=== pipeline_hazard_controller ===
pipeline_hazard_controller, a small window of the routed layout:
Region (18, 82) to (43, 107) um. Cells in grey, sequential cells in the stronger grey; small squares are vias.
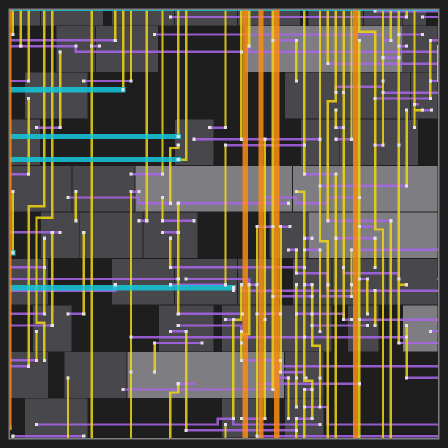

--- src/rtl/pipeline_hazard_controller.sv ---
// Hazard and redirect sequencer for the 5-stage ARMv8 pipeline.
// It handles load-use stalls, taken-branch flushes, the delayed BL link write and saturating debug counters.
module pipeline_hazard_controller #(
  parameter int ADDR_W = 64,
  parameter int REG_W  = 5,
  parameter int CNT_W  = 16
) (
  input  logic              clock,
  input  logic              reset,
  input  logic              id_valid,
  input  logic [REG_W-1:0]  id_rn,
  input  logic [REG_W-1:0]  id_rm,
  input  logic              ex_valid,
  input  logic              ex_mem_read,
  input  logic [REG_W-1:0]  ex_rd,
  input  logic              ex_br_taken,
  input  logic              ex_br_link,
  input  logic [ADDR_W-1:0] ex_br_target,
  input  logic [ADDR_W-1:0] ex_pc_plus4,
  output logic              pc_write,
  output logic              if_id_write,
  output logic              if_id_flush,
  output logic              id_ex_bubble,
  output logic              pc_sel,
  output logic [ADDR_W-1:0] pc_redirect,
  output logic              lr_we,
  output logic [ADDR_W-1:0] lr_wdata,
  output logic [1:0]        ctrl_state,
  output logic [CNT_W-1:0]  stall_cnt,
  output logic [CNT_W-1:0]  flush_cnt
);

  typedef enum logic [1:0] {
    ST_RUN     = 2'd0,
    ST_STALL   = 2'd1,
    ST_FLUSH   = 2'd2,
    ST_ILLEGAL = 2'd3
  } state_t;

  localparam logic [REG_W-1:0] XZR     = {REG_W{1'b1}};
  localparam logic [CNT_W-1:0] CNT_MAX = {CNT_W{1'b1}};
  localparam logic [CNT_W-1:0] CNT_ONE = {{(CNT_W-1){1'b0}}, 1'b1};

  state_t              state_q, state_d;
  logic                lr_we_q, lr_we_d;
  logic [ADDR_W-1:0]   lr_wdata_q, lr_wdata_d;
  logic [CNT_W-1:0]    stall_cnt_q, stall_cnt_d;
  logic [CNT_W-1:0]    flush_cnt_q, flush_cnt_d;

  logic hz;
  logic br;
  logic take_br;
  logic take_hz;

  assign hz = ex_valid & ex_mem_read & (ex_rd != XZR) & id_valid &
              ((ex_rd == id_rn) | (ex_rd == id_rm));
  assign br = ex_valid & ex_br_taken;

  // Only a RUN cycle (or the unreachable encoding, which behaves as RUN) reacts to events;
  // the cycle after a stall or flush has a bubble in EX, so whatever it presents is ignored.
  always_comb begin
    state_d      = ST_RUN;
    take_br      = 1'b0;
    take_hz      = 1'b0;
    pc_write     = 1'b1;
    if_id_write  = 1'b1;
    if_id_flush  = 1'b0;
    id_ex_bubble = 1'b0;
    pc_sel       = 1'b0;
    pc_redirect  = '0;
    case (state_q)
      ST_RUN, ST_ILLEGAL: begin
        if (br) begin
          take_br      = 1'b1;
          pc_sel       = 1'b1;
          pc_redirect  = ex_br_target;
          if_id_flush  = 1'b1;
          id_ex_bubble = 1'b1;
          state_d      = ST_FLUSH;
        end else if (hz) begin
          take_hz      = 1'b1;
          pc_write     = 1'b0;
          if_id_write  = 1'b0;
          id_ex_bubble = 1'b1;
          state_d      = ST_STALL;
        end
      end
      ST_STALL: state_d = ST_RUN;
      ST_FLUSH: state_d = ST_RUN;
      default:  state_d = ST_RUN;
    endcase
    if (reset) begin
      take_br      = 1'b0;
      take_hz      = 1'b0;
      pc_write     = 1'b0;
      if_id_write  = 1'b0;
      if_id_flush  = 1'b0;
      id_ex_bubble = 1'b0;
      pc_sel       = 1'b0;
      pc_redirect  = '0;
      state_d      = ST_RUN;
    end
  end

  always_comb begin
    lr_we_d     = take_br & ex_br_link;
    lr_wdata_d  = lr_wdata_q;
    stall_cnt_d = stall_cnt_q;
    flush_cnt_d = flush_cnt_q;
    if (take_br & ex_br_link) lr_wdata_d = ex_pc_plus4;
    if (take_hz && (stall_cnt_q != CNT_MAX)) stall_cnt_d = stall_cnt_q + CNT_ONE;
    if (take_br && (flush_cnt_q != CNT_MAX)) flush_cnt_d = flush_cnt_q + CNT_ONE;
  end

  always_ff @(posedge clock or posedge reset) begin
    if (reset) begin
      state_q     <= ST_RUN;
      lr_we_q     <= 1'b0;
      lr_wdata_q  <= '0;
      stall_cnt_q <= '0;
      flush_cnt_q <= '0;
    end else begin
      state_q     <= state_d;
      lr_we_q     <= lr_we_d;
      lr_wdata_q  <= lr_wdata_d;
      stall_cnt_q <= stall_cnt_d;
      flush_cnt_q <= flush_cnt_d;
    end
  end

  assign lr_we      = lr_we_q;
  assign lr_wdata   = lr_wdata_q;
  assign ctrl_state = state_q;
  assign stall_cnt  = stall_cnt_q;
  assign flush_cnt  = flush_cnt_q;

endmodule

--- config.mk ---
export PLATFORM = sky130hd
export DESIGN_NAME = pipeline_hazard_controller
export DESIGN_NICKNAME = d
export VERILOG_FILES = /design/src/rtl/pipeline_hazard_controller.sv
export SDC_FILE = /design/constraint.sdc
export NUM_CORES = 1
export LEC_CHECK = 0
export CAP_MARGIN = 20
export CORE_AREA = 2 2 122 124
export CTS_BUF_LIST = sky130_fd_sc_hd__clkbuf_8
export DETAILED_ROUTE_END_ITERATION = 10
export DIE_AREA = 0 0 124 126
export PLACE_DENSITY = 0.77
export RECOVER_POWER = 50
export SETUP_SLACK_MARGIN = 0.05
export SLEW_MARGIN = 20
export SYNTH_ARGS = -nofsm -noshare
export SYNTH_HDL_FRONTEND = slang
export SYNTH_SLANG_ARGS = --single-unit
--- constraint.sdc ---
create_clock -name clock -period 8.2 [get_ports clock]
set_input_delay 1.64 -clock clock [delete_from_list [all_inputs] [get_ports clock]]
set_output_delay 1.64 -clock clock [all_outputs]
set_load 0.01 [all_outputs]
=== alu_flag_stage ===
===== config.mk =====
export PLATFORM = sky130hd
export DESIGN_NAME = alu_flag_stage
export DESIGN_NICKNAME = d
export VERILOG_FILES = /design/src/rtl/alu_flag_stage.sv
export SDC_FILE = /design/constraint.sdc
export NUM_CORES = 1
export LEC_CHECK = 0
export ABC_AREA = 0
export CAP_MARGIN = 10
export CORE_MARGIN = 1.5
export CORE_UTILIZATION = 55
export CTS_CLUSTER_SIZE = 24
export DETAILED_ROUTE_END_ITERATION = 10
export HOLD_SLACK_MARGIN = 0.15
export PLACE_DENSITY_LB_ADDON = 0.05
export SLEW_MARGIN = 5
export SYNTH_ARGS = -nofsm -noshare
export SYNTH_HDL_FRONTEND = slang
export SYNTH_SLANG_ARGS = --single-unit

===== constraint.sdc =====
create_clock -name clk -period 4 [get_ports clk]
set_clock_uncertainty 0.1 [all_clocks]
set_input_delay 0.8 -clock clk [delete_from_list [all_inputs] [get_ports clk]]
set_output_delay 0.8 -clock clk [all_outputs]
set_load 0.02 [all_outputs]

===== src/rtl/alu_flag_stage.sv =====
// alu_flag_stage: execute stage producing a data result plus N/V/Z flag updates
// for a 3-bit flag register (bit0 N, bit1 V, bit2 Z). Arithmetic and logic ops
// complete in one cycle; shifts and rotates iterate one bit per cycle.
// Build option: define ALU_SAT_EN to make ADD/SUB saturate on signed overflow;
// without it ADD/SUB wrap modulo 2^WIDTH.
module alu_flag_stage #(
  parameter int unsigned WIDTH = 16
) (
  input  logic             clk,
  input  logic             rst,
  input  logic             in_valid,
  output logic             in_ready,
  input  logic [2:0]       op,
  input  logic [WIDTH-1:0] a,
  input  logic [WIDTH-1:0] b,
  output logic             out_valid,
  input  logic             out_ready,
  output logic [WIDTH-1:0] result,
  output logic [2:0]       flag_wen,
  output logic [2:0]       flag_val
);

  localparam int unsigned SH_W = $clog2(WIDTH);

  localparam logic [2:0] OP_ADD  = 3'd0;
  localparam logic [2:0] OP_SUB  = 3'd1;
  localparam logic [2:0] OP_AND  = 3'd2;
  localparam logic [2:0] OP_XOR  = 3'd3;
  localparam logic [2:0] OP_SLL  = 3'd4;
  localparam logic [2:0] OP_SRA  = 3'd5;
  localparam logic [2:0] OP_ROR  = 3'd6;
  localparam logic [2:0] OP_PASS = 3'd7;

  localparam logic [WIDTH-1:0] SAT_MAX = {1'b0, {(WIDTH-1){1'b1}}};
  localparam logic [WIDTH-1:0] SAT_MIN = {1'b1, {(WIDTH-1){1'b0}}};

  typedef enum logic [1:0] {IDLE, SHIFT, DONE} state_t;

  state_t           state;
  logic [2:0]       op_q;
  logic [SH_W-1:0]  cnt;

  logic [WIDTH-1:0] b_eff;
  logic [WIDTH-1:0] sum;
  logic             ovf;
  logic [WIDTH-1:0] arith_res;
  logic [WIDTH-1:0] imm_res;
  logic             imm_v;
  logic             is_shift;
  logic [SH_W-1:0]  k;
  logic [WIDTH-1:0] step_res;
  logic [2:0]       mask;

  // Single-cycle result for the operation presented at the input
  always_comb begin
    b_eff     = (op == OP_SUB) ? ~b : b;
    sum       = a + b_eff + WIDTH'(op == OP_SUB);
    ovf       = (a[WIDTH-1] == b_eff[WIDTH-1]) && (sum[WIDTH-1] != a[WIDTH-1]);
    arith_res = sum;
`ifdef ALU_SAT_EN
    if (ovf) arith_res = a[WIDTH-1] ? SAT_MIN : SAT_MAX;
`endif
    k        = b[SH_W-1:0];
    is_shift = (op == OP_SLL) || (op == OP_SRA) || (op == OP_ROR);
    imm_v    = 1'b0;
    imm_res  = a;
    case (op)
      OP_ADD, OP_SUB: begin
        imm_res = arith_res;
        imm_v   = ovf;
      end
      OP_AND:  imm_res = a & b;
      OP_XOR:  imm_res = a ^ b;
      OP_PASS: imm_res = b;
      default: imm_res = a;
    endcase
  end

  // One-bit step of the shift/rotate accumulator and flag write mask of the held op
  always_comb begin
    step_res = result;
    mask     = 3'b100;
    case (op_q)
      OP_SLL:  step_res = {result[WIDTH-2:0], 1'b0};
      OP_SRA:  step_res = {result[WIDTH-1], result[WIDTH-1:1]};
      OP_ROR:  step_res = {result[0], result[WIDTH-1:1]};
      default: step_res = result;
    endcase
    case (op_q)
      OP_ADD, OP_SUB: mask = 3'b111;
      OP_PASS:        mask = 3'b000;
      default:        mask = 3'b100;
    endcase
  end

  assign in_ready = (state == IDLE);
  assign flag_wen = (out_valid && out_ready) ? mask : 3'b000;

  // Control FSM with registered result, flags and valid
  always_ff @(posedge clk or negedge rst) begin
    if (!rst) begin
      state     <= IDLE;
      op_q      <= OP_ADD;
      cnt       <= '0;
      result    <= '0;
      flag_val  <= 3'b000;
      out_valid <= 1'b0;
    end else begin
      case (state)
        IDLE: begin
          if (in_valid) begin
            op_q <= op;
            if (is_shift && (k != '0)) begin
              result <= a;
              cnt    <= k;
              state  <= SHIFT;
            end else begin
              result    <= imm_res;
              flag_val  <= {(imm_res == '0), imm_v, imm_res[WIDTH-1]};
              out_valid <= 1'b1;
              state     <= DONE;
            end
          end
        end
        SHIFT: begin
          result <= step_res;
          cnt    <= cnt - SH_W'(1);
          if (cnt == SH_W'(1)) begin
            flag_val  <= {(step_res == '0), 1'b0, step_res[WIDTH-1]};
            out_valid <= 1'b1;
            state     <= DONE;
          end
        end
        DONE: begin
          if (out_ready) begin
            out_valid <= 1'b0;
            state     <= IDLE;
          end
        end
        default: state <= IDLE;
      endcase
    end
  end

endmodule



==> notes/layouts.md <==
Pictures saved along the way, in no particular order.

Track usage over the die.
image #1
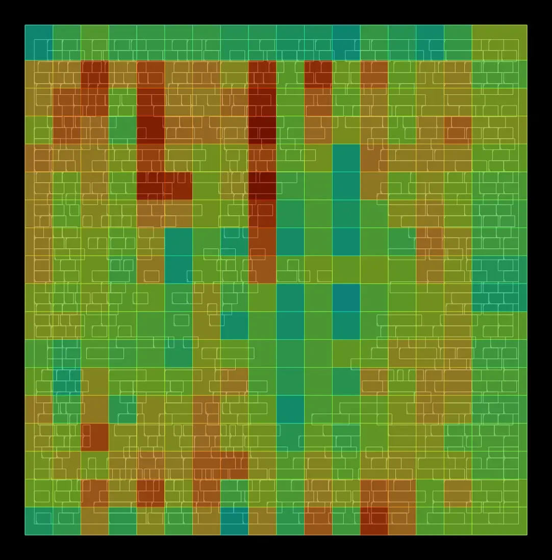
image #2
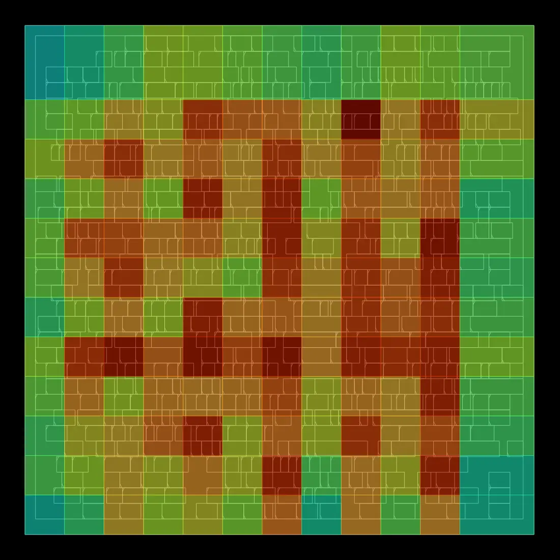
- pipeline_hazard_controller = image #1
- alu_flag_stage = image #2

alu_flag_stage, a small window of the routed layout:
Region (10, 54) to (35, 79) um. Cells in grey, sequential cells in the stronger grey; small squares are vias.
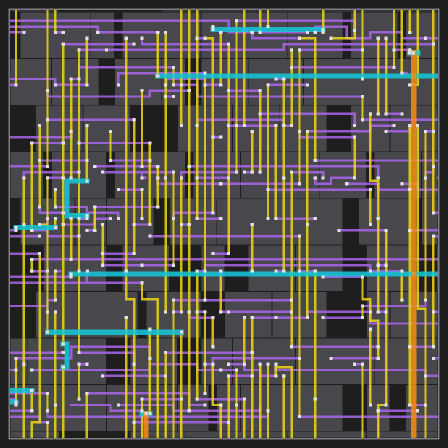
Key: purple = metal 1; orange = metal 4; yellow = metal 2; cyan = metal 3
Most frequent: buf_4 (18), nand2_1 (4). 61 logic cells have their middle in the window. Sequential cells in the window: 0.

==> flow_metrics.env, alu_flag_stage <==
# physical design summary
export IMPL_power_leakage_nw=2.307
export IMPL_numCtsBuffers=5
export IMPL_antenna_left=0
export IMPL_cts_sinks=29
export IMPL_logic_gate_count=433
export IMPL_status="finished, final reports clean"
export IMPL_layout_cells_most_common="buf_4"
export IMPL_crit_slowest_cell="clkdlybuf4s50_1"
export IMPL_top_area_share_pct=17.91
export IMPL_ys_sh_aoi_pct=32.02
export IMPL_worst_slack_ps=168.3
export IMPL_seq_power_share_pct=23.7
export IMPL_top_cells_by_area="dfrtp_1, ha_1, mux2_2"
export IMPL_postCtsSetupRepairBufs=0
export IMPL_dp_slack_ps=-501.6
alu_flag_stage: tightest hold or removal path, delay by kind of cell, from the launching register on:
kind	cells	cell delay, ps
AND-OR/OR-AND	1	60
flip-flops	1	350
AND/OR/NAND/NOR	1	50
alu_flag_stage: power groups by stage:
| stage | Sequential, mW | Combinational (mW) | Clock, mW |
|---|---|---|---|
| final | 0.671 | 1.93 | 0.230 |
| after global routing | 0.695 | 2.09 | 0.243 |
| after CTS | 0.663 | 1.86 | 0.232 |
| after detailed placement | 0.668 | 1.85 | 0 |
| after global placement | 0.658 | 1.80 | 0 |
| after floorplan | 0.679 | 1.16 | 0 |
alu_flag_stage: routing by layer:
metal | track usage [%] | routed length [um] | vias up
met5 | 0 | 0 | -
met4 | 10.65 | 316 | 0
met3 | 2.985 | 661 | 30
met2 | 54.41 | 6450 | 192
met1 | 40.58 | 5458 | 2198
li1 | - | - | 2175
alu_flag_stage: stage by stage:
step	hold WS (ps)	area [um^2]
after floorplan	372.6	4104
after global placement	364.0	5192
after detailed placement	391.6	5192
after CTS	405.1	5293
after global routing	430.7	5484
final	399.2	5484
pipeline_hazard_controller, met1 routing:
(4 px per um)
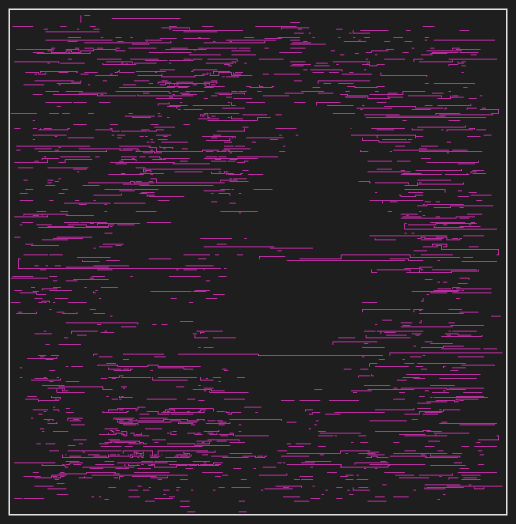
The longest straight run is 50.6 um. The layer holds 33% of the routed length. The layer carries 5350 um of wire. The wires run mostly horizontal.
met1 GRT Util: 20.94%
Post-Route WL: 16210 um
vias after detailed routing: 4102

About 'a small window of the routed layout' of pipeline_hazard_controller:
Key: cyan = metal 3; orange = metal 4; yellow = metal 2; purple = metal 1
Sequential cells in the window: 5. Most frequent: clkdlybuf4s50_1 (8), and2_1 (7), dfrtp_1 (5). Netlist names of flops here include `flush_cnt` (5). 39 logic cells have their middle in the window.

==> flow_metrics.env, pipeline_hazard_controller <==
# physical design summary
export IMPL_firstDrtPassIters=4
export IMPL_seq_cells=99
export IMPL_slew_viol_final=132
export IMPL_comb_area_um2=2097
export IMPL_p_comb_share_pct=30.6
export IMPL_ir_drop_mv=0.06272
export IMPL_area_growth_pct=75.19
export IMPL_violations="max-capacitance violations, max-slew violations"
export IMPL_yosys_top_cells_count="dfrtp_1, and2_1, mux2_2"
export IMPL_grt_pass1_wl_um=23920
export IMPL_cp_start_kind="input pin"
export IMPL_grt_use_met3_pct=8.062
export IMPL_comb_share_pct=25.58
export IMPL_globalplace_congestion=0.9408
export IMPL_io_buffer_count=317
export IMPL_hold_end="flush_cnt[11]"
export IMPL_inverters=1
export IMPL_finalCritPeriodShare_pct=80.34
export IMPL_synth_stat_cells=377
export IMPL_drive_gt1_share_pct=14.76
export IMPL_maxCapViolCount=2
export IMPL_tightestPinTransition_ps=3086
export IMPL_via_per_inst=4.688
export IMPL_clockBufferCount=9
export IMPL_status="finished, violations left"
export IMPL_ys_area_um2=4679
## pipeline_hazard_controller: cells by family after synthesis
family / count (synthesis)
flops: 99
xor+xnor: 40
buf+inv: 23
compound gates: 7
fa+ha+maj: 2
simple gates: 139
mux: 67
## pipeline_hazard_controller: through the flow
| stage | hold WS, ps | instance area [um^2] | instances |
|---|---|---|---|
| 6_report | 505.2 | 8198 | 875 |
| 5_1_grt | 521.0 | 8198 | 875 |
| 4_1_cts | 514.3 | 8205 | 875 |
| 3_5_place_dp | 493.3 | 8006 | 859 |
| 3_3_place_gp | 483.6 | 8006 | 859 |
| 2_1_floorplan | 518.7 | 4679 | 377 |
## pipeline_hazard_controller: worst max-delay path by stage
stage | startpoint | end | cells after the start
3_3_place_gp | ex_rd[1] | pc_write | 7
6_report | ex_br_taken | pc_redirect[0] | 6
2_1_floorplan | reset | id_ex_bubble | 3
5_1_grt | ex_br_taken | pc_redirect[0] | 6
3_5_place_dp | ex_rd[1] | pc_write | 7
4_1_cts | ex_rd[1] | pc_write | 7
## pipeline_hazard_controller: worst max-delay path, stage by stage
cell             delay [ps]
clkdlybuf4s50_1         540
nand2_1                 160
nor3b_4                 230
clkbuf_1               1440
and2_1                  350
clkdlybuf4s50_1         570

=== mem_arbiter ===
mem_arbiter, track usage over the die:
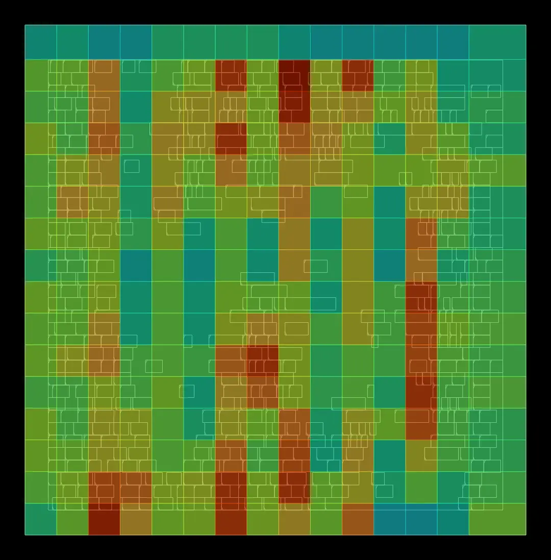

<file path="src/rtl/cpu_types.sv">
// Shared CPU-side types and constants used by the memory arbiter.
package cpu_types;

  // Response pipeline state: which port (if any) gets a response this cycle.
  typedef enum logic [1:0] {
    RESP_IDLE,
    RESP_I,
    RESP_D
  } mem_resp_state_t;

  // Consecutive data grants tolerated while a fetch is waiting.
  localparam int MEM_STARVE_LIMIT_DEFAULT = 4;

endpackage

</file>
<file path="src/rtl/mem_arbiter.sv">
// Single-port RAM arbiter between instruction fetch and load/store.
// Data side wins contention; a streak counter forces a fetch grant after
// STARVE_LIMIT consecutive data wins. Responses return one cycle after grant.
module mem_arbiter
  import cpu_types::*;
#(
  parameter int STARVE_LIMIT = MEM_STARVE_LIMIT_DEFAULT
) (
  input  logic        clk,
  input  logic        rst,
  input  logic        imem_req,
  input  logic [31:0] imem_addr,
  output logic        imem_gnt,
  output logic        imem_rvalid,
  output logic [31:0] imem_rdata,
  input  logic        dmem_req,
  input  logic        dmem_we,
  input  logic [31:0] dmem_addr,
  input  logic [31:0] dmem_wdata,
  input  logic [3:0]  dmem_be,
  output logic        dmem_gnt,
  output logic        dmem_rvalid,
  output logic [31:0] dmem_rdata,
  output logic        ram_we,
  output logic [31:0] ram_a,
  output logic [31:0] ram_wd,
  output logic [3:0]  ram_be,
  input  logic [31:0] ram_rd
);

  localparam logic [3:0] LIMIT = 4'(STARVE_LIMIT);

  mem_resp_state_t state_reg, state_next;
  logic [3:0]      streak_reg, streak_next;
  logic [31:0]     rdata_reg;
  logic            grant_i, grant_d;

  // Grant selection: data first unless the fetch has waited LIMIT data grants.
  always_comb begin
    grant_i = 1'b0;
    grant_d = 1'b0;
    if (!rst) begin
      if (dmem_req && !(imem_req && (streak_reg == LIMIT))) begin
        grant_d = 1'b1;
      end else if (imem_req) begin
        grant_i = 1'b1;
      end
    end
  end

  // Streak counter: counts data wins over a waiting fetch, saturating at LIMIT.
  always_comb begin
    streak_next = streak_reg;
    if (!imem_req || grant_i) begin
      streak_next = 4'd0;
    end else if (grant_d && (streak_reg != LIMIT)) begin
      streak_next = streak_reg + 4'd1;
    end
  end

  // Response FSM next state: remember which port was granted this cycle.
  always_comb begin
    state_next = RESP_IDLE;
    if (grant_i) begin
      state_next = RESP_I;
    end else if (grant_d) begin
      state_next = RESP_D;
    end
  end

  // State, streak and captured read data registers.
  always_ff @(posedge clk) begin
    if (rst) begin
      state_reg  <= RESP_IDLE;
      streak_reg <= 4'd0;
      rdata_reg  <= 32'd0;
    end else begin
      state_reg  <= state_next;
      streak_reg <= streak_next;
      if (grant_i || grant_d) begin
        rdata_reg <= ram_rd;
      end
    end
  end

  assign imem_gnt = grant_i;
  assign dmem_gnt = grant_d;

  // A response pending when reset arrives is dropped immediately.
  assign imem_rvalid = (state_reg == RESP_I) && !rst;
  assign dmem_rvalid = (state_reg == RESP_D) && !rst;
  assign imem_rdata  = rdata_reg;
  assign dmem_rdata  = rdata_reg;

  // With no grant the RAM address idles on the fetch address.
  assign ram_a  = grant_d ? dmem_addr : imem_addr;
  assign ram_wd = dmem_wdata;
  assign ram_be = dmem_be;
  assign ram_we = grant_d & dmem_we;

endmodule

</file>
<file path="config.mk">
export PLATFORM = sky130hd
export DESIGN_NAME = mem_arbiter
export DESIGN_NICKNAME = d
export VERILOG_FILES = /design/src/rtl/cpu_types.sv /design/src/rtl/mem_arbiter.sv
export SDC_FILE = /design/constraint.sdc
export NUM_CORES = 1
export LEC_CHECK = 0
export CAP_MARGIN = 20
export CORE_AREA = 5 5 104 106
export DETAILED_ROUTE_END_ITERATION = 8
export DIE_AREA = 0 0 109 111
export GPL_TIMING_DRIVEN = 0
export HOLD_SLACK_MARGIN = 0.1
export PLACE_DENSITY = 0.85
export SLEW_MARGIN = 10
export SYNTH_ARGS = -nofsm -noshare
export SYNTH_HDL_FRONTEND = slang
export SYNTH_SLANG_ARGS = --single-unit
</file>
<file path="constraint.sdc">
create_clock -name clk -period 3 [get_ports clk]
set_input_delay 0.6 -clock clk [delete_from_list [all_inputs] [get_ports clk]]
set_output_delay 0.6 -clock clk [all_outputs]
set_load 0.005 [all_outputs]
</file>
=== pc_unit ===
==> config.mk <==
export PLATFORM = sky130hd
export DESIGN_NAME = pc_unit
export DESIGN_NICKNAME = d
export VERILOG_FILES = /design/src/rtl/pc_unit.sv
export SDC_FILE = /design/constraint.sdc
export NUM_CORES = 1
export LEC_CHECK = 0
export CAP_MARGIN = 25
export CORE_UTILIZATION = 30
export CTS_CLUSTER_DIAMETER = 60
export DETAILED_ROUTE_END_ITERATION = 10
export GPL_TIMING_DRIVEN = 0
export SYNTH_ARGS = -nofsm -noshare
export SYNTH_HDL_FRONTEND = slang
export SYNTH_SLANG_ARGS = --single-unit
==> constraint.sdc <==
create_clock -name clk -period 3.9 [get_ports clk]
set_clock_uncertainty 0.05 [all_clocks]
set_input_delay 0.78 -clock clk [delete_from_list [all_inputs] [get_ports clk]]
set_output_delay 0.78 -clock clk [all_outputs]
set_load 0.01 [all_outputs]
==> src/rtl/pc_unit.sv <==
// Program-counter unit for the fetch stage: holds the PC, advances it on each
// fetch handshake, takes branch/jump redirects and traps misaligned targets.
module pc_unit #(
  parameter int unsigned     XLEN         = 64,
  parameter int unsigned     INC          = 4,
  parameter int unsigned     ALIGN_BITS   = 2,
  parameter logic [XLEN-1:0] RESET_VECTOR = {XLEN{1'b0}},
  parameter logic [XLEN-1:0] TRAP_VECTOR  = XLEN'(32'h0000_0100)
) (
  input  logic            clk,
  input  logic            reset,
  input  logic            fetch_ready,
  input  logic            redirect_vld,
  input  logic [XLEN-1:0] redirect_pc,
  input  logic            halt_req,
  input  logic            resume,
  output logic [XLEN-1:0] pc_out,
  output logic [XLEN-1:0] pc_next_seq,
  output logic            pc_valid,
  output logic            misalign_err,
  output logic            halted
);

  typedef enum logic [1:0] {
    ST_BOOT = 2'd0,
    ST_RUN  = 2'd1,
    ST_HALT = 2'd2
  } state_t;

  // Low-address bits that must be clear; an all-zero mask when ALIGN_BITS is 0.
  localparam logic [XLEN-1:0] ALIGN_MASK = {XLEN{1'b1}} >> (XLEN - ALIGN_BITS);

  function automatic logic is_aligned(input logic [XLEN-1:0] addr);
    return (addr & ALIGN_MASK) == {XLEN{1'b0}};
  endfunction

  state_t          state_r;
  state_t          state_nxt_s;
  logic [XLEN-1:0] pc_r;
  logic [XLEN-1:0] pc_nxt_s;
  logic            misalign_r;
  logic            misalign_nxt_s;
  logic            redir_ok_s;
  logic [XLEN-1:0] redir_tgt_s;

  assign pc_next_seq  = pc_r + XLEN'(INC);
  assign pc_out       = pc_r;
  assign misalign_err = misalign_r;
  assign pc_valid     = (state_r == ST_RUN);
  assign halted       = (state_r == ST_HALT);

  // Redirect target after the alignment check.
  always_comb begin
    redir_ok_s  = is_aligned(redirect_pc);
    redir_tgt_s = TRAP_VECTOR;
    if (redir_ok_s) begin
      redir_tgt_s = redirect_pc;
    end else begin
      redir_tgt_s = TRAP_VECTOR;
    end
  end

  // Next-state and next-PC selection: redirect beats sequential advance beats hold.
  always_comb begin
    state_nxt_s    = state_r;
    pc_nxt_s       = pc_r;
    misalign_nxt_s = 1'b0;
    case (state_r)
      ST_BOOT: begin
        state_nxt_s = ST_RUN;
      end
      ST_RUN: begin
        if (redirect_vld) begin
          pc_nxt_s       = redir_tgt_s;
          misalign_nxt_s = !redir_ok_s;
        end else if (fetch_ready) begin
          pc_nxt_s = pc_next_seq;
        end else begin
          pc_nxt_s = pc_r;
        end
        if (halt_req) begin
          state_nxt_s = ST_HALT;
        end else begin
          state_nxt_s = ST_RUN;
        end
      end
      ST_HALT: begin
        // A redirect while halted becomes the first PC issued after resume.
        if (redirect_vld) begin
          pc_nxt_s       = redir_tgt_s;
          misalign_nxt_s = !redir_ok_s;
        end else begin
          pc_nxt_s = pc_r;
        end
        if (resume && !halt_req) begin
          state_nxt_s = ST_RUN;
        end else begin
          state_nxt_s = ST_HALT;
        end
      end
      default: begin
        state_nxt_s = ST_BOOT;
        pc_nxt_s    = RESET_VECTOR;
      end
    endcase
  end

  // State, PC and error-pulse registers.
  always_ff @(posedge clk or negedge reset) begin
    if (!reset) begin
      state_r    <= ST_BOOT;
      pc_r       <= RESET_VECTOR;
      misalign_r <= 1'b0;
    end else begin
      state_r    <= state_nxt_s;
      pc_r       <= pc_nxt_s;
      misalign_r <= misalign_nxt_s;
    end
  end

endmodule

=== sort_drain ===
**config.mk**
```make
export PLATFORM = sky130hd
export DESIGN_NAME = sort_drain
export DESIGN_NICKNAME = d
export VERILOG_FILES = /design/src/rtl/sort_pkg.sv /design/src/rtl/sort_drain.sv
export SDC_FILE = /design/constraint.sdc
export NUM_CORES = 1
export LEC_CHECK = 0
export CAP_MARGIN = 10
export CORE_ASPECT_RATIO = 1.75
export CORE_MARGIN = 2
export CORE_UTILIZATION = 46
export DETAILED_ROUTE_END_ITERATION = 10
export PLACE_DENSITY = 0.82
export SETUP_SLACK_MARGIN = 0.05
export SYNTH_ARGS = -nofsm -noshare
export SYNTH_HDL_FRONTEND = slang
export SYNTH_SLANG_ARGS = --single-unit
```
**constraint.sdc**
```tcl
create_clock -name clk -period 6 [get_ports clk]
set_clock_uncertainty 0.15 [all_clocks]
set_input_delay 0.9 -clock clk [delete_from_list [all_inputs] [get_ports clk]]
set_output_delay 0.9 -clock clk [all_outputs]
set_load 0.02 [all_outputs]
```
**src/rtl/sort_pkg.sv**
```systemverilog
// Shared definitions for the bubble-sort engine and its drain stage.
package sort_pkg;

    localparam int NUM_ITEMS = 10;
    localparam int DATA_W    = 16;
    localparam int IDX_W     = 4;

    typedef logic [DATA_W-1:0] word_t;

    typedef enum logic [0:0] {
        IDLE   = 1'b0,
        STREAM = 1'b1
    } state_t;

    // A stream step is out of order only when it is not the first word and drops below its predecessor.
    function automatic logic is_descent(input word_t cur, input word_t prev, input logic first);
        return !first && (cur < prev);
    endfunction

endpackage

```
**src/rtl/sort_drain.sv**
```systemverilog
// Drain stage: snapshots the sorter result bank on a done edge, streams it out
// over valid/ready and flags any descending step in the stream.
module sort_drain
    import sort_pkg::*;
(
    input  logic                        clk,
    input  logic                        reset,
    input  logic                        sort_done,
    input  logic [NUM_ITEMS*DATA_W-1:0] dat_in,
    output logic                        rd_en,
    output logic                        out_valid,
    input  logic                        out_ready,
    output logic [DATA_W-1:0]           out_data,
    output logic [IDX_W-1:0]            out_idx,
    output logic                        out_last,
    output logic                        order_err,
    output logic                        busy
);

    localparam logic [IDX_W-1:0] LAST_IDX = IDX_W'(NUM_ITEMS - 1);

    state_t           state;
    logic             done_q;
    logic             first;
    logic [IDX_W-1:0] idx;
    word_t            prev;
    word_t            bank [NUM_ITEMS];

    logic done_rise;
    logic xfer;

    assign done_rise = sort_done & ~done_q;
    assign out_valid = (state == STREAM);
    assign busy      = (state != IDLE);
    assign out_data  = out_valid ? bank[idx] : '0;
    assign out_idx   = idx;
    assign out_last  = out_valid && (idx == LAST_IDX);
    assign xfer      = out_valid & out_ready;

    // Edges arriving while streaming are dropped; done_q still tracks the level
    // so a done held high after the last word cannot retrigger a capture.
    always_ff @(posedge clk or posedge reset) begin
        if (reset) begin
            state     <= IDLE;
            done_q    <= 1'b0;
            first     <= 1'b1;
            idx       <= '0;
            prev      <= '0;
            order_err <= 1'b0;
            rd_en     <= 1'b0;
            for (int k = 0; k < NUM_ITEMS; k++) begin
                bank[k] <= '0;
            end
        end else begin
            done_q <= sort_done;
            rd_en  <= 1'b0;
            if (state == IDLE) begin
                if (done_rise) begin
                    for (int k = 0; k < NUM_ITEMS; k++) begin
                        bank[k] <= dat_in[k*DATA_W +: DATA_W];
                    end
                    order_err <= 1'b0;
                    prev      <= '0;
                    idx       <= '0;
                    first     <= 1'b1;
                    rd_en     <= 1'b1;
                    state     <= STREAM;
                end
            end else if (xfer) begin
                if (is_descent(out_data, prev, first)) begin
                    order_err <= 1'b1;
                end
                prev  <= out_data;
                first <= 1'b0;
                if (out_last) begin
                    idx   <= '0;
                    state <= IDLE;
                end else begin
                    idx <= idx + 1'b1;
                end
            end
        end
    end

endmodule

```

==> screenshots <==
Met1 routing.
shot_01.png
(3 px per um)
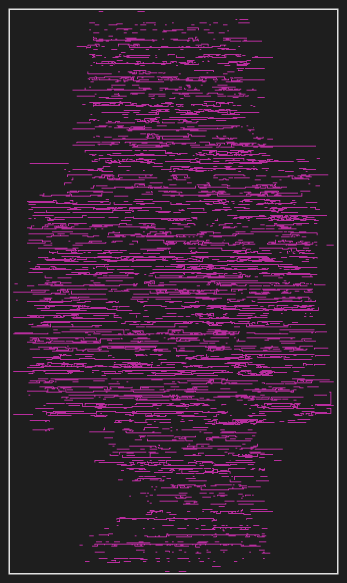
shot_02.png
(4 px per um)
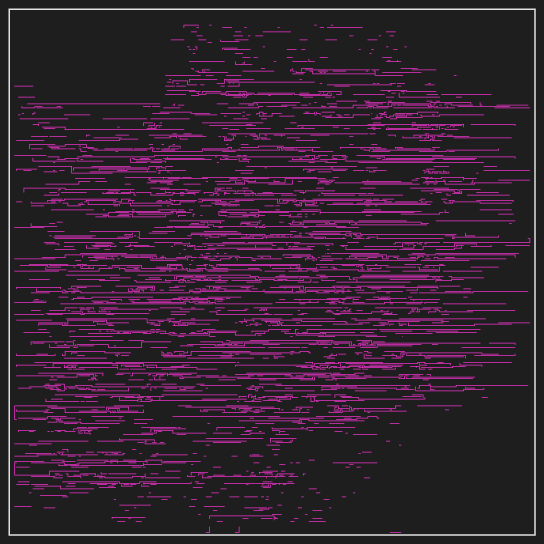
shot_03.png
(4 px per um)
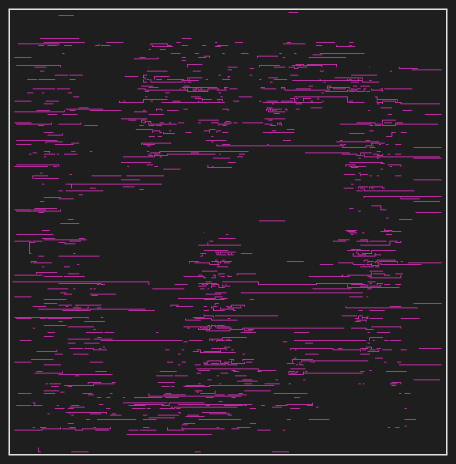
Of these, smallest die: shot_03.png
| from | picture |
|---|---|
| sort_drain | shot_01.png |
| mem_arbiter | shot_03.png |
| pc_unit | shot_02.png |

mem_arbiter, placement by cell class:
(3 px per um)
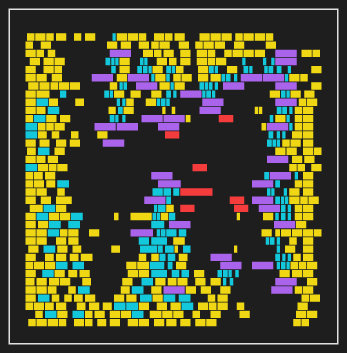
Key: red = clock drivers and dummy loads [cells 7, share of their area 2.3%]; purple = sequential cells [cells 38, share of their area 16%]; cyan = combinational and other logic [cells 155, share of their area 20%]; yellow = remaining buffers and delay cells [cells 328, share of their area 62%]

About 'track usage over the die' of mem_arbiter:
GR Util met3: 5.300%
layer with the highest usage: met2
met2 Usage GRT: 31.53%
Final Util: 52.07%
met1 GRT Util: 12.91%

==> flow_metrics.env, mem_arbiter <==
# physical design summary
export IMPL_status="finished, final reports clean"
export IMPL_ys_types=25
export IMPL_cts_resized=31
export IMPL_via_per_inst=4.116
export IMPL_path_class="flip-flop to output port"
export IMPL_grt_pass1_vias=2952
export IMPL_comb_area_um2=965.9
export IMPL_syn_area_um2=2322
export IMPL_yosys_warnings=0
export IMPL_ys_sh_xor_pct=0
export IMPL_root_buffer="clkbuf_8"
export IMPL_nFillCells=870
export IMPL_warning_count=28
export IMPL_htreeDepth=2
export IMPL_min_path_type="flip-flop to flip-flop"
export IMPL_drc_errors=0
export IMPL_largest_reg_flops=32
export IMPL_instances_no_fill=661
export IMPL_hold_end="dmem_rdata[3]"
export IMPL_clockBufferCount=6
export IMPL_cts_clk_slew_worst_paths_ps=70
export IMPL_powerSeq_mw=0.551
export IMPL_globalplace_congestion=0.7101
export IMPL_final_nets=667
export IMPL_synth_adder_area_share_pct=1.078
export IMPL_ys_seq_share_pct=32.76
export IMPL_timing_rr_start="streak_reg[0]"
export IMPL_tightestPinTransition_ps=516.3
export IMPL_p_sw_mw=0.3487
export IMPL_cpLargestDelayFamily="buffers and inverters"
export IMPL_layout_cells_most_common="clkdlybuf4s50_1"
export IMPL_grt_overflow=0
export IMPL_top_layer_used="met4"
export IMPL_setup_viol=0
export IMPL_cp_num_buf_inv=6
export IMPL_slew_viol_final=0
export IMPL_crit_cells=10
export IMPL_seq_power_share_pct=35.8
export IMPL_nWellTaps=133
==> mem_arbiter: Yosys cell counts <==
| master | instances | area share, % |
|---|---|---|
| dfxtp_1 | 38 | 33 |
| a21oi_1 | 34 | 7.3 |
| buf_6 | 4 | 1.9 |
| nand2b_1 | 3 | 0.81 |
| mux2_2 | 29 | 14 |
| a21oi_4 | 1 | 0.70 |
| ha_1 | 2 | 1.1 |
| inv_1 | 2 | 0.32 |
| nand2_1 | 64 | 10 |
| and3b_1 | 1 | 0.38 |
| buf_2 | 4 | 0.86 |
| mux2_1 | 3 | 1.5 |
| clkbuf_1 | 7 | 1.1 |
| nor4bb_1 | 1 | 0.43 |
| buf_4 | 68 | 22 |
| nand3b_1 | 2 | 0.65 |
| o21ba_2 | 1 | 0.43 |
| and2_1 | 1 | 0.27 |
| nor3b_1 | 4 | 1.3 |
| nor3_1 | 1 | 0.22 |
| nor2b_1 | 1 | 0.27 |
| mux2i_1 | 1 | 0.43 |
| o21bai_1 | 1 | 0.32 |
| nand3_1 | 1 | 0.22 |
| nor2_1 | 2 | 0.32 |
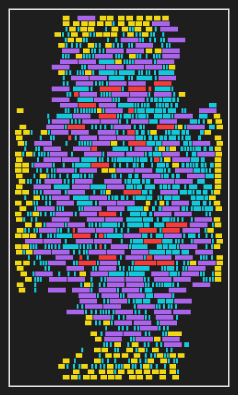
sort_drain: placement by cell class
(2 px per um)
Key: yellow = remaining buffers and delay cells [cells 196, share of their area 18%]; red = clock drivers and dummy loads [cells 32, share of their area 5.4%]; purple = sequential cells [cells 185, share of their area 42%]; cyan = combinational and other logic [cells 714, share of their area 35%]
row count: 67
Seq/total area: 40.47%
Final Util: 60.19%
Design Area, Final: 11450 um^2

sort_drain, track usage over the die:
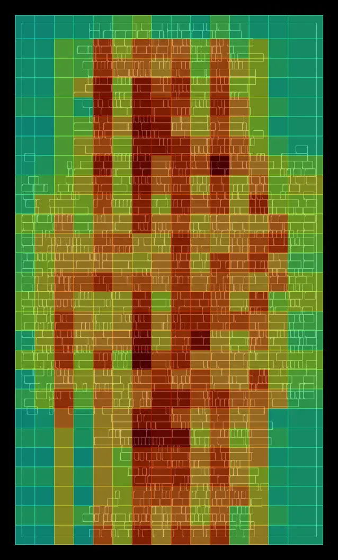
Total GRT Usage: 26.08%
met2 Usage GRT: 43.14%
routed length per instance: 18.61 um

==> flow_metrics.env, sort_drain <==
# physical design summary
export IMPL_crit_cells=5
export IMPL_maxCapViolCount=0
export IMPL_cts_buffer_depth=2
export IMPL_hp_start="first"
export IMPL_vias=7400
export IMPL_crit_fanout=54
export IMPL_initCoreUtil_pct=46.61
export IMPL_status="finished, final reports clean"
export IMPL_timing_rr_start="out_idx[0]"
export IMPL_r2r_end="order_err"
export IMPL_grt_pass1_vias=7711
export IMPL_routed_wl_um=25510
export IMPL_floorplan_nets=1141
export IMPL_cts_clk_slew_worst_paths_ps=70
export IMPL_seq_cells=185
export IMPL_yosys_area_top_type="dfrtp_1"
export IMPL_place_area_um2=10850
export IMPL_crit_path_start="out_idx[0]"
export IMPL_yosys_warnings=0
export IMPL_core_area_um2=19030
export IMPL_slew_viol_final=0
export IMPL_drt_met1_wl_um=9222
export IMPL_register_area_um2=4636
export IMPL_cts_tree="built"
export IMPL_critical_path_required_ps=4950
export IMPL_synth_stat_cells=960
export IMPL_final_nets=1295
export IMPL_htreeDepth=4
export IMPL_rsz0062_at_grt="no"
export IMPL_ys_seq_share_pct=52.21
export IMPL_synth_area_per_cell_um2=9.239
export IMPL_r2r_slack_ps=2250
export IMPL_buf_share_pct=17.06
export IMPL_endpoint="out_data[8]"
export IMPL_dp_hpwl_um=18160
export IMPL_area_growth_pct=29.14
export IMPL_setup_worst_path_end_class="output port"
export IMPL_fin_tns_setup_ps=0
export IMPL_top_cells_by_area="dfrtp_1, nand2_1, mux4_2"
export IMPL_nWellTaps=241
export IMPL_synth_cells=960
export IMPL_path_class="flip-flop to output port"
export IMPL_period_needed_ps=4565
export IMPL_via_per_inst=5.398
export IMPL_cp_start_kind="flip-flop"
export IMPL_cts_sinks=185
export IMPL_p_total_mw=6.270
sort_drain: power by group through the flow:
stage / Clock (mW) / Combinational [mW] / Sequential (mW)
after floorplan: 0 / 2.01 / 2.05
after CTS: 1.16 / 2.76 / 2.32
after global routing: 1.21 / 3.05 / 2.40
final: 1.17 / 2.77 / 2.33
after global placement: 0 / 2.62 / 2.31
after detailed placement: 0 / 2.72 / 2.33
sort_drain: registers in the layout, indices dropped and copies added, names as in the netlist:
name,flops
busy,1
out_idx,4
first,1
order_err,1
rd_en,1
prev,16
done_q,1
bank,160
sort_drain: logic make-up after synthesis:
| kind of cell | count (synthesis) | synth area share (%) |
|---|---|---|
| buffers and inverters | 81 | 4.161 |
| adders and majority gates | 17 | 2.398 |
| DFF | 185 | 52.21 |
| AOI/OAI and AO/OA | 54 | 4.528 |
| and+or+nand+nor | 558 | 24.55 |
| muxes | 65 | 12.16 |
sort_drain: per-layer routing:
layer,up-vias,global-route usage (%)
li1,3403,-
met1,3559,29.91
met2,331,43.14
met3,107,3.615
met4,0,19.67
met5,-,0
sort_drain: tightest hold or removal path: cells and delay by family (launching register included):
family / cells / cell delay [ps]
DFF: 1 / 370
and+or+nand+nor: 2 / 100
pc_unit, cells by drive strength:
(3 px per um)
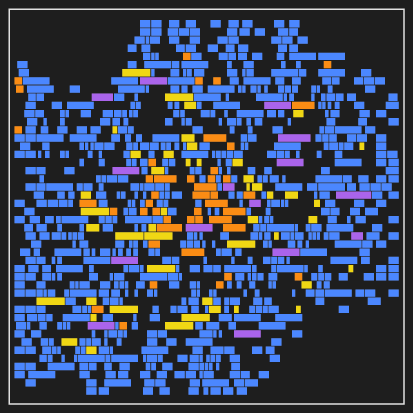
Key: orange = _3 and _4 cells [cells 44, share 5.3%]; yellow = _2 cells [cells 46, share 5.6%]; purple = _6 and larger [cells 15, share 1.8%]; blue = _0 and _1 cells [cells 721, share 87%]

==> flow_metrics.env, pc_unit <==
# physical design summary
export IMPL_period_needed_ps=3839
export IMPL_synth_flops=67
export IMPL_cts_resized=29
export IMPL_status="finished, final reports clean"
export IMPL_ys_types=66
export IMPL_postCtsSetupRepairBufs=14
export IMPL_endpoint="pc_next_seq[53]"
export IMPL_relSlewSlack_pct=46.25
export IMPL_floorplan_nets=670
export IMPL_final_nets=897
export IMPL_crit_slowest_cell="clkdlybuf4s50_1"
export IMPL_synthArstFlopShare_pct=100.0
export IMPL_warning_count=30
export IMPL_crit_fanout=7
export IMPL_io_pins=201
export IMPL_crit_path_start="pc_out[30]"
export IMPL_ys_sh_mux_pct=0.2003
export IMPL_numCtsBuffers=9
export IMPL_antenna_left=0
export IMPL_fp_dieH_um=131.1
export IMPL_layout_top_cells="clkdlybuf4s50_1, dfrtp_1, nand2_1, nand3_1, xnor2_1"
export IMPL_crit_chain="nand4_1 -> buf_4 -> or3_1 -> nor4_4 -> buf_4 -> nand4_1 -> xnor2_1 -> clkdlybuf4s50_1"
export IMPL_whs_ps=349.9
export IMPL_power_density_nw_per_um2=456.5
export IMPL_yosys_warnings=0
export IMPL_globalplace_congestion=0.9063
export IMPL_cts_buffer_depth=2
export IMPL_grt_overflow=0
export IMPL_io_buffer_count=200
export IMPL_setup_worst_path_end_class="output port"
export IMPL_ys_sh_xor_pct=10.51
export IMPL_r2r_slack_ps=600
export IMPL_power_internal_mw=2.089
export IMPL_swShare_pct=42.25
export IMPL_reg2reg_depth=9
export IMPL_timing_rr_start="state_r[1]"
export IMPL_synth_stat_cells=595
export IMPL_synth_adder_area_share_pct=1.252
export IMPL_powerSeq_mw=1.02
export IMPL_dieWidth_um=131.1
export IMPL_antenna_cells=0
export IMPL_seq_power_share_pct=28.3
export IMPL_rows=46
export IMPL_p_total_mw=3.618
-- pc_unit: per-layer routing --
metal	up-vias	global-route usage, %	wire length, um
met2	292	41.74	10060
met3	50	6.615	2002
li1	2692	-	-
met1	2853	34.47	9478
met4	0	11.09	680
met5	-	0	0
-- pc_unit: final cells by class --
| class | count | area [um^2] |
|---|---|---|
| fillers | 1505 | 8133 |
| multi-input cells | 467 | 3208 |
| repair buffers | 221 | 2185 |
| flip-flops and latches | 67 | 1690 |
| well taps | 216 | 270.3 |
| plain buffers | 43 | 246.5 |
| clock buffers | 12 | 236.5 |
| inverters | 13 | 48.80 |
| clock inverters | 3 | 40.04 |
-- pc_unit: synth_stat cells, types with 14 or more instances --
library cell | instances | share of area [%]
a21oi_1 | 15 | 1.5
a22oi_1 | 21 | 3.2
and3_1 | 16 | 2.0
clkbuf_1 | 30 | 2.3
dfrtp_1 | 67 | 34
nand2_1 | 52 | 3.9
nand3_1 | 48 | 4.8
nand4_1 | 26 | 3.3
nor2_1 | 37 | 2.8
nor3_1 | 28 | 2.8
nor4_1 | 14 | 1.8
o21ai_0 | 39 | 3.9
xnor2_1 | 40 | 7.0
xor2_1 | 20 | 3.5

=== th_mem_arbiter ===
File: config.mk
export PLATFORM = sky130hd
export DESIGN_NAME = th_mem_arbiter
export DESIGN_NICKNAME = d
export VERILOG_FILES = /design/src/rtl/th_mem_arbiter.sv
export SDC_FILE = /design/constraint.sdc
export NUM_CORES = 1
export LEC_CHECK = 0
export CAP_MARGIN = 0
export CORE_ASPECT_RATIO = 0.5
export CORE_UTILIZATION = 30
export DETAILED_ROUTE_END_ITERATION = 7
export PLACE_DENSITY = 0.77
export SLEW_MARGIN = 5
export SYNTH_ARGS = -nofsm -noshare
export SYNTH_HDL_FRONTEND = slang
export SYNTH_SLANG_ARGS = --single-unit
File: constraint.sdc
create_clock -name clock_i -period 2.1 [get_ports clock_i]
set_input_delay 0.42 -clock clock_i [delete_from_list [all_inputs] [get_ports clock_i]]
set_output_delay 0.42 -clock clock_i [all_outputs]
set_load 0.01 [all_outputs]
File: src/rtl/th_mem_arbiter.sv
// th_mem_arbiter
//   Shares one read-only memory port between two requesters. Port A is the
//   second-level instruction fetch refill master and port B is the data load
//   master. Grants are round-robin. The owner keeps the grant for a burst of at
//   most MAXBURST accepted beats. A tag FIFO remembers which port issued each
//   outstanding beat, so every returning data word is steered to that port.
//
// Ports
//   clock_i, reset_i           clock, asynchronous active-high reset
//   a_read_i/a_addr_i          port A request and address (held until rack)
//   a_rack_o/a_ready_o/a_data_o port A accept, data valid, data
//   b_*                        same as port A, for port B
//   m_read_o/m_addr_o          forwarded request to memory
//   m_rack_i/m_ready_i/m_data_i memory accept, data valid, data
//   owner_o                    current grant: 00 idle, 01 A, 10 B
//   err_o                      sticky flag: memory returned data with no beat outstanding
module th_mem_arbiter #(
  parameter int ADDRESS  = 10,
  parameter int WIDTH    = 32,
  parameter int DEPTH    = 4,
  parameter int MAXBURST = 8
) (
  input  logic               clock_i,
  input  logic               reset_i,
  input  logic               a_read_i,
  output logic               a_rack_o,
  output logic               a_ready_o,
  input  logic [ADDRESS-1:0] a_addr_i,
  output logic [WIDTH-1:0]   a_data_o,
  input  logic               b_read_i,
  output logic               b_rack_o,
  output logic               b_ready_o,
  input  logic [ADDRESS-1:0] b_addr_i,
  output logic [WIDTH-1:0]   b_data_o,
  output logic               m_read_o,
  input  logic               m_rack_i,
  input  logic               m_ready_i,
  output logic [ADDRESS-1:0] m_addr_o,
  input  logic [WIDTH-1:0]   m_data_i,
  output logic [1:0]         owner_o,
  output logic               err_o
);

  localparam int PW = $clog2(DEPTH);
  localparam int CW = $clog2(DEPTH) + 1;
  localparam int BW = $clog2(MAXBURST + 1);

  localparam logic [CW-1:0] CNT_FULL  = CW'(DEPTH);
  localparam logic [CW-1:0] CNT_ONE   = CW'(1);
  localparam logic [PW-1:0] PTR_ONE   = PW'(1);
  localparam logic [BW-1:0] BEAT_ONE  = BW'(1);
  localparam logic [BW-1:0] BEAT_LAST = BW'(MAXBURST - 1);

  // State encoding doubles as the owner_o value.
  typedef enum logic [1:0] {
    IDLE  = 2'b00,
    OWN_A = 2'b01,
    OWN_B = 2'b10
  } state_t;

  state_t        state_q, state_d;
  logic          last_q, last_d;       // 1: B held the most recent grant
  logic [BW-1:0] beat_q, beat_d;
  logic [CW-1:0] cnt_q, cnt_d;
  logic [PW-1:0] wr_ptr_q, rd_ptr_q;
  logic          err_q;
  logic          tags_q [DEPTH];       // 1: beat belongs to B

  logic own_a, own_b;
  logic self_read, other_read;
  logic full, empty;
  logic accept, pop, head_b;
  logic grant_end;

  // Forwarding and return steering
  always_comb begin
    own_a      = (state_q == OWN_A);
    own_b      = (state_q == OWN_B);
    self_read  = (own_a & a_read_i) | (own_b & b_read_i);
    other_read = (own_a & b_read_i) | (own_b & a_read_i);
    full       = (cnt_q == CNT_FULL);
    empty      = (cnt_q == '0);

    // A full FIFO blocks the request even if a pop happens this cycle.
    m_read_o   = self_read & ~full;
    m_addr_o   = own_b ? b_addr_i : a_addr_i;
    accept     = m_read_o & m_rack_i;
    a_rack_o   = accept & own_a;
    b_rack_o   = accept & own_b;

    pop        = m_ready_i & ~empty;
    head_b     = tags_q[rd_ptr_q];
    a_ready_o  = pop & ~head_b;
    b_ready_o  = pop & head_b;
    a_data_o   = m_data_i;
    b_data_o   = m_data_i;
  end

  // Grant arbitration and occupancy
  always_comb begin
    state_d   = state_q;
    last_d    = last_q;
    beat_d    = beat_q;
    grant_end = 1'b0;

    unique case (state_q)
      IDLE: begin
        // On a tie the port that did not hold the last grant wins.
        if (a_read_i && (!b_read_i || last_q)) state_d = OWN_A;
        else if (b_read_i)                     state_d = OWN_B;
      end
      OWN_A, OWN_B: begin
        // Stalled cycles (full FIFO) keep the grant and do not count as beats.
        grant_end = ~self_read | (accept & (beat_q == BEAT_LAST));
        if (grant_end) begin
          last_d = own_b;
          beat_d = '0;
          if (other_read)     state_d = own_a ? OWN_B : OWN_A;
          else if (self_read) state_d = state_q;
          else                state_d = IDLE;
        end else if (accept) begin
          beat_d = beat_q + BEAT_ONE;
        end
      end
      default: state_d = IDLE;
    endcase

    unique case ({accept, pop})
      2'b10:   cnt_d = cnt_q + CNT_ONE;
      2'b01:   cnt_d = cnt_q - CNT_ONE;
      default: cnt_d = cnt_q;
    endcase
  end

  always_ff @(posedge clock_i or posedge reset_i) begin
    if (reset_i) begin
      state_q  <= IDLE;
      last_q   <= 1'b1;
      beat_q   <= '0;
      cnt_q    <= '0;
      wr_ptr_q <= '0;
      rd_ptr_q <= '0;
      err_q    <= 1'b0;
    end else begin
      state_q <= state_d;
      last_q  <= last_d;
      beat_q  <= beat_d;
      cnt_q   <= cnt_d;
      if (accept)             wr_ptr_q <= wr_ptr_q + PTR_ONE;
      if (pop)                rd_ptr_q <= rd_ptr_q + PTR_ONE;
      if (m_ready_i && empty) err_q    <= 1'b1;
    end
  end

  // Tag storage needs no reset: the pointers and count define which entries are live.
  always_ff @(posedge clock_i) begin
    if (accept) tags_q[wr_ptr_q] <= own_b;
  end

  assign owner_o = state_q;
  assign err_o   = err_q;

endmodule

=== led_chaser ===
### src/rtl/led_chaser.sv
// led_chaser: one-hot LED chaser driven by a periodic advance strobe.
// The lit position either bounces between LED 0 and LED N-1 or wraps
// from LED N-1 back to LED 0. All outputs are registered.
//
//   state | meaning
//   IDLE  | no LED lit, waiting for run
//   UP    | moves increment pos
//   DOWN  | moves decrement pos
module led_chaser #(
  parameter int N  = 16,
  parameter int PW = $clog2(N)
) (
  input  logic          clk,
  input  logic          reset,
  input  logic          tick,
  input  logic          run,
  input  logic          mode,
  output logic [N-1:0]  led,
  output logic [PW-1:0] pos,
  output logic          dir,
  output logic          end_tick
);

  typedef enum logic [1:0] {IDLE, UP, DOWN} state_t;

  localparam logic [PW-1:0] LAST    = PW'(N - 1);
  localparam logic [PW-1:0] FIRST   = '0;
  localparam logic [N-1:0]  ONE_HOT = N'(1);

  state_t        state, state_nxt;
  logic [PW-1:0] pos_nxt;
  logic [N-1:0]  led_nxt;
  logic          dir_nxt;
  logic          end_nxt;
  logic          move;

  // Register state and all outputs; reset wins over every other input.
  always_ff @(posedge clk) begin
    if (reset) begin
      state    <= IDLE;
      pos      <= '0;
      led      <= '0;
      dir      <= 1'b0;
      end_tick <= 1'b0;
    end else begin
      state    <= state_nxt;
      pos      <= pos_nxt;
      led      <= led_nxt;
      dir      <= dir_nxt;
      end_tick <= end_nxt;
    end
  end

  // Next-state and next-output logic; a move needs run and tick while lit.
  always_comb begin
    state_nxt = state;
    pos_nxt   = pos;
    move      = 1'b0;
    case (state)
      IDLE: begin
        if (run) begin
          state_nxt = UP;
          pos_nxt   = FIRST;
        end
      end
      UP: begin
        if (run && tick) begin
          move = 1'b1;
          if (pos != LAST) begin
            pos_nxt = pos + 1'b1;
            if ((pos_nxt == LAST) && !mode) state_nxt = DOWN;
          end else if (mode) begin
            pos_nxt = FIRST;
          end else begin
            // Only reachable after switching from wrap to bounce at the top.
            pos_nxt   = LAST - 1'b1;
            state_nxt = (pos_nxt == FIRST) ? UP : DOWN;
          end
        end
      end
      DOWN: begin
        if (run && tick && (pos != FIRST)) begin
          move    = 1'b1;
          pos_nxt = pos - 1'b1;
          if (pos_nxt == FIRST) state_nxt = UP;
        end
      end
      default: begin
        state_nxt = IDLE;
        pos_nxt   = FIRST;
      end
    endcase
    end_nxt = move && ((pos_nxt == FIRST) || (pos_nxt == LAST));
    led_nxt = (state_nxt == IDLE) ? '0 : (ONE_HOT << pos_nxt);
    dir_nxt = (state_nxt == DOWN);
  end

endmodule

### config.mk
export PLATFORM = sky130hd
export DESIGN_NAME = led_chaser
export DESIGN_NICKNAME = d
export VERILOG_FILES = /design/src/rtl/led_chaser.sv
export SDC_FILE = /design/constraint.sdc
export NUM_CORES = 1
export LEC_CHECK = 0
export CAP_MARGIN = 25
export CORE_MARGIN = 2
export CORE_UTILIZATION = 35
export DETAILED_ROUTE_END_ITERATION = 7
export PLACE_DENSITY = 0.58
export SYNTH_ARGS = -nofsm -noshare
export SYNTH_HDL_FRONTEND = slang
export SYNTH_SLANG_ARGS = --single-unit
### constraint.sdc
create_clock -name clk -period 4.6 [get_ports clk]
set_clock_uncertainty 0.15 [all_clocks]
set_input_delay 0.69 -clock clk [delete_from_list [all_inputs] [get_ports clk]]
set_output_delay 0.69 -clock clk [all_outputs]
set_load 0.1 [all_outputs]
=== rx_block_lock ===
===== src/rtl/rx_block_lock.sv =====
// ---------------------------------------------------------------------------
// rx_block_lock
//   64b/66b receive block-lock state machine. Watches the 2-bit sync header
//   delivered by the transceiver gearbox and steers the gearbox with one-bit
//   slip requests until 66-bit block alignment is found, then supervises the
//   lock with a windowed invalid-header budget.
//
// Parameters
//   SH_CNT_MAX   : headers per test window
//   SH_INVLD_MAX : invalid headers in one window that drop an acquired lock
//   SLIP_WAIT    : cycles after a slip during which headers are ignored
//
// Ports
//   xver_rx_clk    in   transceiver RX user clock (rising edge)
//   i_reset_n      in   asynchronous active-low reset
//   i_header[1:0]  in   sync header from the gearbox
//   i_header_valid in   i_header carries a header this cycle
//   o_gearbox_slip out  single-cycle slip request to the gearbox
//   o_block_lock   out  block alignment acquired
//   o_slip_count   out  saturating count of slips since reset
// ---------------------------------------------------------------------------
module rx_block_lock #(
  parameter int unsigned SH_CNT_MAX   = 64,
  parameter int unsigned SH_INVLD_MAX = 16,
  parameter int unsigned SLIP_WAIT    = 32
) (
  input  logic       xver_rx_clk,
  input  logic       i_reset_n,
  input  logic [1:0] i_header,
  input  logic       i_header_valid,
  output logic       o_gearbox_slip,
  output logic       o_block_lock,
  output logic [7:0] o_slip_count
);

  localparam int unsigned CNT_W  = $clog2(SH_CNT_MAX + 1);
  localparam int unsigned INV_W  = $clog2(SH_INVLD_MAX + 1);
  localparam int unsigned WAIT_W = $clog2(SLIP_WAIT + 1);

  localparam logic [CNT_W-1:0]  CNT_LAST  = CNT_W'(SH_CNT_MAX);
  localparam logic [INV_W-1:0]  INV_LAST  = INV_W'(SH_INVLD_MAX);
  localparam logic [WAIT_W-1:0] WAIT_LAST = WAIT_W'(SLIP_WAIT - 1);

  typedef enum logic [1:0] {
    ST_RESET_CNT = 2'd0,
    ST_TEST_SH   = 2'd1,
    ST_SLIP      = 2'd2,
    ST_SLIP_WAIT = 2'd3
  } state_e;

  state_e              state_q,     state_d;
  logic [CNT_W-1:0]    sh_cnt_q,    sh_cnt_d;
  logic [INV_W-1:0]    invld_cnt_q, invld_cnt_d;
  logic [WAIT_W-1:0]   wait_cnt_q,  wait_cnt_d;
  logic                lock_q,      lock_d;
  logic                slip_q,      slip_d;
  logic [7:0]          slip_cnt_q,  slip_cnt_d;
  logic [1:0]          rst_sync_q;

  logic                run;
  logic                hdr_ok;
  logic [CNT_W-1:0]    sh_cnt_inc;
  logic [INV_W-1:0]    invld_cnt_inc;

  // Assertion clears everything at once; release is held off for two edges
  // so the state machine never starts on a partially released reset.
  always_ff @(posedge xver_rx_clk or negedge i_reset_n) begin
    if (!i_reset_n) begin
      rst_sync_q <= '0;
    end else begin
      rst_sync_q <= {rst_sync_q[0], 1'b1};
    end
  end

  assign run           = rst_sync_q[1];
  assign hdr_ok        = i_header[1] ^ i_header[0];
  assign sh_cnt_inc    = sh_cnt_q + 1'b1;
  assign invld_cnt_inc = invld_cnt_q + INV_W'(!hdr_ok);

  always_comb begin
    state_d     = state_q;
    sh_cnt_d    = sh_cnt_q;
    invld_cnt_d = invld_cnt_q;
    wait_cnt_d  = wait_cnt_q;
    lock_d      = lock_q;
    slip_d      = 1'b0;
    slip_cnt_d  = slip_cnt_q;

    if (run) begin
      unique case (state_q)
        ST_RESET_CNT: begin
          sh_cnt_d    = '0;
          invld_cnt_d = '0;
          state_d     = ST_TEST_SH;
        end

        ST_TEST_SH: begin
          if (i_header_valid) begin
            if (!lock_q) begin
              // Hunting: any invalid header (even the last of a window)
              // means the alignment is wrong, so slip immediately.
              if (!hdr_ok) begin
                state_d = ST_SLIP;
                slip_d  = 1'b1;
              end else if (sh_cnt_inc == CNT_LAST) begin
                lock_d  = 1'b1;
                state_d = ST_RESET_CNT;
              end else begin
                sh_cnt_d = sh_cnt_inc;
              end
            end else begin
              // Locked: the invalid budget is checked before the window end
              // so a window closing on its last allowed error still drops lock.
              if (invld_cnt_inc == INV_LAST) begin
                lock_d  = 1'b0;
                state_d = ST_SLIP;
                slip_d  = 1'b1;
              end else if (sh_cnt_inc == CNT_LAST) begin
                state_d = ST_RESET_CNT;
              end else begin
                sh_cnt_d    = sh_cnt_inc;
                invld_cnt_d = invld_cnt_inc;
              end
            end
          end
        end

        ST_SLIP: begin
          wait_cnt_d = '0;
          state_d    = ST_SLIP_WAIT;
        end

        ST_SLIP_WAIT: begin
          if (wait_cnt_q == WAIT_LAST) begin
            state_d = ST_RESET_CNT;
          end else begin
            wait_cnt_d = wait_cnt_q + 1'b1;
          end
        end

        default: state_d = ST_RESET_CNT;
      endcase
    end

    // The slip pulse and counter are registered together with the entry into
    // SLIP, so the pulse is exactly the SLIP-state cycle.
    if (slip_d && (slip_cnt_q != 8'hFF)) begin
      slip_cnt_d = slip_cnt_q + 8'd1;
    end
  end

  always_ff @(posedge xver_rx_clk or negedge i_reset_n) begin
    if (!i_reset_n) begin
      state_q     <= ST_RESET_CNT;
      sh_cnt_q    <= '0;
      invld_cnt_q <= '0;
      wait_cnt_q  <= '0;
      lock_q      <= 1'b0;
      slip_q      <= 1'b0;
      slip_cnt_q  <= '0;
    end else begin
      state_q     <= state_d;
      sh_cnt_q    <= sh_cnt_d;
      invld_cnt_q <= invld_cnt_d;
      wait_cnt_q  <= wait_cnt_d;
      lock_q      <= lock_d;
      slip_q      <= slip_d;
      slip_cnt_q  <= slip_cnt_d;
    end
  end

  assign o_gearbox_slip = slip_q;
  assign o_block_lock   = lock_q;
  assign o_slip_count   = slip_cnt_q;

endmodule


===== config.mk =====
export PLATFORM = sky130hd
export DESIGN_NAME = rx_block_lock
export DESIGN_NICKNAME = d
export VERILOG_FILES = /design/src/rtl/rx_block_lock.sv
export SDC_FILE = /design/constraint.sdc
export NUM_CORES = 1
export LEC_CHECK = 0
export ABC_AREA = 1
export CAP_MARGIN = 10
export CORE_MARGIN = 4
export CORE_UTILIZATION = 57
export DETAILED_ROUTE_END_ITERATION = 6
export PLACE_DENSITY = 0.85
export SLEW_MARGIN = 20
export SYNTH_ARGS = -nofsm -noshare
export SYNTH_HDL_FRONTEND = slang
export SYNTH_SLANG_ARGS = --single-unit

===== constraint.sdc =====
create_clock -name xver_rx_clk -period 2.38 [get_ports xver_rx_clk]
set_input_delay 0.357 -clock xver_rx_clk [delete_from_list [all_inputs] [get_ports xver_rx_clk]]
set_output_delay 0.357 -clock xver_rx_clk [all_outputs]
set_load 0.05 [all_outputs]

=== pmem_loader_flat ===
`config.mk`:
```
export PLATFORM = sky130hd
export DESIGN_NAME = pmem_loader_flat
export DESIGN_NICKNAME = d
export VERILOG_FILES = /design/src/rtl/pmem_loader_if.sv /design/src/rtl/pmem_loader.sv /design/src/flat_wrapper.sv
export SDC_FILE = /design/constraint.sdc
export NUM_CORES = 1
export LEC_CHECK = 0
export ABC_CLOCK_PERIOD_IN_PS = 3150
export CAP_MARGIN = 5
export CORE_MARGIN = 2
export CORE_UTILIZATION = 45
export DETAILED_ROUTE_END_ITERATION = 8
export HOLD_SLACK_MARGIN = 0.15
export MAX_ROUTING_LAYER = met4
export PLACE_DENSITY_LB_ADDON = 0.2
export SKIP_LAST_GASP = 1
export SLEW_MARGIN = 20
export SYNTH_ARGS = -nofsm -noshare
export SYNTH_HDL_FRONTEND = slang
export SYNTH_SLANG_ARGS = --single-unit
```
`constraint.sdc`:
```
create_clock -name clk -period 3.15 [get_ports clk]
set_clock_uncertainty 0.15 [all_clocks]
set_input_delay 0.7875 -clock clk [delete_from_list [all_inputs] [get_ports clk]]
set_output_delay 0.7875 -clock clk [all_outputs]
set_load 0.02 [all_outputs]
```
`src/rtl/pmem_loader_if.sv`:
```
// Byte-stream input and PMEM write port of the program-memory loader.
// The master side drives the stream and observes the writes.
// The slave side (the loader) accepts bytes and drives the write strobe, address and data.
interface pmem_loader_if;
    logic [7:0]  rx_data;
    logic        rx_valid;
    logic        rx_ready;
    logic        pmem_we;
    logic [31:0] pmem_waddr;
    logic [31:0] pmem_wdata;

    modport master (
        output rx_data,
        output rx_valid,
        input  rx_ready,
        input  pmem_we,
        input  pmem_waddr,
        input  pmem_wdata
    );

    modport slave (
        input  rx_data,
        input  rx_valid,
        output rx_ready,
        output pmem_we,
        output pmem_waddr,
        output pmem_wdata
    );
endinterface

```
`src/rtl/pmem_loader.sv`:
```
// Framed byte stream -> little-endian 32-bit PMEM words; holds the CPU while a frame loads.
// Latency: pmem_we one cycle after the 4th payload byte; status pulse one cycle after CSUM byte.
// Backpressure: rx_ready drops only in the single WRITE cycle; rx_valid low simply stalls the FSM.
module pmem_loader #(
    parameter int          ADDR_W = 15,
    parameter logic [7:0]  SYNC   = 8'hA5
) (
    input  logic         clk,
    input  logic         reset,
    pmem_loader_if.slave bus,
    output logic         cpu_hold,
    output logic         load_done,
    output logic         load_error
);

    typedef enum logic [2:0] {
        S_IDLE, S_ADDR, S_CNT, S_DATA, S_WRITE, S_CSUM, S_ERR
    } state_t;

    // One past the last valid word index of the PMEM array.
    localparam logic [32:0] WORD_LIMIT = 33'd1 << ADDR_W;

    state_t      state_q, state_d;
    logic [1:0]  byte_cnt_q, byte_cnt_d;
    logic [31:0] addr_q, addr_d;
    logic [15:0] cnt_q, cnt_d;
    logic [31:0] word_q, word_d;
    logic [7:0]  sum_q, sum_d;
    logic        done_q, done_d;
    logic        cerr_q, cerr_d;

    logic        accept;
    logic [31:0] addr_nxt;
    logic [15:0] cnt_nxt;
    logic [31:0] word_nxt;
    logic        range_bad;

    // Handshake is derived from state directly so it does not loop through the FSM block.
    assign bus.rx_ready = (state_q != S_WRITE);
    assign accept       = bus.rx_valid && (state_q != S_WRITE);

    // Little-endian shift-in: the first byte received ends up in bits [7:0].
    assign addr_nxt = {bus.rx_data, addr_q[31:8]};
    assign cnt_nxt  = {bus.rx_data, cnt_q[15:8]};
    assign word_nxt = {bus.rx_data, word_q[31:8]};

    // Last word of the frame must still fall inside the array; no wrap-around allowed.
    assign range_bad = ({3'b000, addr_q[31:2]} + {17'd0, cnt_nxt}) > WORD_LIMIT;

    assign cpu_hold   = (state_q != S_IDLE) && (state_q != S_ERR);
    assign load_done  = done_q;
    assign load_error = cerr_q || (state_q == S_ERR);

    // State and datapath registers, cleared by synchronous reset.
    always_ff @(posedge clk) begin
        if (reset) begin
            state_q    <= S_IDLE;
            byte_cnt_q <= 2'd0;
            addr_q     <= 32'd0;
            cnt_q      <= 16'd0;
            word_q     <= 32'd0;
            sum_q      <= 8'd0;
            done_q     <= 1'b0;
            cerr_q     <= 1'b0;
        end else begin
            state_q    <= state_d;
            byte_cnt_q <= byte_cnt_d;
            addr_q     <= addr_d;
            cnt_q      <= cnt_d;
            word_q     <= word_d;
            sum_q      <= sum_d;
            done_q     <= done_d;
            cerr_q     <= cerr_d;
        end
    end

    // Frame parser: next state, field assembly and the PMEM write port.
    always_comb begin
        state_d        = state_q;
        byte_cnt_d     = byte_cnt_q;
        addr_d         = addr_q;
        cnt_d          = cnt_q;
        word_d         = word_q;
        sum_d          = sum_q;
        done_d         = 1'b0;
        cerr_d         = 1'b0;
        bus.pmem_we    = 1'b0;
        bus.pmem_waddr = 32'd0;
        bus.pmem_wdata = 32'd0;

        case (state_q)
            S_IDLE: begin
                if (accept && (bus.rx_data == SYNC)) begin
                    state_d    = S_ADDR;
                    byte_cnt_d = 2'd0;
                    sum_d      = 8'd0;
                end
            end
            S_ADDR: begin
                if (accept) begin
                    addr_d     = addr_nxt;
                    byte_cnt_d = byte_cnt_q + 2'd1;
                    if (byte_cnt_q == 2'd3) begin
                        byte_cnt_d = 2'd0;
                        state_d    = (addr_nxt[1:0] != 2'b00) ? S_ERR : S_CNT;
                    end
                end
            end
            S_CNT: begin
                if (accept) begin
                    cnt_d      = cnt_nxt;
                    byte_cnt_d = byte_cnt_q + 2'd1;
                    if (byte_cnt_q == 2'd1) begin
                        byte_cnt_d = 2'd0;
                        if (range_bad) begin
                            state_d = S_ERR;
                        end else if (cnt_nxt == 16'd0) begin
                            state_d = S_CSUM;
                        end else begin
                            state_d = S_DATA;
                        end
                    end
                end
            end
            S_DATA: begin
                if (accept) begin
                    word_d     = word_nxt;
                    sum_d      = sum_q + bus.rx_data;
                    byte_cnt_d = byte_cnt_q + 2'd1;
                    if (byte_cnt_q == 2'd3) begin
                        byte_cnt_d = 2'd0;
                        state_d    = S_WRITE;
                    end
                end
            end
            S_WRITE: begin
                bus.pmem_we    = 1'b1;
                bus.pmem_waddr = addr_q;
                bus.pmem_wdata = word_q;
                addr_d         = addr_q + 32'd4;
                cnt_d          = cnt_q - 16'd1;
                state_d        = (cnt_q == 16'd1) ? S_CSUM : S_DATA;
            end
            S_CSUM: begin
                if (accept) begin
                    done_d  = (bus.rx_data == sum_q);
                    cerr_d  = (bus.rx_data != sum_q);
                    state_d = S_IDLE;
                end
            end
            S_ERR: begin
                state_d = S_IDLE;
            end
            default: begin
                state_d = S_IDLE;
            end
        endcase
    end

endmodule

```
`src/flat_wrapper.sv`:
```
// flat-port wrapper written by rule: the top's interface ports become plain ports
module pmem_loader_flat 
#(
    parameter int          ADDR_W = 15,
    parameter logic [7:0]  SYNC   = 8'hA5
)
  (clk, reset, cpu_hold, load_done, load_error, bus_rx_data, bus_rx_valid, bus_rx_ready, bus_pmem_we, bus_pmem_waddr, bus_pmem_wdata);
  pmem_loader_if bus_i ();
  input  logic clk;
  input  logic reset;
  output logic cpu_hold;
  output logic load_done;
  output logic load_error;
  input wire logic [$bits(bus_i.rx_data)-1:0] bus_rx_data;
  input wire logic [$bits(bus_i.rx_valid)-1:0] bus_rx_valid;
  output wire logic [$bits(bus_i.rx_ready)-1:0] bus_rx_ready;
  output wire logic [$bits(bus_i.pmem_we)-1:0] bus_pmem_we;
  output wire logic [$bits(bus_i.pmem_waddr)-1:0] bus_pmem_waddr;
  output wire logic [$bits(bus_i.pmem_wdata)-1:0] bus_pmem_wdata;
  assign bus_i.rx_data = bus_rx_data;
  assign bus_i.rx_valid = bus_rx_valid;
  assign bus_rx_ready = bus_i.rx_ready;
  assign bus_pmem_we = bus_i.pmem_we;
  assign bus_pmem_waddr = bus_i.pmem_waddr;
  assign bus_pmem_wdata = bus_i.pmem_wdata;
  pmem_loader #(.ADDR_W(ADDR_W), .SYNC(SYNC)) u_core (.clk(clk), .reset(reset), .bus(bus_i), .cpu_hold(cpu_hold), .load_done(load_done), .load_error(load_error));
endmodule
```
th_mem_arbiter, track usage over the die:
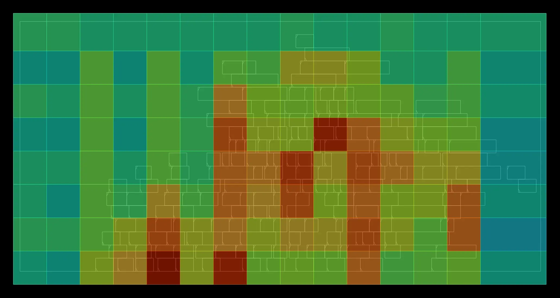
routed length per instance: 14.42 um
met2 Usage GRT: 22.41%
Total GRT Usage: 12.82%

==> flow_metrics.env, th_mem_arbiter <==
# physical design summary
export IMPL_synth_comb_largest_family="buffers and inverters"
export IMPL_ys_types=42
export IMPL_synthArstFlopShare_pct=78.95
export IMPL_timing_rr_start="owner_o[1]"
export IMPL_globalplace_congestion=0.7551
export IMPL_clockBufferCount=3
export IMPL_hold_end="err_o"
export IMPL_cts_sinks=19
export IMPL_cts_clk_slew_worst_paths_ps=60
export IMPL_largestClassByArea="combinational gates"
export IMPL_synth_stat_cells=182
export IMPL_r2r_end="cnt_q[2]"
export IMPL_status="finished, final reports clean"
export IMPL_power_leakage_nw=0.9403
export IMPL_comb_area_um2=768.2
export IMPL_grt_pass1_wl_um=6016
export IMPL_skew_ps=2.500
export IMPL_nWellTaps=73
export IMPL_finalCritPeriodShare_pct=97.88
th_mem_arbiter: per-layer routing:
metal,GRT usage (%),vias to the layer above,part of all wire (%)
met5,0,-,0
met4,10.71,0,4.7
met3,3.747,33,6.1
met2,22.41,26,53
met1,12.50,568,36
li1,-,555,-
th_mem_arbiter: where the power goes:
part,internal [mW],total [mW],switching (mW)
registers,0.524,0.634,0.111
clock network,0.255,0.392,0.137
logic,0.824,1.48,0.661
th_mem_arbiter: cell usage after synthesis (all sizes together), types with 2 or more instances:
cell type and number:
inv 14, o21ai 8, nor2 3, a22o 2, nor3 3, edfxtp 4, and2 3, and3 7
a31oi 2, a21o 2, xor2 2, o32a 2, ha 10, dfrtp 14, mux2 14, nand2 5
a21oi 3, xnor2 4, buf 65
th_mem_arbiter: registers in the layout, indices dropped and copies added (netlist names):
signal,cells
err_o,1
beat_q,4
rd_ptr_q,2
owner_o,2
last_q,1
wr_ptr_q,2
tags_q,4
cnt_q,3
th_mem_arbiter: worst reg2reg max path: stages (launching register included):
cell,delay (ps)
dfrtp_2,450
ha_4,190
buf_6,140
a22oi_2,160
nor2_2,60
inv_2,70
ha_4,130
inv_2,30
fa_2,320
xor2_1,140
nor2_1,100
xor2_1,150
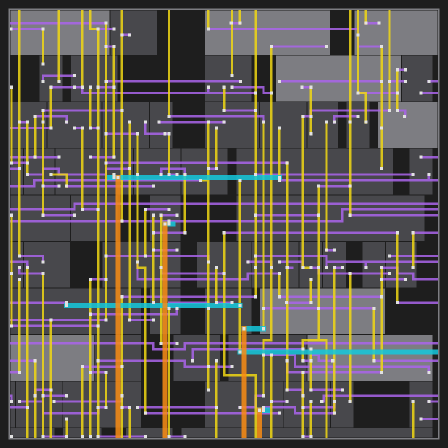
pmem_loader_flat: a small window of the routed layout
Region (19, 81) to (44, 106) um. Cells in grey, sequential cells in the stronger grey; small squares are vias.
Key: purple = metal 1; cyan = metal 3; orange = metal 4; yellow = metal 2
Sequential cells in the window: 7. Most frequent: buf_4 (7), dfxtp_1 (7), a21oi_1 (6). 50 logic cells have their middle in the window. Netlist names of flops here include `u_core.sum_q` (5), `u_core.word_q` (2).

pmem_loader_flat, placement by cell class:
(3 px per um)
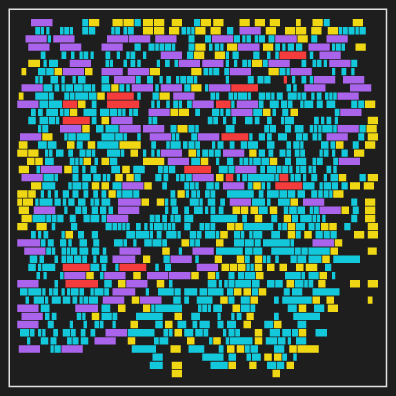
Key: cyan = combinational and other logic [cells 757, share of their area 55%]; red = clock drivers and dummy loads [cells 16, share of their area 3.8%]; purple = sequential cells [cells 95, share of their area 22%]; yellow = remaining buffers and delay cells [cells 200, share of their area 20%]
Design Area, Final: 8966 um^2
Seq/total area: 21.28%

==> flow_metrics.env, pmem_loader_flat <==
# physical design summary
export IMPL_seq_power_share_pct=41.5
export IMPL_critical_path_required_ps=3230
export IMPL_worst_slack_ps=-59.79
export IMPL_power_internal_mw=2.172
export IMPL_ys_sh_mux_pct=1.248
export IMPL_hp_start="u_core.word_q[3]"
export IMPL_critical_path_arrival_ps=3290
export IMPL_cts_sinks=95
export IMPL_synthMostInstantiatedCell="nand2_1"
export IMPL_wl_per_cell_um=18.19
export IMPL_setup_worst_path_end_class="flip-flop"
export IMPL_drt_met1_wl_um=10170
export IMPL_antenna_left=0
export IMPL_fp_dieH_um=125.2
export IMPL_yosys_area_top_type="dfxtp_1"
export IMPL_status="finished, violations left"
export IMPL_r2r_slack_ps=-60
export IMPL_fin_tns_setup_ps=-126.0
export IMPL_slew_viol_final=0
export IMPL_setup_viol=3
export IMPL_violations="negative setup slack"
export IMPL_maxCapViolCount=0
export IMPL_area_growth_pct=35.54
## pmem_loader_flat: worst max-delay path by stage
stage / from / to / slack (ps)
global route: bus_rx_data[5] / u_core.state_q[2] / -130
global placement: bus_rx_data[4] / u_core.state_q[2] / -870
finish: u_core.cnt_q[8] / u_core.state_q[2] / -60
detailed placement: bus_rx_data[4] / u_core.state_q[2] / -890
CTS: u_core.cnt_q[8] / u_core.state_q[2] / 5
floorplan: bus_rx_data[3] / u_core.state_q[0] / -1
## pmem_loader_flat: final cells by class
type	instances	area [um^2]
clock buffers	12	256.5
clock inverters	4	76.32
fillers	1349	5458
inverters	19	71.32
multi-input cells	738	4710
flip-flops and latches	95	1908
well taps	184	230.2
repair buffers	200	1714
## pmem_loader_flat: cell families after synthesis
group / count (synthesis)
adder cells (fa/ha/maj): 31
flip-flops: 95
buffers and inverters: 94
multiplexers: 8
AND-OR/OR-AND: 263
XOR/XNOR: 14
AND/OR/NAND/NOR: 422
## pmem_loader_flat: registers in the layout (all words and copies together), names as in the netlist
signal and count:
u_core.addr_q 32, u_core.word_q 32, u_core.cnt_q 16, u_core.sum_q 8
u_core.state_q 3, u_core.byte_cnt_q 2, u_core.cerr_q 1, u_core.load_done 1
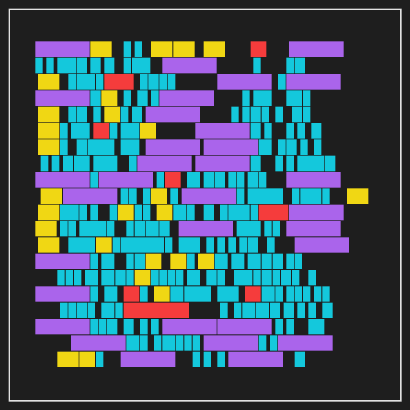
rx_block_lock: placement by cell class
(6 px per um)
Key: purple = sequential cells [cells 32, share of their area 37%]; yellow = remaining buffers and delay cells [cells 27, share of their area 11%]; cyan = combinational and other logic [cells 206, share of their area 48%]; red = clock drivers and dummy loads [cells 8, share of their area 4.4%]

==> flow_metrics.env, rx_block_lock <==
# physical design summary
export IMPL_warning_count=26
export IMPL_crit_top_cell="nand2_1"
export IMPL_yosys_warnings=0
export IMPL_yosys_top_cells_count="nand2_1, dfrtp_1, inv_1"
export IMPL_p_comb_share_pct=39.0
export IMPL_nWellTaps=44
export IMPL_crit_chain="clkdlybuf4s50_1 -> xor2_1 -> inv_1 -> ha_1 -> ha_1 -> inv_1 -> nand2_1 -> nor2_1 -> nand3_1 -> nand2_1 -> nand2_2 -> nor2_8 -> nand2_4 -> nand2_1 -> nand2_1"
export IMPL_crit_slowest_cell="clkdlybuf4s50_1"
export IMPL_clk_share_pct=4.270
export IMPL_register_area_um2=800.8
export IMPL_ys_seq_share_pct=43.21
export IMPL_maxCapViolCount=0
export IMPL_worst_slack_ps=209.3
export IMPL_setup_worst_path_end_class="flip-flop"
export IMPL_hold_viol_final=0
export IMPL_cp_start_kind="input pin"
export IMPL_power_frac_clock_pct=22.7
export IMPL_clk_latency_ps=340
export IMPL_grt_use_met1_pct=27.84
export IMPL_syn_area_um2=1853
export IMPL_io_pins=15
export IMPL_status="finished, final reports clean"
## rx_block_lock: state kept, by name, indices dropped and copies added (netlist names), named ones only
register and cells:
wait_cnt_q 6, sh_cnt_q 7, o_block_lock 1, invld_cnt_q 5
o_gearbox_slip 1, state_q 1, o_slip_count 8, rst_sync_q 2
## rx_block_lock: power by group through the flow
stage	clock [mW]	combinational [mW]	sequential, mW
finish	0.470	0.808	0.793
floorplan	0	0.460	0.876
CTS	0.481	0.805	0.791
global route	0.503	0.910	0.812
global placement	0	0.778	0.798
detailed placement	0	0.797	0.798
## rx_block_lock: path summary, 6_finish.rpt
path                               start               to  cells past startpoint
setup / recovery             i_header[1]  o_slip_count[5]                     15
hold / removal             rst_sync_q[0]    rst_sync_q[1]                      0
setup reg to reg             sh_cnt_q[0]   invld_cnt_q[3]                     10
hold reg to reg            rst_sync_q[0]    rst_sync_q[1]                      0
max in group asynchronous      i_reset_n   invld_cnt_q[0]                      2
min in group asynchronous      i_reset_n     o_block_lock                      2
led_chaser, a small window of the routed layout:
Region (4, 36) to (29, 61) um. Cells in grey, sequential cells in the stronger grey; small squares are vias.
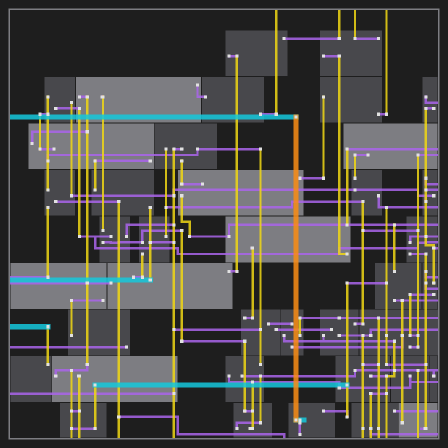
Key: orange = metal 4; yellow = metal 2; purple = metal 1; cyan = metal 3
Most frequent: nor3_1 (9), dfxtp_1 (8), clkdlybuf4s50_1 (7). 37 logic cells have their middle in the window. Sequential cells in the window: 8. Netlist names of flops here include `led` (8).

==> flow_metrics.env, led_chaser <==
# physical design summary
export IMPL_dp_hpwl_um=2176
export IMPL_top_area_share_pct=37.61
export IMPL_synth_cells=142
export IMPL_wl_per_cell_um=13.84
export IMPL_status="finished, final reports clean"
export IMPL_cpLargestDelayFamily="buffers and inverters"
export IMPL_fin_tns_setup_ps=0
export IMPL_synth_main_ff_cell="dfxtp_1"
export IMPL_die_area_um2=4149
export IMPL_powerSeq_mw=0.215
export IMPL_reg2reg_depth=8
export IMPL_whs_ps=633.3
export IMPL_max_stage_delay_ps=1240
export IMPL_crit_chain="clkdlybuf4s50_1"
export IMPL_min_path_type="flip-flop to flip-flop"
export IMPL_instances_no_fill=210
export IMPL_crit_path_start="pos[2]"
export IMPL_floorplan_nets=155
export IMPL_setup_worst_path_end_class="output port"
export IMPL_ys_sh_xor_pct=0
led_chaser: metal layers:
metal | wire length [um] | track usage [%] | share of wire (%) | up-vias
met5 | 0 | 0 | 0 | -
met4 | 17 | 2.394 | 0.58 | 0
met3 | 138 | 3.299 | 4.7 | 2
met2 | 1377 | 26.82 | 47 | 28
met1 | 1373 | 19.03 | 47 | 515
li1 | - | - | - | 560
led_chaser: synth_stat cells, drive strengths merged, types with 4 or more instances:
| library cell | n |
|---|---|
| a21oi | 8 |
| buf | 6 |
| dfxtp | 24 |
| ha | 8 |
| inv | 7 |
| nand2 | 6 |
| nand2b | 6 |
| nand3 | 4 |
| nor2 | 12 |
| nor3 | 17 |
| o21ai | 5 |
led_chaser: logic make-up (layout without fill, tap and decap cells):
kind of cell	count (synthesis)	count (layout)
DFF	24	24
and+or+nand+nor	62	62
AOI/OAI and AO/OA	33	33
muxes	1	1
adders and majority gates	8	8
buffers and inverters	14	36
led_chaser: layout make-up:
type / count / area, um^2
fill: 348 / 1847
multi-input combinational: 104 / 721.9
sequential: 24 / 480.5
timing repair buffer: 26 / 260.3
tap: 46 / 57.56
inverter: 7 / 26.28
clock buffer: 3 / 22.52

==> gallery <==
Met1 routing.
panel A
(4 px per um)
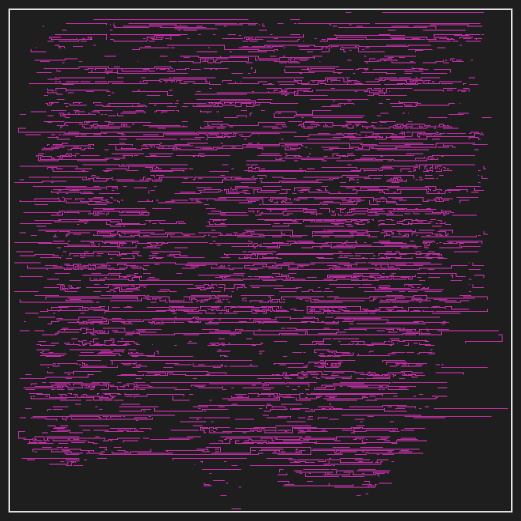
panel B
(6 px per um)
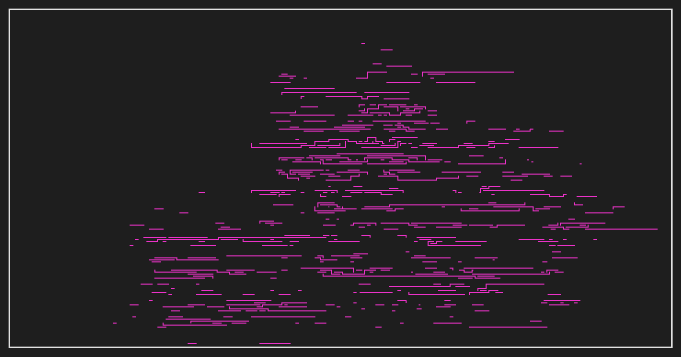
panel C
(8 px per um)
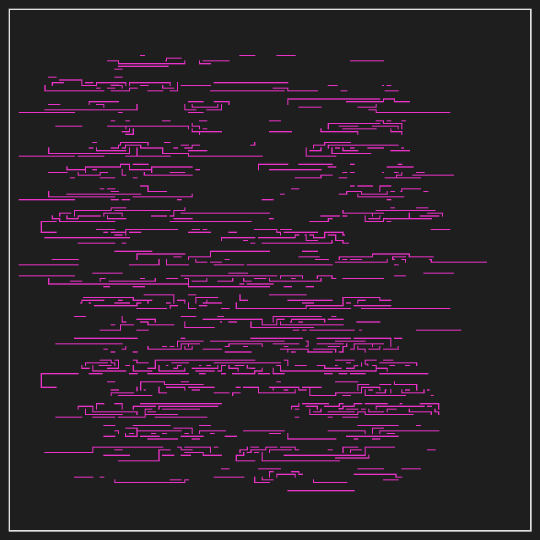
panel D
(8 px per um)
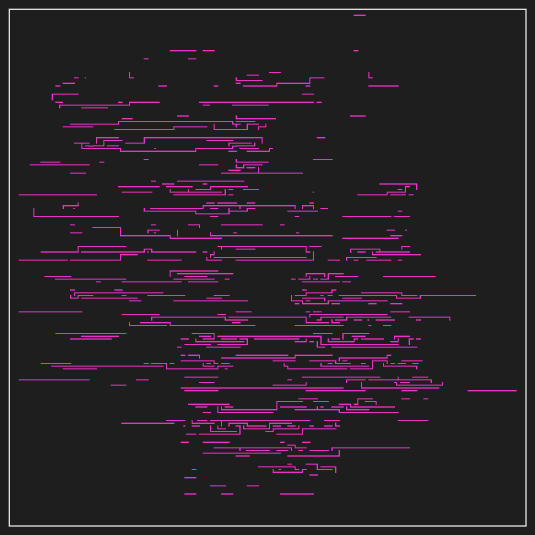
pmem_loader_flat -> panel A
rx_block_lock -> panel C
led_chaser -> panel D
th_mem_arbiter -> panel B
Of these, largest die: panel A


=== seg_scan_mux8 ===
seg_scan_mux8, a small window of the routed layout:
Region (15, 88) to (40, 113) um. Cells in grey, sequential cells in the stronger grey; small squares are vias.
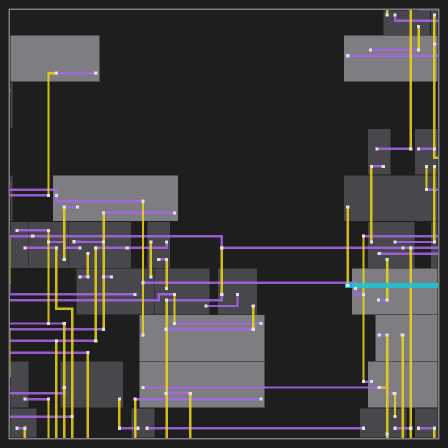

[config.mk]
export PLATFORM = sky130hd
export DESIGN_NAME = seg_scan_mux8
export DESIGN_NICKNAME = d
export VERILOG_FILES = /design/src/rtl/disp_pkg.sv /design/src/rtl/dim_pwm.sv /design/src/rtl/seg_scan_mux8.sv
export SDC_FILE = /design/constraint.sdc
export NUM_CORES = 1
export LEC_CHECK = 0
export ABC_AREA = 0
export CORE_ASPECT_RATIO = 1.2
export CORE_MARGIN = 2
export CORE_UTILIZATION = 36
export DETAILED_ROUTE_END_ITERATION = 16
export SYNTH_ARGS = -nofsm -noshare
export SYNTH_HDL_FRONTEND = slang
export SYNTH_HIERARCHICAL = 1
export SYNTH_SLANG_ARGS = --single-unit
[constraint.sdc]
create_clock -name clk -period 3.95 [get_ports clk]
set_input_delay 0.79 -clock clk [delete_from_list [all_inputs] [get_ports clk]]
set_output_delay 0.79 -clock clk [all_outputs]
set_load 0.01 [all_outputs]
[src/rtl/disp_pkg.sv]
// ============================================================================
// disp_pkg : shared types and constants for the seven-segment display blocks
// Rev 1.0
// ============================================================================
`default_nettype none

package disp_pkg;

  localparam int         NDIG    = 8;
  localparam logic [7:0] SEG_OFF = 8'hFF;

  typedef logic [7:0] seg_t;
  typedef logic [2:0] dig_idx_t;

  // Active-low anode pattern selecting a single digit.
  function automatic logic [7:0] an_onehot_low(input dig_idx_t idx);
    return ~(8'b1 << idx);
  endfunction

endpackage

`default_nettype wire

[src/rtl/dim_pwm.sv]
// ============================================================================
// dim_pwm : 4-bit free-running dimming counter, gate high while count <= bright
// Rev 1.0
// ============================================================================
`default_nettype none

module dim_pwm (
  input  logic       clk,
  input  logic       rst_n,
  input  logic       en,
  input  logic [3:0] bright,
  output logic       gate
);

  logic [3:0] cnt_q;
  logic [3:0] cnt_d;

  always_comb begin
    cnt_d = cnt_q;
    if (en) begin
      cnt_d = cnt_q + 4'd1;
    end
  end

  always_ff @(posedge clk) begin
    if (!rst_n) begin
      cnt_q <= 4'd0;
    end else begin
      cnt_q <= cnt_d;
    end
  end

  // bright = 15 keeps the gate permanently open; bright = 0 gives 1/16 duty.
  assign gate = en && (cnt_q <= bright);

endmodule

`default_nettype wire

[src/rtl/seg_scan_mux8.sv]
// ============================================================================
// seg_scan_mux8 : 8-digit seven-segment scanner with per-frame snapshot and
//                 16-level PWM dimming. Optional macro: SEG_SCAN_GHOST_GUARD_EN
// Rev 1.0
// ============================================================================
`default_nettype none

module seg_scan_mux8
  import disp_pkg::*;
#(
  parameter int DWELL = 50_000,
  parameter int GUARD = 64
) (
  input  logic       clk,
  input  logic       rst_n,
  input  logic       en,
  input  logic [3:0] bright,
  input  logic [7:0] in0,
  input  logic [7:0] in1,
  input  logic [7:0] in2,
  input  logic [7:0] in3,
  input  logic [7:0] in4,
  input  logic [7:0] in5,
  input  logic [7:0] in6,
  input  logic [7:0] in7,
  output logic [7:0] an,
  output logic [7:0] sseg,
  output logic       frame_tick
);

  localparam int             SW        = $clog2(DWELL);
  localparam logic [SW-1:0]  SLOT_LAST = SW'(DWELL - 1);

  generate
    if (DWELL < 16 || GUARD >= DWELL) begin : g_param_check
      $error("seg_scan_mux8: need DWELL >= 16 and GUARD < DWELL");
    end
  endgenerate

  logic [SW-1:0] slot_cnt_q, slot_cnt_d;
  dig_idx_t      idx_q, idx_d;
  logic          load_pend_q, load_pend_d;
  logic          frame_tick_q, frame_tick_d;
  seg_t          an_q, an_d;
  seg_t          sseg_q, sseg_d;
  seg_t          shadow_q [NDIG];
  seg_t          shadow_d [NDIG];
  seg_t          in_w     [NDIG];

  logic          pwm_gate;
  logic          guard_ok;
  logic          lit;
  logic          slot_end;
  logic          capture;

  assign in_w = '{in0, in1, in2, in3, in4, in5, in6, in7};

  dim_pwm u_dim_pwm (
    .clk    (clk),
    .rst_n  (rst_n),
    .en     (en),
    .bright (bright),
    .gate   (pwm_gate)
  );

`ifdef SEG_SCAN_GHOST_GUARD_EN
  assign guard_ok = (slot_cnt_q >= SW'(GUARD));
`else
  assign guard_ok = 1'b1;
`endif

  assign lit      = pwm_gate && guard_ok;
  assign slot_end = (slot_cnt_q == SLOT_LAST);
  // A frame boundary is the last cycle of digit 7; the pending flag forces
  // an immediate snapshot after reset so stale shadows never reach the bus.
  assign capture  = en && (load_pend_q || (slot_end && idx_q == 3'd7));

  always_comb begin
    slot_cnt_d   = slot_cnt_q;
    idx_d        = idx_q;
    load_pend_d  = load_pend_q;
    shadow_d     = shadow_q;
    frame_tick_d = 1'b0;

    if (en) begin
      if (slot_end) begin
        slot_cnt_d = '0;
        idx_d      = idx_q + 3'd1;
      end else begin
        slot_cnt_d = slot_cnt_q + 1'b1;
      end
    end

    if (capture) begin
      shadow_d     = in_w;
      load_pend_d  = 1'b0;
      frame_tick_d = 1'b1;
    end
  end

  always_comb begin
    an_d   = SEG_OFF;
    sseg_d = SEG_OFF;
    if (lit) begin
      an_d   = an_onehot_low(idx_q);
      sseg_d = shadow_q[idx_q];
    end
  end

  always_ff @(posedge clk) begin
    if (!rst_n) begin
      slot_cnt_q   <= '0;
      idx_q        <= '0;
      load_pend_q  <= 1'b1;
      frame_tick_q <= 1'b0;
      an_q         <= SEG_OFF;
      sseg_q       <= SEG_OFF;
      for (int k = 0; k < NDIG; k++) begin
        shadow_q[k] <= SEG_OFF;
      end
    end else begin
      slot_cnt_q   <= slot_cnt_d;
      idx_q        <= idx_d;
      load_pend_q  <= load_pend_d;
      frame_tick_q <= frame_tick_d;
      an_q         <= an_d;
      sseg_q       <= sseg_d;
      shadow_q     <= shadow_d;
    end
  end

  assign an         = an_q;
  assign sseg       = sseg_q;
  assign frame_tick = frame_tick_q;

endmodule

`default_nettype wire

=== can_frame_receiver ===
<file path="config.mk">
export PLATFORM = sky130hd
export DESIGN_NAME = can_frame_receiver
export DESIGN_NICKNAME = d
export VERILOG_FILES = /design/src/rtl/can_frame_receiver.sv
export SDC_FILE = /design/constraint.sdc
export NUM_CORES = 1
export LEC_CHECK = 0
export ABC_AREA = 1
export CAP_MARGIN = 20
export CORE_ASPECT_RATIO = 0.9
export CORE_MARGIN = 1.5
export CORE_UTILIZATION = 51
export DETAILED_ROUTE_END_ITERATION = 12
export GPL_TIMING_DRIVEN = 0
export PLACE_DENSITY = 0.74
export RECOVER_POWER = 50
export SETUP_SLACK_MARGIN = 0.1
export SYNTH_ARGS = -nofsm -noshare
export SYNTH_HDL_FRONTEND = slang
export SYNTH_SLANG_ARGS = --single-unit
</file>
<file path="constraint.sdc">
create_clock -name clk -period 1.95 [get_ports clk]
set_clock_uncertainty 0.1 [all_clocks]
set_input_delay 0.195 -clock clk [delete_from_list [all_inputs] [get_ports clk]]
set_output_delay 0.195 -clock clk [all_outputs]
set_load 0.02 [all_outputs]
</file>
<file path="src/rtl/can_frame_receiver.sv">
// CAN receiver: de-stuffs, parses and CRC-checks standard 11-bit ID
// data/remote frames, drives ACK, and pulses per-frame status.
`timescale 1ns/1ps
module can_frame_receiver #(
    parameter int IDLE_BITS         = 11,
    parameter int INTERMISSION_BITS = 3
) (
    input  logic        clk,
    input  logic        rst_n,
    input  logic        bit_en,
    input  logic        rx_bus,
    output logic        ack_drive,
    output logic [10:0] rx_id,
    output logic        rx_rtr,
    output logic [3:0]  rx_dlc,
    output logic [63:0] rx_data,
    output logic        rx_valid,
    output logic        stuff_err,
    output logic        crc_err,
    output logic        form_err
);

    typedef enum logic [3:0] {
        S_WAIT_IDLE, S_IDLE, S_ID, S_CTRL, S_DATA, S_CRC,
        S_CRC_DELIM, S_ACK_SLOT, S_ACK_DELIM, S_EOF, S_INTERM
    } state_t;

    state_t      state_q, state_d;
    logic [6:0]  cnt_q, cnt_d;
    logic [2:0]  run_q, run_d;
    logic        last_q, last_d;
    logic [14:0] crc_q, crc_d;
    logic [14:0] rxcrc_q, rxcrc_d;
    logic [6:0]  nbits_q, nbits_d;
    logic [10:0] id_q, id_d;
    logic        rtr_q, rtr_d;
    logic [3:0]  dlc_q, dlc_d;
    logic [63:0] data_q, data_d;
    logic        ack_q, ack_d;
    logic        valid_q, valid_d;
    logic        serr_q, serr_d;
    logic        cerr_q, cerr_d;
    logic        ferr_q, ferr_d;

    logic        zone, stuff;
    logic [3:0]  dlc_full, nbytes;
    logic [5:0]  didx;

    function automatic logic [14:0] crc_next(input logic [14:0] c,
                                             input logic b);
        logic fb;
        fb = b ^ c[14];
        return {c[13:0], 1'b0} ^ (fb ? 15'h4599 : 15'h0000);
    endfunction

    // Next-state, de-stuffing, field capture and status pulses.
    always_comb begin
        state_d = state_q;
        cnt_d   = cnt_q;
        run_d   = run_q;
        last_d  = last_q;
        crc_d   = crc_q;
        rxcrc_d = rxcrc_q;
        nbits_d = nbits_q;
        id_d    = id_q;
        rtr_d   = rtr_q;
        dlc_d   = dlc_q;
        data_d  = data_q;
        ack_d   = ack_q;
        valid_d = 1'b0;
        serr_d  = 1'b0;
        cerr_d  = 1'b0;
        ferr_d  = 1'b0;
        zone    = 1'b0;
        stuff   = 1'b0;
        dlc_full = {dlc_q[2:0], rx_bus};
        nbytes  = rtr_q ? 4'd0 : (dlc_full[3] ? 4'd8 : dlc_full);
        didx    = 6'd63 - cnt_q[5:0];
        if (bit_en) begin
            zone = (state_q inside {S_ID, S_CTRL, S_DATA, S_CRC}) ||
                   (state_q == S_CRC_DELIM && run_q == 3'd5);
            stuff = zone && (run_q == 3'd5);
            if (zone) begin
                if (stuff) begin
                    run_d  = 3'd1;
                    last_d = rx_bus;
                    if (rx_bus == last_q) begin
                        serr_d  = 1'b1;
                        state_d = S_WAIT_IDLE;
                        cnt_d   = 7'd0;
                    end
                end else begin
                    run_d  = (rx_bus == last_q) ? run_q + 3'd1 : 3'd1;
                    last_d = rx_bus;
                end
            end
            if (!stuff) begin
                unique case (state_q)
                    S_WAIT_IDLE: begin
                        if (!rx_bus) begin
                            cnt_d = 7'd0;
                        end else if (cnt_q == 7'(IDLE_BITS - 1)) begin
                            cnt_d   = 7'd0;
                            state_d = S_IDLE;
                        end else begin
                            cnt_d = cnt_q + 7'd1;
                        end
                    end
                    S_IDLE: begin
                        if (!rx_bus) begin
                            crc_d   = crc_next(15'd0, 1'b0);
                            run_d   = 3'd1;
                            last_d  = 1'b0;
                            data_d  = 64'd0;
                            cnt_d   = 7'd0;
                            state_d = S_ID;
                        end
                    end
                    S_ID: begin
                        crc_d = crc_next(crc_q, rx_bus);
                        id_d  = {id_q[9:0], rx_bus};
                        if (cnt_q == 7'd10) begin
                            cnt_d   = 7'd0;
                            state_d = S_CTRL;
                        end else begin
                            cnt_d = cnt_q + 7'd1;
                        end
                    end
                    S_CTRL: begin
                        crc_d = crc_next(crc_q, rx_bus);
                        cnt_d = cnt_q + 7'd1;
                        if (cnt_q == 7'd0) rtr_d = rx_bus;
                        if (cnt_q >= 7'd3) dlc_d = dlc_full;
                        if (cnt_q == 7'd1 && rx_bus) begin
                            ferr_d  = 1'b1;
                            cnt_d   = 7'd0;
                            state_d = S_WAIT_IDLE;
                        end else if (cnt_q == 7'd6) begin
                            cnt_d   = 7'd0;
                            nbits_d = {nbytes, 3'b000};
                            state_d = (nbytes == 4'd0) ? S_CRC : S_DATA;
                        end
                    end
                    S_DATA: begin
                        crc_d        = crc_next(crc_q, rx_bus);
                        data_d[didx] = rx_bus;
                        if (cnt_q == nbits_q - 7'd1) begin
                            cnt_d   = 7'd0;
                            state_d = S_CRC;
                        end else begin
                            cnt_d = cnt_q + 7'd1;
                        end
                    end
                    S_CRC: begin
                        rxcrc_d = {rxcrc_q[13:0], rx_bus};
                        if (cnt_q == 7'd14) begin
                            cnt_d   = 7'd0;
                            state_d = S_CRC_DELIM;
                        end else begin
                            cnt_d = cnt_q + 7'd1;
                        end
                    end
                    S_CRC_DELIM: begin
                        cnt_d = 7'd0;
                        if (!rx_bus) begin
                            ferr_d  = 1'b1;
                            state_d = S_WAIT_IDLE;
                        end else if (rxcrc_q != crc_q) begin
                            cerr_d  = 1'b1;
                            state_d = S_WAIT_IDLE;
                        end else begin
                            ack_d   = 1'b1;
                            state_d = S_ACK_SLOT;
                        end
                    end
                    S_ACK_SLOT: begin
                        ack_d   = 1'b0;
                        state_d = S_ACK_DELIM;
                    end
                    S_ACK_DELIM: begin
                        cnt_d = 7'd0;
                        if (!rx_bus) begin
                            ferr_d  = 1'b1;
                            state_d = S_WAIT_IDLE;
                        end else begin
                            state_d = S_EOF;
                        end
                    end
                    S_EOF: begin
                        if (!rx_bus) begin
                            ferr_d  = 1'b1;
                            cnt_d   = 7'd0;
                            state_d = S_WAIT_IDLE;
                        end else if (cnt_q == 7'd6) begin
                            valid_d = 1'b1;
                            cnt_d   = 7'd0;
                            state_d = S_INTERM;
                        end else begin
                            cnt_d = cnt_q + 7'd1;
                        end
                    end
                    S_INTERM: begin
                        if (!rx_bus) begin
                            ferr_d  = 1'b1;
                            cnt_d   = 7'd0;
                            state_d = S_WAIT_IDLE;
                        end else if (cnt_q == 7'(INTERMISSION_BITS - 1)) begin
                            cnt_d   = 7'd0;
                            state_d = S_IDLE;
                        end else begin
                            cnt_d = cnt_q + 7'd1;
                        end
                    end
                    default: begin
                        cnt_d   = 7'd0;
                        state_d = S_WAIT_IDLE;
                    end
                endcase
            end
        end
    end

    // State and output registers; reset aborts any frame in flight.
    always_ff @(posedge clk or negedge rst_n) begin
        if (!rst_n) begin
            state_q <= S_WAIT_IDLE;
            cnt_q   <= 7'd0;
            run_q   <= 3'd0;
            last_q  <= 1'b0;
            crc_q   <= 15'd0;
            rxcrc_q <= 15'd0;
            nbits_q <= 7'd0;
            id_q    <= 11'd0;
            rtr_q   <= 1'b0;
            dlc_q   <= 4'd0;
            data_q  <= 64'd0;
            ack_q   <= 1'b0;
            valid_q <= 1'b0;
            serr_q  <= 1'b0;
            cerr_q  <= 1'b0;
            ferr_q  <= 1'b0;
        end else begin
            state_q <= state_d;
            cnt_q   <= cnt_d;
            run_q   <= run_d;
            last_q  <= last_d;
            crc_q   <= crc_d;
            rxcrc_q <= rxcrc_d;
            nbits_q <= nbits_d;
            id_q    <= id_d;
            rtr_q   <= rtr_d;
            dlc_q   <= dlc_d;
            data_q  <= data_d;
            ack_q   <= ack_d;
            valid_q <= valid_d;
            serr_q  <= serr_d;
            cerr_q  <= cerr_d;
            ferr_q  <= ferr_d;
        end
    end

    assign ack_drive = ack_q;
    assign rx_id     = id_q;
    assign rx_rtr    = rtr_q;
    assign rx_dlc    = dlc_q;
    assign rx_data   = data_q;
    assign rx_valid  = valid_q;
    assign stuff_err = serr_q;
    assign crc_err   = cerr_q;
    assign form_err  = ferr_q;

endmodule

</file>
=== controller_write_enable_flat ===
File: config.mk
export PLATFORM = sky130hd
export DESIGN_NAME = controller_write_enable_flat
export DESIGN_NICKNAME = d
export VERILOG_FILES = /design/src/rtl/controller_write_enable_if.sv /design/src/rtl/controller_write_enable.sv /design/src/flat_wrapper.sv
export SDC_FILE = /design/constraint.sdc
export NUM_CORES = 1
export LEC_CHECK = 0
export ABC_AREA = 1
export ABC_CLOCK_PERIOD_IN_PS = 2200
export CAP_MARGIN = 20
export CORE_UTILIZATION = 40
export DETAILED_ROUTE_END_ITERATION = 7
export GPL_ROUTABILITY_DRIVEN = 0
export PLACE_DENSITY_LB_ADDON = 0.08
export SYNTH_ARGS = -nofsm -noshare
export SYNTH_HDL_FRONTEND = slang
export SYNTH_SLANG_ARGS = --single-unit
File: constraint.sdc
create_clock -name clk -period 2.2 [get_ports clk]
set_input_delay 0.44 -clock clk [delete_from_list [all_inputs] [get_ports clk]]
set_output_delay 0.44 -clock clk [all_outputs]
set_load 0.02 [all_outputs]
File: src/rtl/controller_write_enable_if.sv
// Write-enable handshake between the RX datapath (done) and the storage write port (enable).
interface controller_write_enable_if;
  logic done;
  logic enable;

  modport master (output done, input enable);
  modport slave  (input done, output enable);
endinterface

File: src/rtl/controller_write_enable.sv
// Turns the RX "byte assembled" level into one registered write-enable pulse of PULSE_CYCLES cycles.
//   state    | meaning
//   IDLE     | armed, waiting for done high
//   PULSE    | enable high, counter running down to zero
//   WAIT_LOW | pulse finished, done still high; wait for it to drop before re-arming
module controller_write_enable #(
  parameter int PULSE_CYCLES = 1
) (
  input  logic                       clk,
  input  logic                       reset,
  controller_write_enable_if.slave   wr
);

  typedef enum logic [1:0] {
    IDLE     = 2'd0,
    PULSE    = 2'd1,
    WAIT_LOW = 2'd2
  } state_e;

  localparam logic [7:0] LOAD = 8'(PULSE_CYCLES - 1);

  state_e     state_q, state_d;
  logic [7:0] cnt_q, cnt_d;
  logic       enable_q, enable_d;

  always_comb begin
    state_d  = state_q;
    cnt_d    = cnt_q;
    enable_d = 1'b0;
    case (state_q)
      IDLE: begin
        if (wr.done) begin
          state_d  = PULSE;
          cnt_d    = LOAD;
          enable_d = 1'b1;
        end
      end
      PULSE: begin
        // done is ignored while the pulse runs, so glitches can neither retrigger nor stretch it
        if (cnt_q != 8'd0) begin
          cnt_d    = cnt_q - 8'd1;
          enable_d = 1'b1;
        end else begin
          state_d = wr.done ? WAIT_LOW : IDLE;
        end
      end
      WAIT_LOW: begin
        if (!wr.done) state_d = IDLE;
      end
      default: begin
        state_d = IDLE;
        cnt_d   = 8'd0;
      end
    endcase
  end

  always_ff @(posedge clk) begin
    if (reset) begin
      state_q  <= IDLE;
      cnt_q    <= 8'd0;
      enable_q <= 1'b0;
    end else begin
      state_q  <= state_d;
      cnt_q    <= cnt_d;
      enable_q <= enable_d;
    end
  end

  assign wr.enable = enable_q;

endmodule

File: src/flat_wrapper.sv
// flat-port wrapper written by rule: the top's interface ports become plain ports
module controller_write_enable_flat 
#(
  parameter int PULSE_CYCLES = 1
)
  (clk, reset, wr_done, wr_enable);
  controller_write_enable_if wr_i ();
  input  logic clk;
  input  logic reset;
  input wire logic [$bits(wr_i.done)-1:0] wr_done;
  output wire logic [$bits(wr_i.enable)-1:0] wr_enable;
  assign wr_i.done = wr_done;
  assign wr_enable = wr_i.enable;
  controller_write_enable #(.PULSE_CYCLES(PULSE_CYCLES)) u_core (.clk(clk), .reset(reset), .wr(wr_i));
endmodule
seg_scan_mux8, track usage over the die:
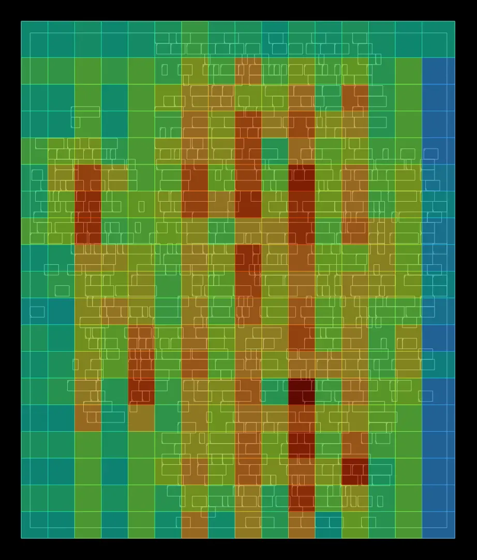
Final Util: 45.38%
met2 Usage GRT: 27.21%
Total GRT Usage: 16.43%

## Picture notes: 'a small window of the routed layout' of seg_scan_mux8
Key: yellow = metal 2; cyan = metal 3; purple = metal 1
21 logic cells have their middle in the window. Netlist names of flops here include `shadow_q` (3), `u_dim_pwm/cnt_q` (3). Sequential cells in the window: 7. Most frequent: dfxtp_1 (7), o211ai_1 (3).

==> flow_metrics.env, seg_scan_mux8 <==
# physical design summary
export IMPL_status="finished, final reports clean"
export IMPL_logic_gate_count=276
export IMPL_warning_count=30
export IMPL_crit_fanout=37
export IMPL_ys_seq_share_pct=41.72
export IMPL_crit_chain="clkdlybuf4s50_1 -> nand4_1 -> or4_2 -> buf_4 -> nand2_1 -> nor2_1"
export IMPL_powerClk_mw=0.891
export IMPL_drt_met1_wl_um=5485
export IMPL_p_sw_mw=0.5588
export IMPL_period_needed_ps=2864
export IMPL_wl_met2_um=5954
export IMPL_hold_viol_final=0
export IMPL_grt_use_met3_pct=3.230
export IMPL_path_class="input pin to flip-flop"
export IMPL_swShare_pct=23.75
export IMPL_dieWidth_um=112.0
export IMPL_clockBufferCount=14
export IMPL_vias=3905
export IMPL_fmax_mhz=349.1
export IMPL_whs_path_depth=2
export IMPL_cpLargestDelayFamily="simple AND/OR/NAND/NOR gates"
export IMPL_final_nets=643
export IMPL_hold_end="load_pend_q"
export IMPL_io_buffer_count=87
export IMPL_buffers=94
export IMPL_ys_types=36
export IMPL_routed_wl_um=12180
export IMPL_synthArstFlopShare_pct=0
export IMPL_skew_ps=5.479
export IMPL_top_usage_layer="met2"
export IMPL_maxCapViolCount=0
export IMPL_comb_area_um2=2439
## seg_scan_mux8: cells by family (layout without fill, tap and decap cells)
kind of cell             Yosys count  after routing  synth area share (%)
AND-OR/OR-AND                    142            142                 25.75
AND/OR/NAND/NOR                   88             88                 9.089
XOR/XNOR                          15             15                 2.607
adder cells (fa/ha/maj)           12             12                 2.980
multiplexers                      19             19                 7.748
buffers and inverters            120            184                 10.11
flip-flops                       105            105                 41.72
## seg_scan_mux8: placed cells by master, fill, tap and decap left out, types with 5 or more instances in the layout
cell type / Yosys / final
o211ai_1: 78 / 78
nand3_1: 16 / 16
xor2_1: 9 / 9
buf_4: 0 / 8
nand4_1: 5 / 5
ha_1: 12 / 12
clkdlybuf4s50_1: 0 / 86
xnor2_1: 6 / 6
inv_1: 73 / 72
nor2_1: 11 / 11
nand2_1: 29 / 28
mux4_2: 16 / 16
clkbuf_16: 0 / 9
dfxtp_1: 105 / 105
o211ai_2: 50 / 50
a21oi_1: 5 / 5
and2_1: 6 / 6
## seg_scan_mux8: registers in the layout, indices dropped and copies added (netlist names)
signal / cells
shadow_q: 64
frame_tick: 1
load_pend_q: 1
idx_q: 3
slot_cnt_q: 16
an: 8
sseg: 8
u_dim_pwm/cnt_q: 4
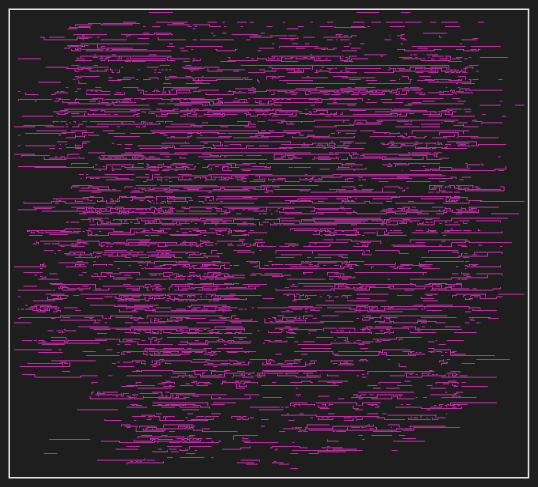
can_frame_receiver: met1 routing
(4 px per um)
The wires run mostly horizontal. The layer carries 9480 um of wire. The longest straight run is 52.0 um.
Post-Route WL: 22810 um
vias after detailed routing: 7557
met1 GRT Util: 40.49%

==> flow_metrics.env, can_frame_receiver <==
# physical design summary
export IMPL_status="finished, violations left"
export IMPL_violations="negative setup slack"
export IMPL_tightestPinTransition_ps=873.8
export IMPL_rsz0062_at_grt="yes"
export IMPL_wl_met2_um=10870
export IMPL_register_area_um2=3361
export IMPL_utilization_pct=75.16
export IMPL_final_nets=1195
export IMPL_grt_max_degree=75
export IMPL_cts_clk_slew_worst_paths_ps=60
export IMPL_top_usage_layer="met2"
export IMPL_fmax_mhz=491.2
export IMPL_setup_viol=39
export IMPL_powerSeq_mw=3.39
export IMPL_power_leader="registers"
export IMPL_finalCritPeriodShare_pct=104.4
export IMPL_period_needed_ps=2036
export IMPL_setup_worst_path_end_class="flip-flop"
export IMPL_numCtsBuffers=17
export IMPL_top_layer_used="met4"
export IMPL_whs_ps=36.99
export IMPL_instances_no_fill=1389
export IMPL_ys_types=39
export IMPL_worst_slack_ps=-85.66
export IMPL_maxCapViolCount=0
export IMPL_floorplan_nets=1021
export IMPL_max_stage_delay_ps=380
export IMPL_clk_latency_ps=440
export IMPL_fp_dieH_um=116.8
export IMPL_buf_share_pct=17.53
export IMPL_grt_pass1_wl_um=34260
export IMPL_root_buffer="clkbuf_16"
export IMPL_io_buffer_count=87
export IMPL_comb_share_pct=36.82
export IMPL_io_pins=89
export IMPL_crit_top_cell="nand2_4"
can_frame_receiver: cell usage in the layout (no fill, tap or decap), drive strengths merged:
| cell type | count |
|---|---|
| o211ai | 2 |
| a21oi | 11 |
| ha | 7 |
| o21ai | 171 |
| o22ai | 14 |
| inv | 165 |
| nand3 | 22 |
| bufbuf | 1 |
| nor3 | 15 |
| nand2 | 216 |
| dlygate4sd3 | 2 |
| nand4 | 7 |
| clkinvlp | 2 |
| nor2 | 191 |
| clkbuf | 40 |
| nand3b | 5 |
| bufinv | 2 |
| xor2 | 8 |
| a31oi | 4 |
| or2 | 1 |
| clkdlybuf4s50 | 86 |
| o41ai | 1 |
| a21boi | 1 |
| buf | 79 |
| a211oi | 1 |
| clkinv | 4 |
| and2 | 1 |
| xnor2 | 3 |
| dfrtp | 134 |
can_frame_receiver: cells by family (layout without fill, tap and decap cells):
| family | count (synthesis) | after routing | synth area share [%] |
|---|---|---|---|
| adders and majority gates | 7 | 7 | 1.194 |
| and+or+nand+nor | 455 | 458 | 25.75 |
| buffers and inverters | 198 | 381 | 11.19 |
| AOI/OAI and AO/OA | 205 | 205 | 14.84 |
| DFF | 134 | 134 | 45.71 |
| xor gates and xnor gates | 11 | 11 | 1.313 |
controller_write_enable_flat, track usage over the die:
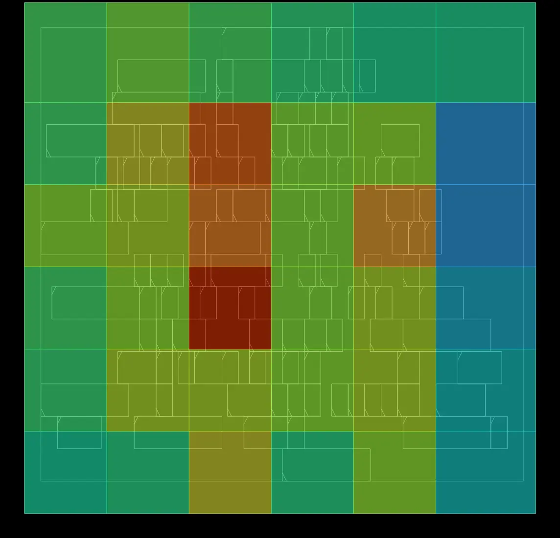
Total GRT Usage: 14.67%
layer with the highest usage: met2
met2 Usage GRT: 21.52%
met1 GRT Util: 20.37%

==> flow_metrics.env, controller_write_enable_flat <==
# physical design summary
export IMPL_status="finished, final reports clean"
export IMPL_crit_path_start="u_core.wr.enable"
export IMPL_skew_ps=9.901
export IMPL_firstDrtPassIters=4
export IMPL_cts_clk_slew_worst_paths_ps=80
export IMPL_synth_comb_largest_family="simple AND/OR/NAND/NOR gates"
export IMPL_io_buffer_count=3
export IMPL_drive_gt1_share_pct=11.01
export IMPL_crit_fanout=1
export IMPL_p_comb_share_pct=48.1
export IMPL_yosys_area_share_simple_pct=38.58
export IMPL_ys_types=20
export IMPL_htreeDepth=1
export IMPL_cts_sinks=11
export IMPL_tightestPinTransition_ps=346.4
export IMPL_top_area_share_pct=32.96
export IMPL_power_internal_mw=0.4456
export IMPL_crit_slowest_cell="clkdlybuf4s50_1"
export IMPL_cts_hold_buf=0
export IMPL_wl_met2_um=511
export IMPL_crit_chain="clkdlybuf4s50_1"
export IMPL_clockBufferCount=4
export IMPL_inverters=17
export IMPL_rows=14
export IMPL_ys_sh_aoi_pct=8.989
export IMPL_p_total_mw=0.7837
export IMPL_r2r_end="u_core.cnt_q[2]"
export IMPL_hp_start="u_core.cnt_q[6]"
export IMPL_synth_flops=11
export IMPL_drt_met1_wl_um=689
export IMPL_postCtsSetupRepairBufs=0
export IMPL_critical_path_arrival_ps=1170
export IMPL_power_leader="combinational cells"
==> controller_write_enable_flat: metrics by stage <==
stage	setup WS, ps	util, %	instance area [um^2]	instances
2_1_floorplan	921.6	-	668.1	104
3_3_place_gp	447.0	45.62	703.2	121
3_5_place_dp	407.8	45.62	703.2	121
4_1_cts	586.3	47.32	729.5	125
5_1_grt	493.3	47.32	729.5	125
6_report	590.9	47.32	729.5	125
==> controller_write_enable_flat: Yosys cell counts <==
| master | n |
|---|---|
| nor2_4 | 1 |
| buf_6 | 1 |
| xor2_1 | 2 |
| nand2_2 | 3 |
| xnor2_1 | 1 |
| nor3_1 | 1 |
| o31ai_1 | 1 |
| nand3_2 | 2 |
| nand2_1 | 25 |
| nor2_2 | 2 |
| inv_2 | 1 |
| a21oi_1 | 7 |
| inv_1 | 16 |
| nand3_1 | 5 |
| o21ai_0 | 2 |
| dfxtp_1 | 11 |
| o21bai_1 | 1 |
| buf_1 | 1 |
| ha_1 | 2 |
| nor2_1 | 19 |


==> gallery <==
Met1 routing.
Plate I
(6 px per um)
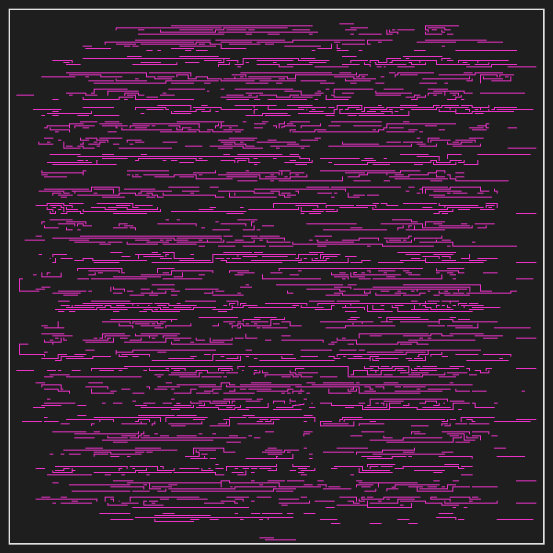
Plate II
(12 px per um)
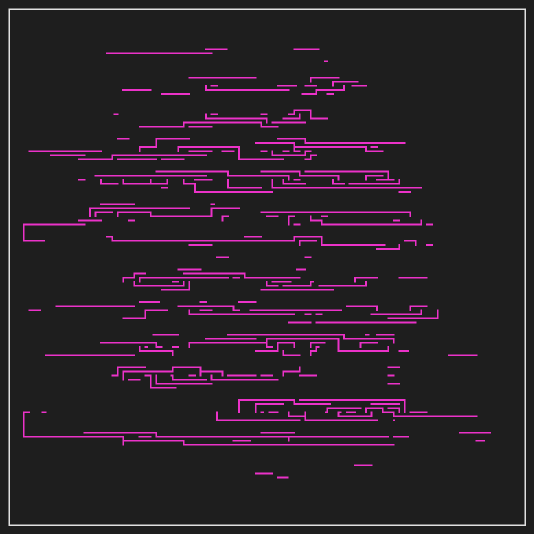
Plate III
(4 px per um)
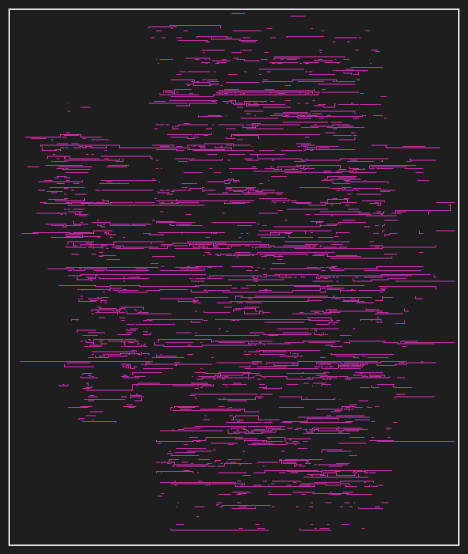
Plate I -> alu_flag_stage
Plate III -> seg_scan_mux8
Plate II -> controller_write_enable_flat
The one with the smallest die is Plate II.
The one with the largest die is Plate III.

Key to Plate III:
The layer holds 45% of the routed length. The wires run mostly horizontal. The layer carries 5490 um of wire.


==> gallery <==
Cells by drive strength.
picture 1
(3 px per um)
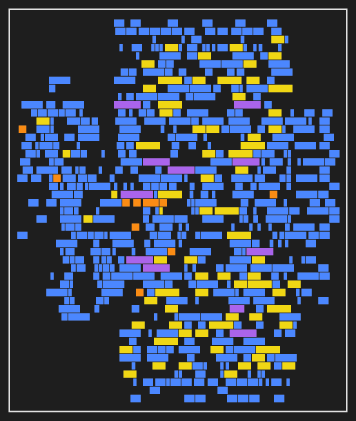
picture 2
(4 px per um)
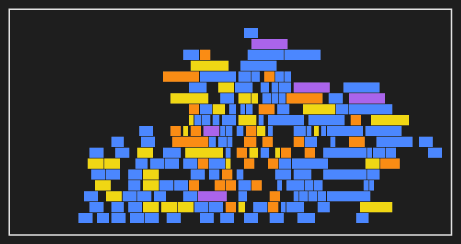
picture 3
(8 px per um)
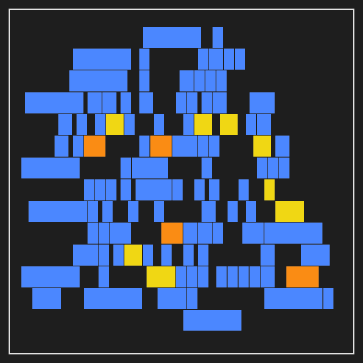
picture 4
(3 px per um)
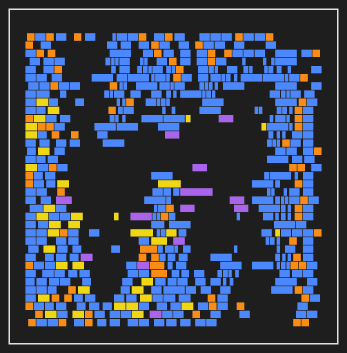
picture 5
(3 px per um)
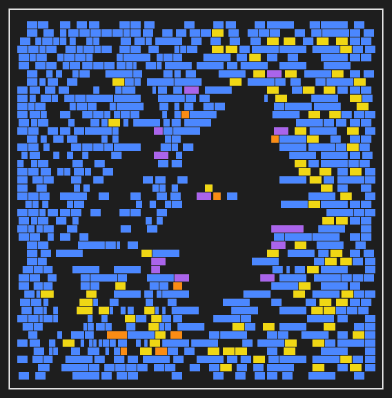
picture 6
(2 px per um)
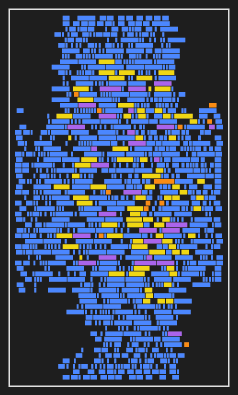
Picture 6 comes from sort_drain.
Picture 1 comes from seg_scan_mux8.
Picture 3 comes from controller_write_enable_flat.
Picture 2 comes from th_mem_arbiter.
Picture 4 comes from mem_arbiter.
Picture 5 comes from pipeline_hazard_controller.
- smallest die: picture 3
- most cells: picture 6

Key to picture 5:
Key: purple = _6 and larger [cells 12, share 1.7%]; yellow = _2 cells [cells 82, share 12%]; orange = _3 and _4 cells [cells 8, share 1.2%]; blue = _0 and _1 cells [cells 589, share 85%]

Power and IR drop assume default switching activity.
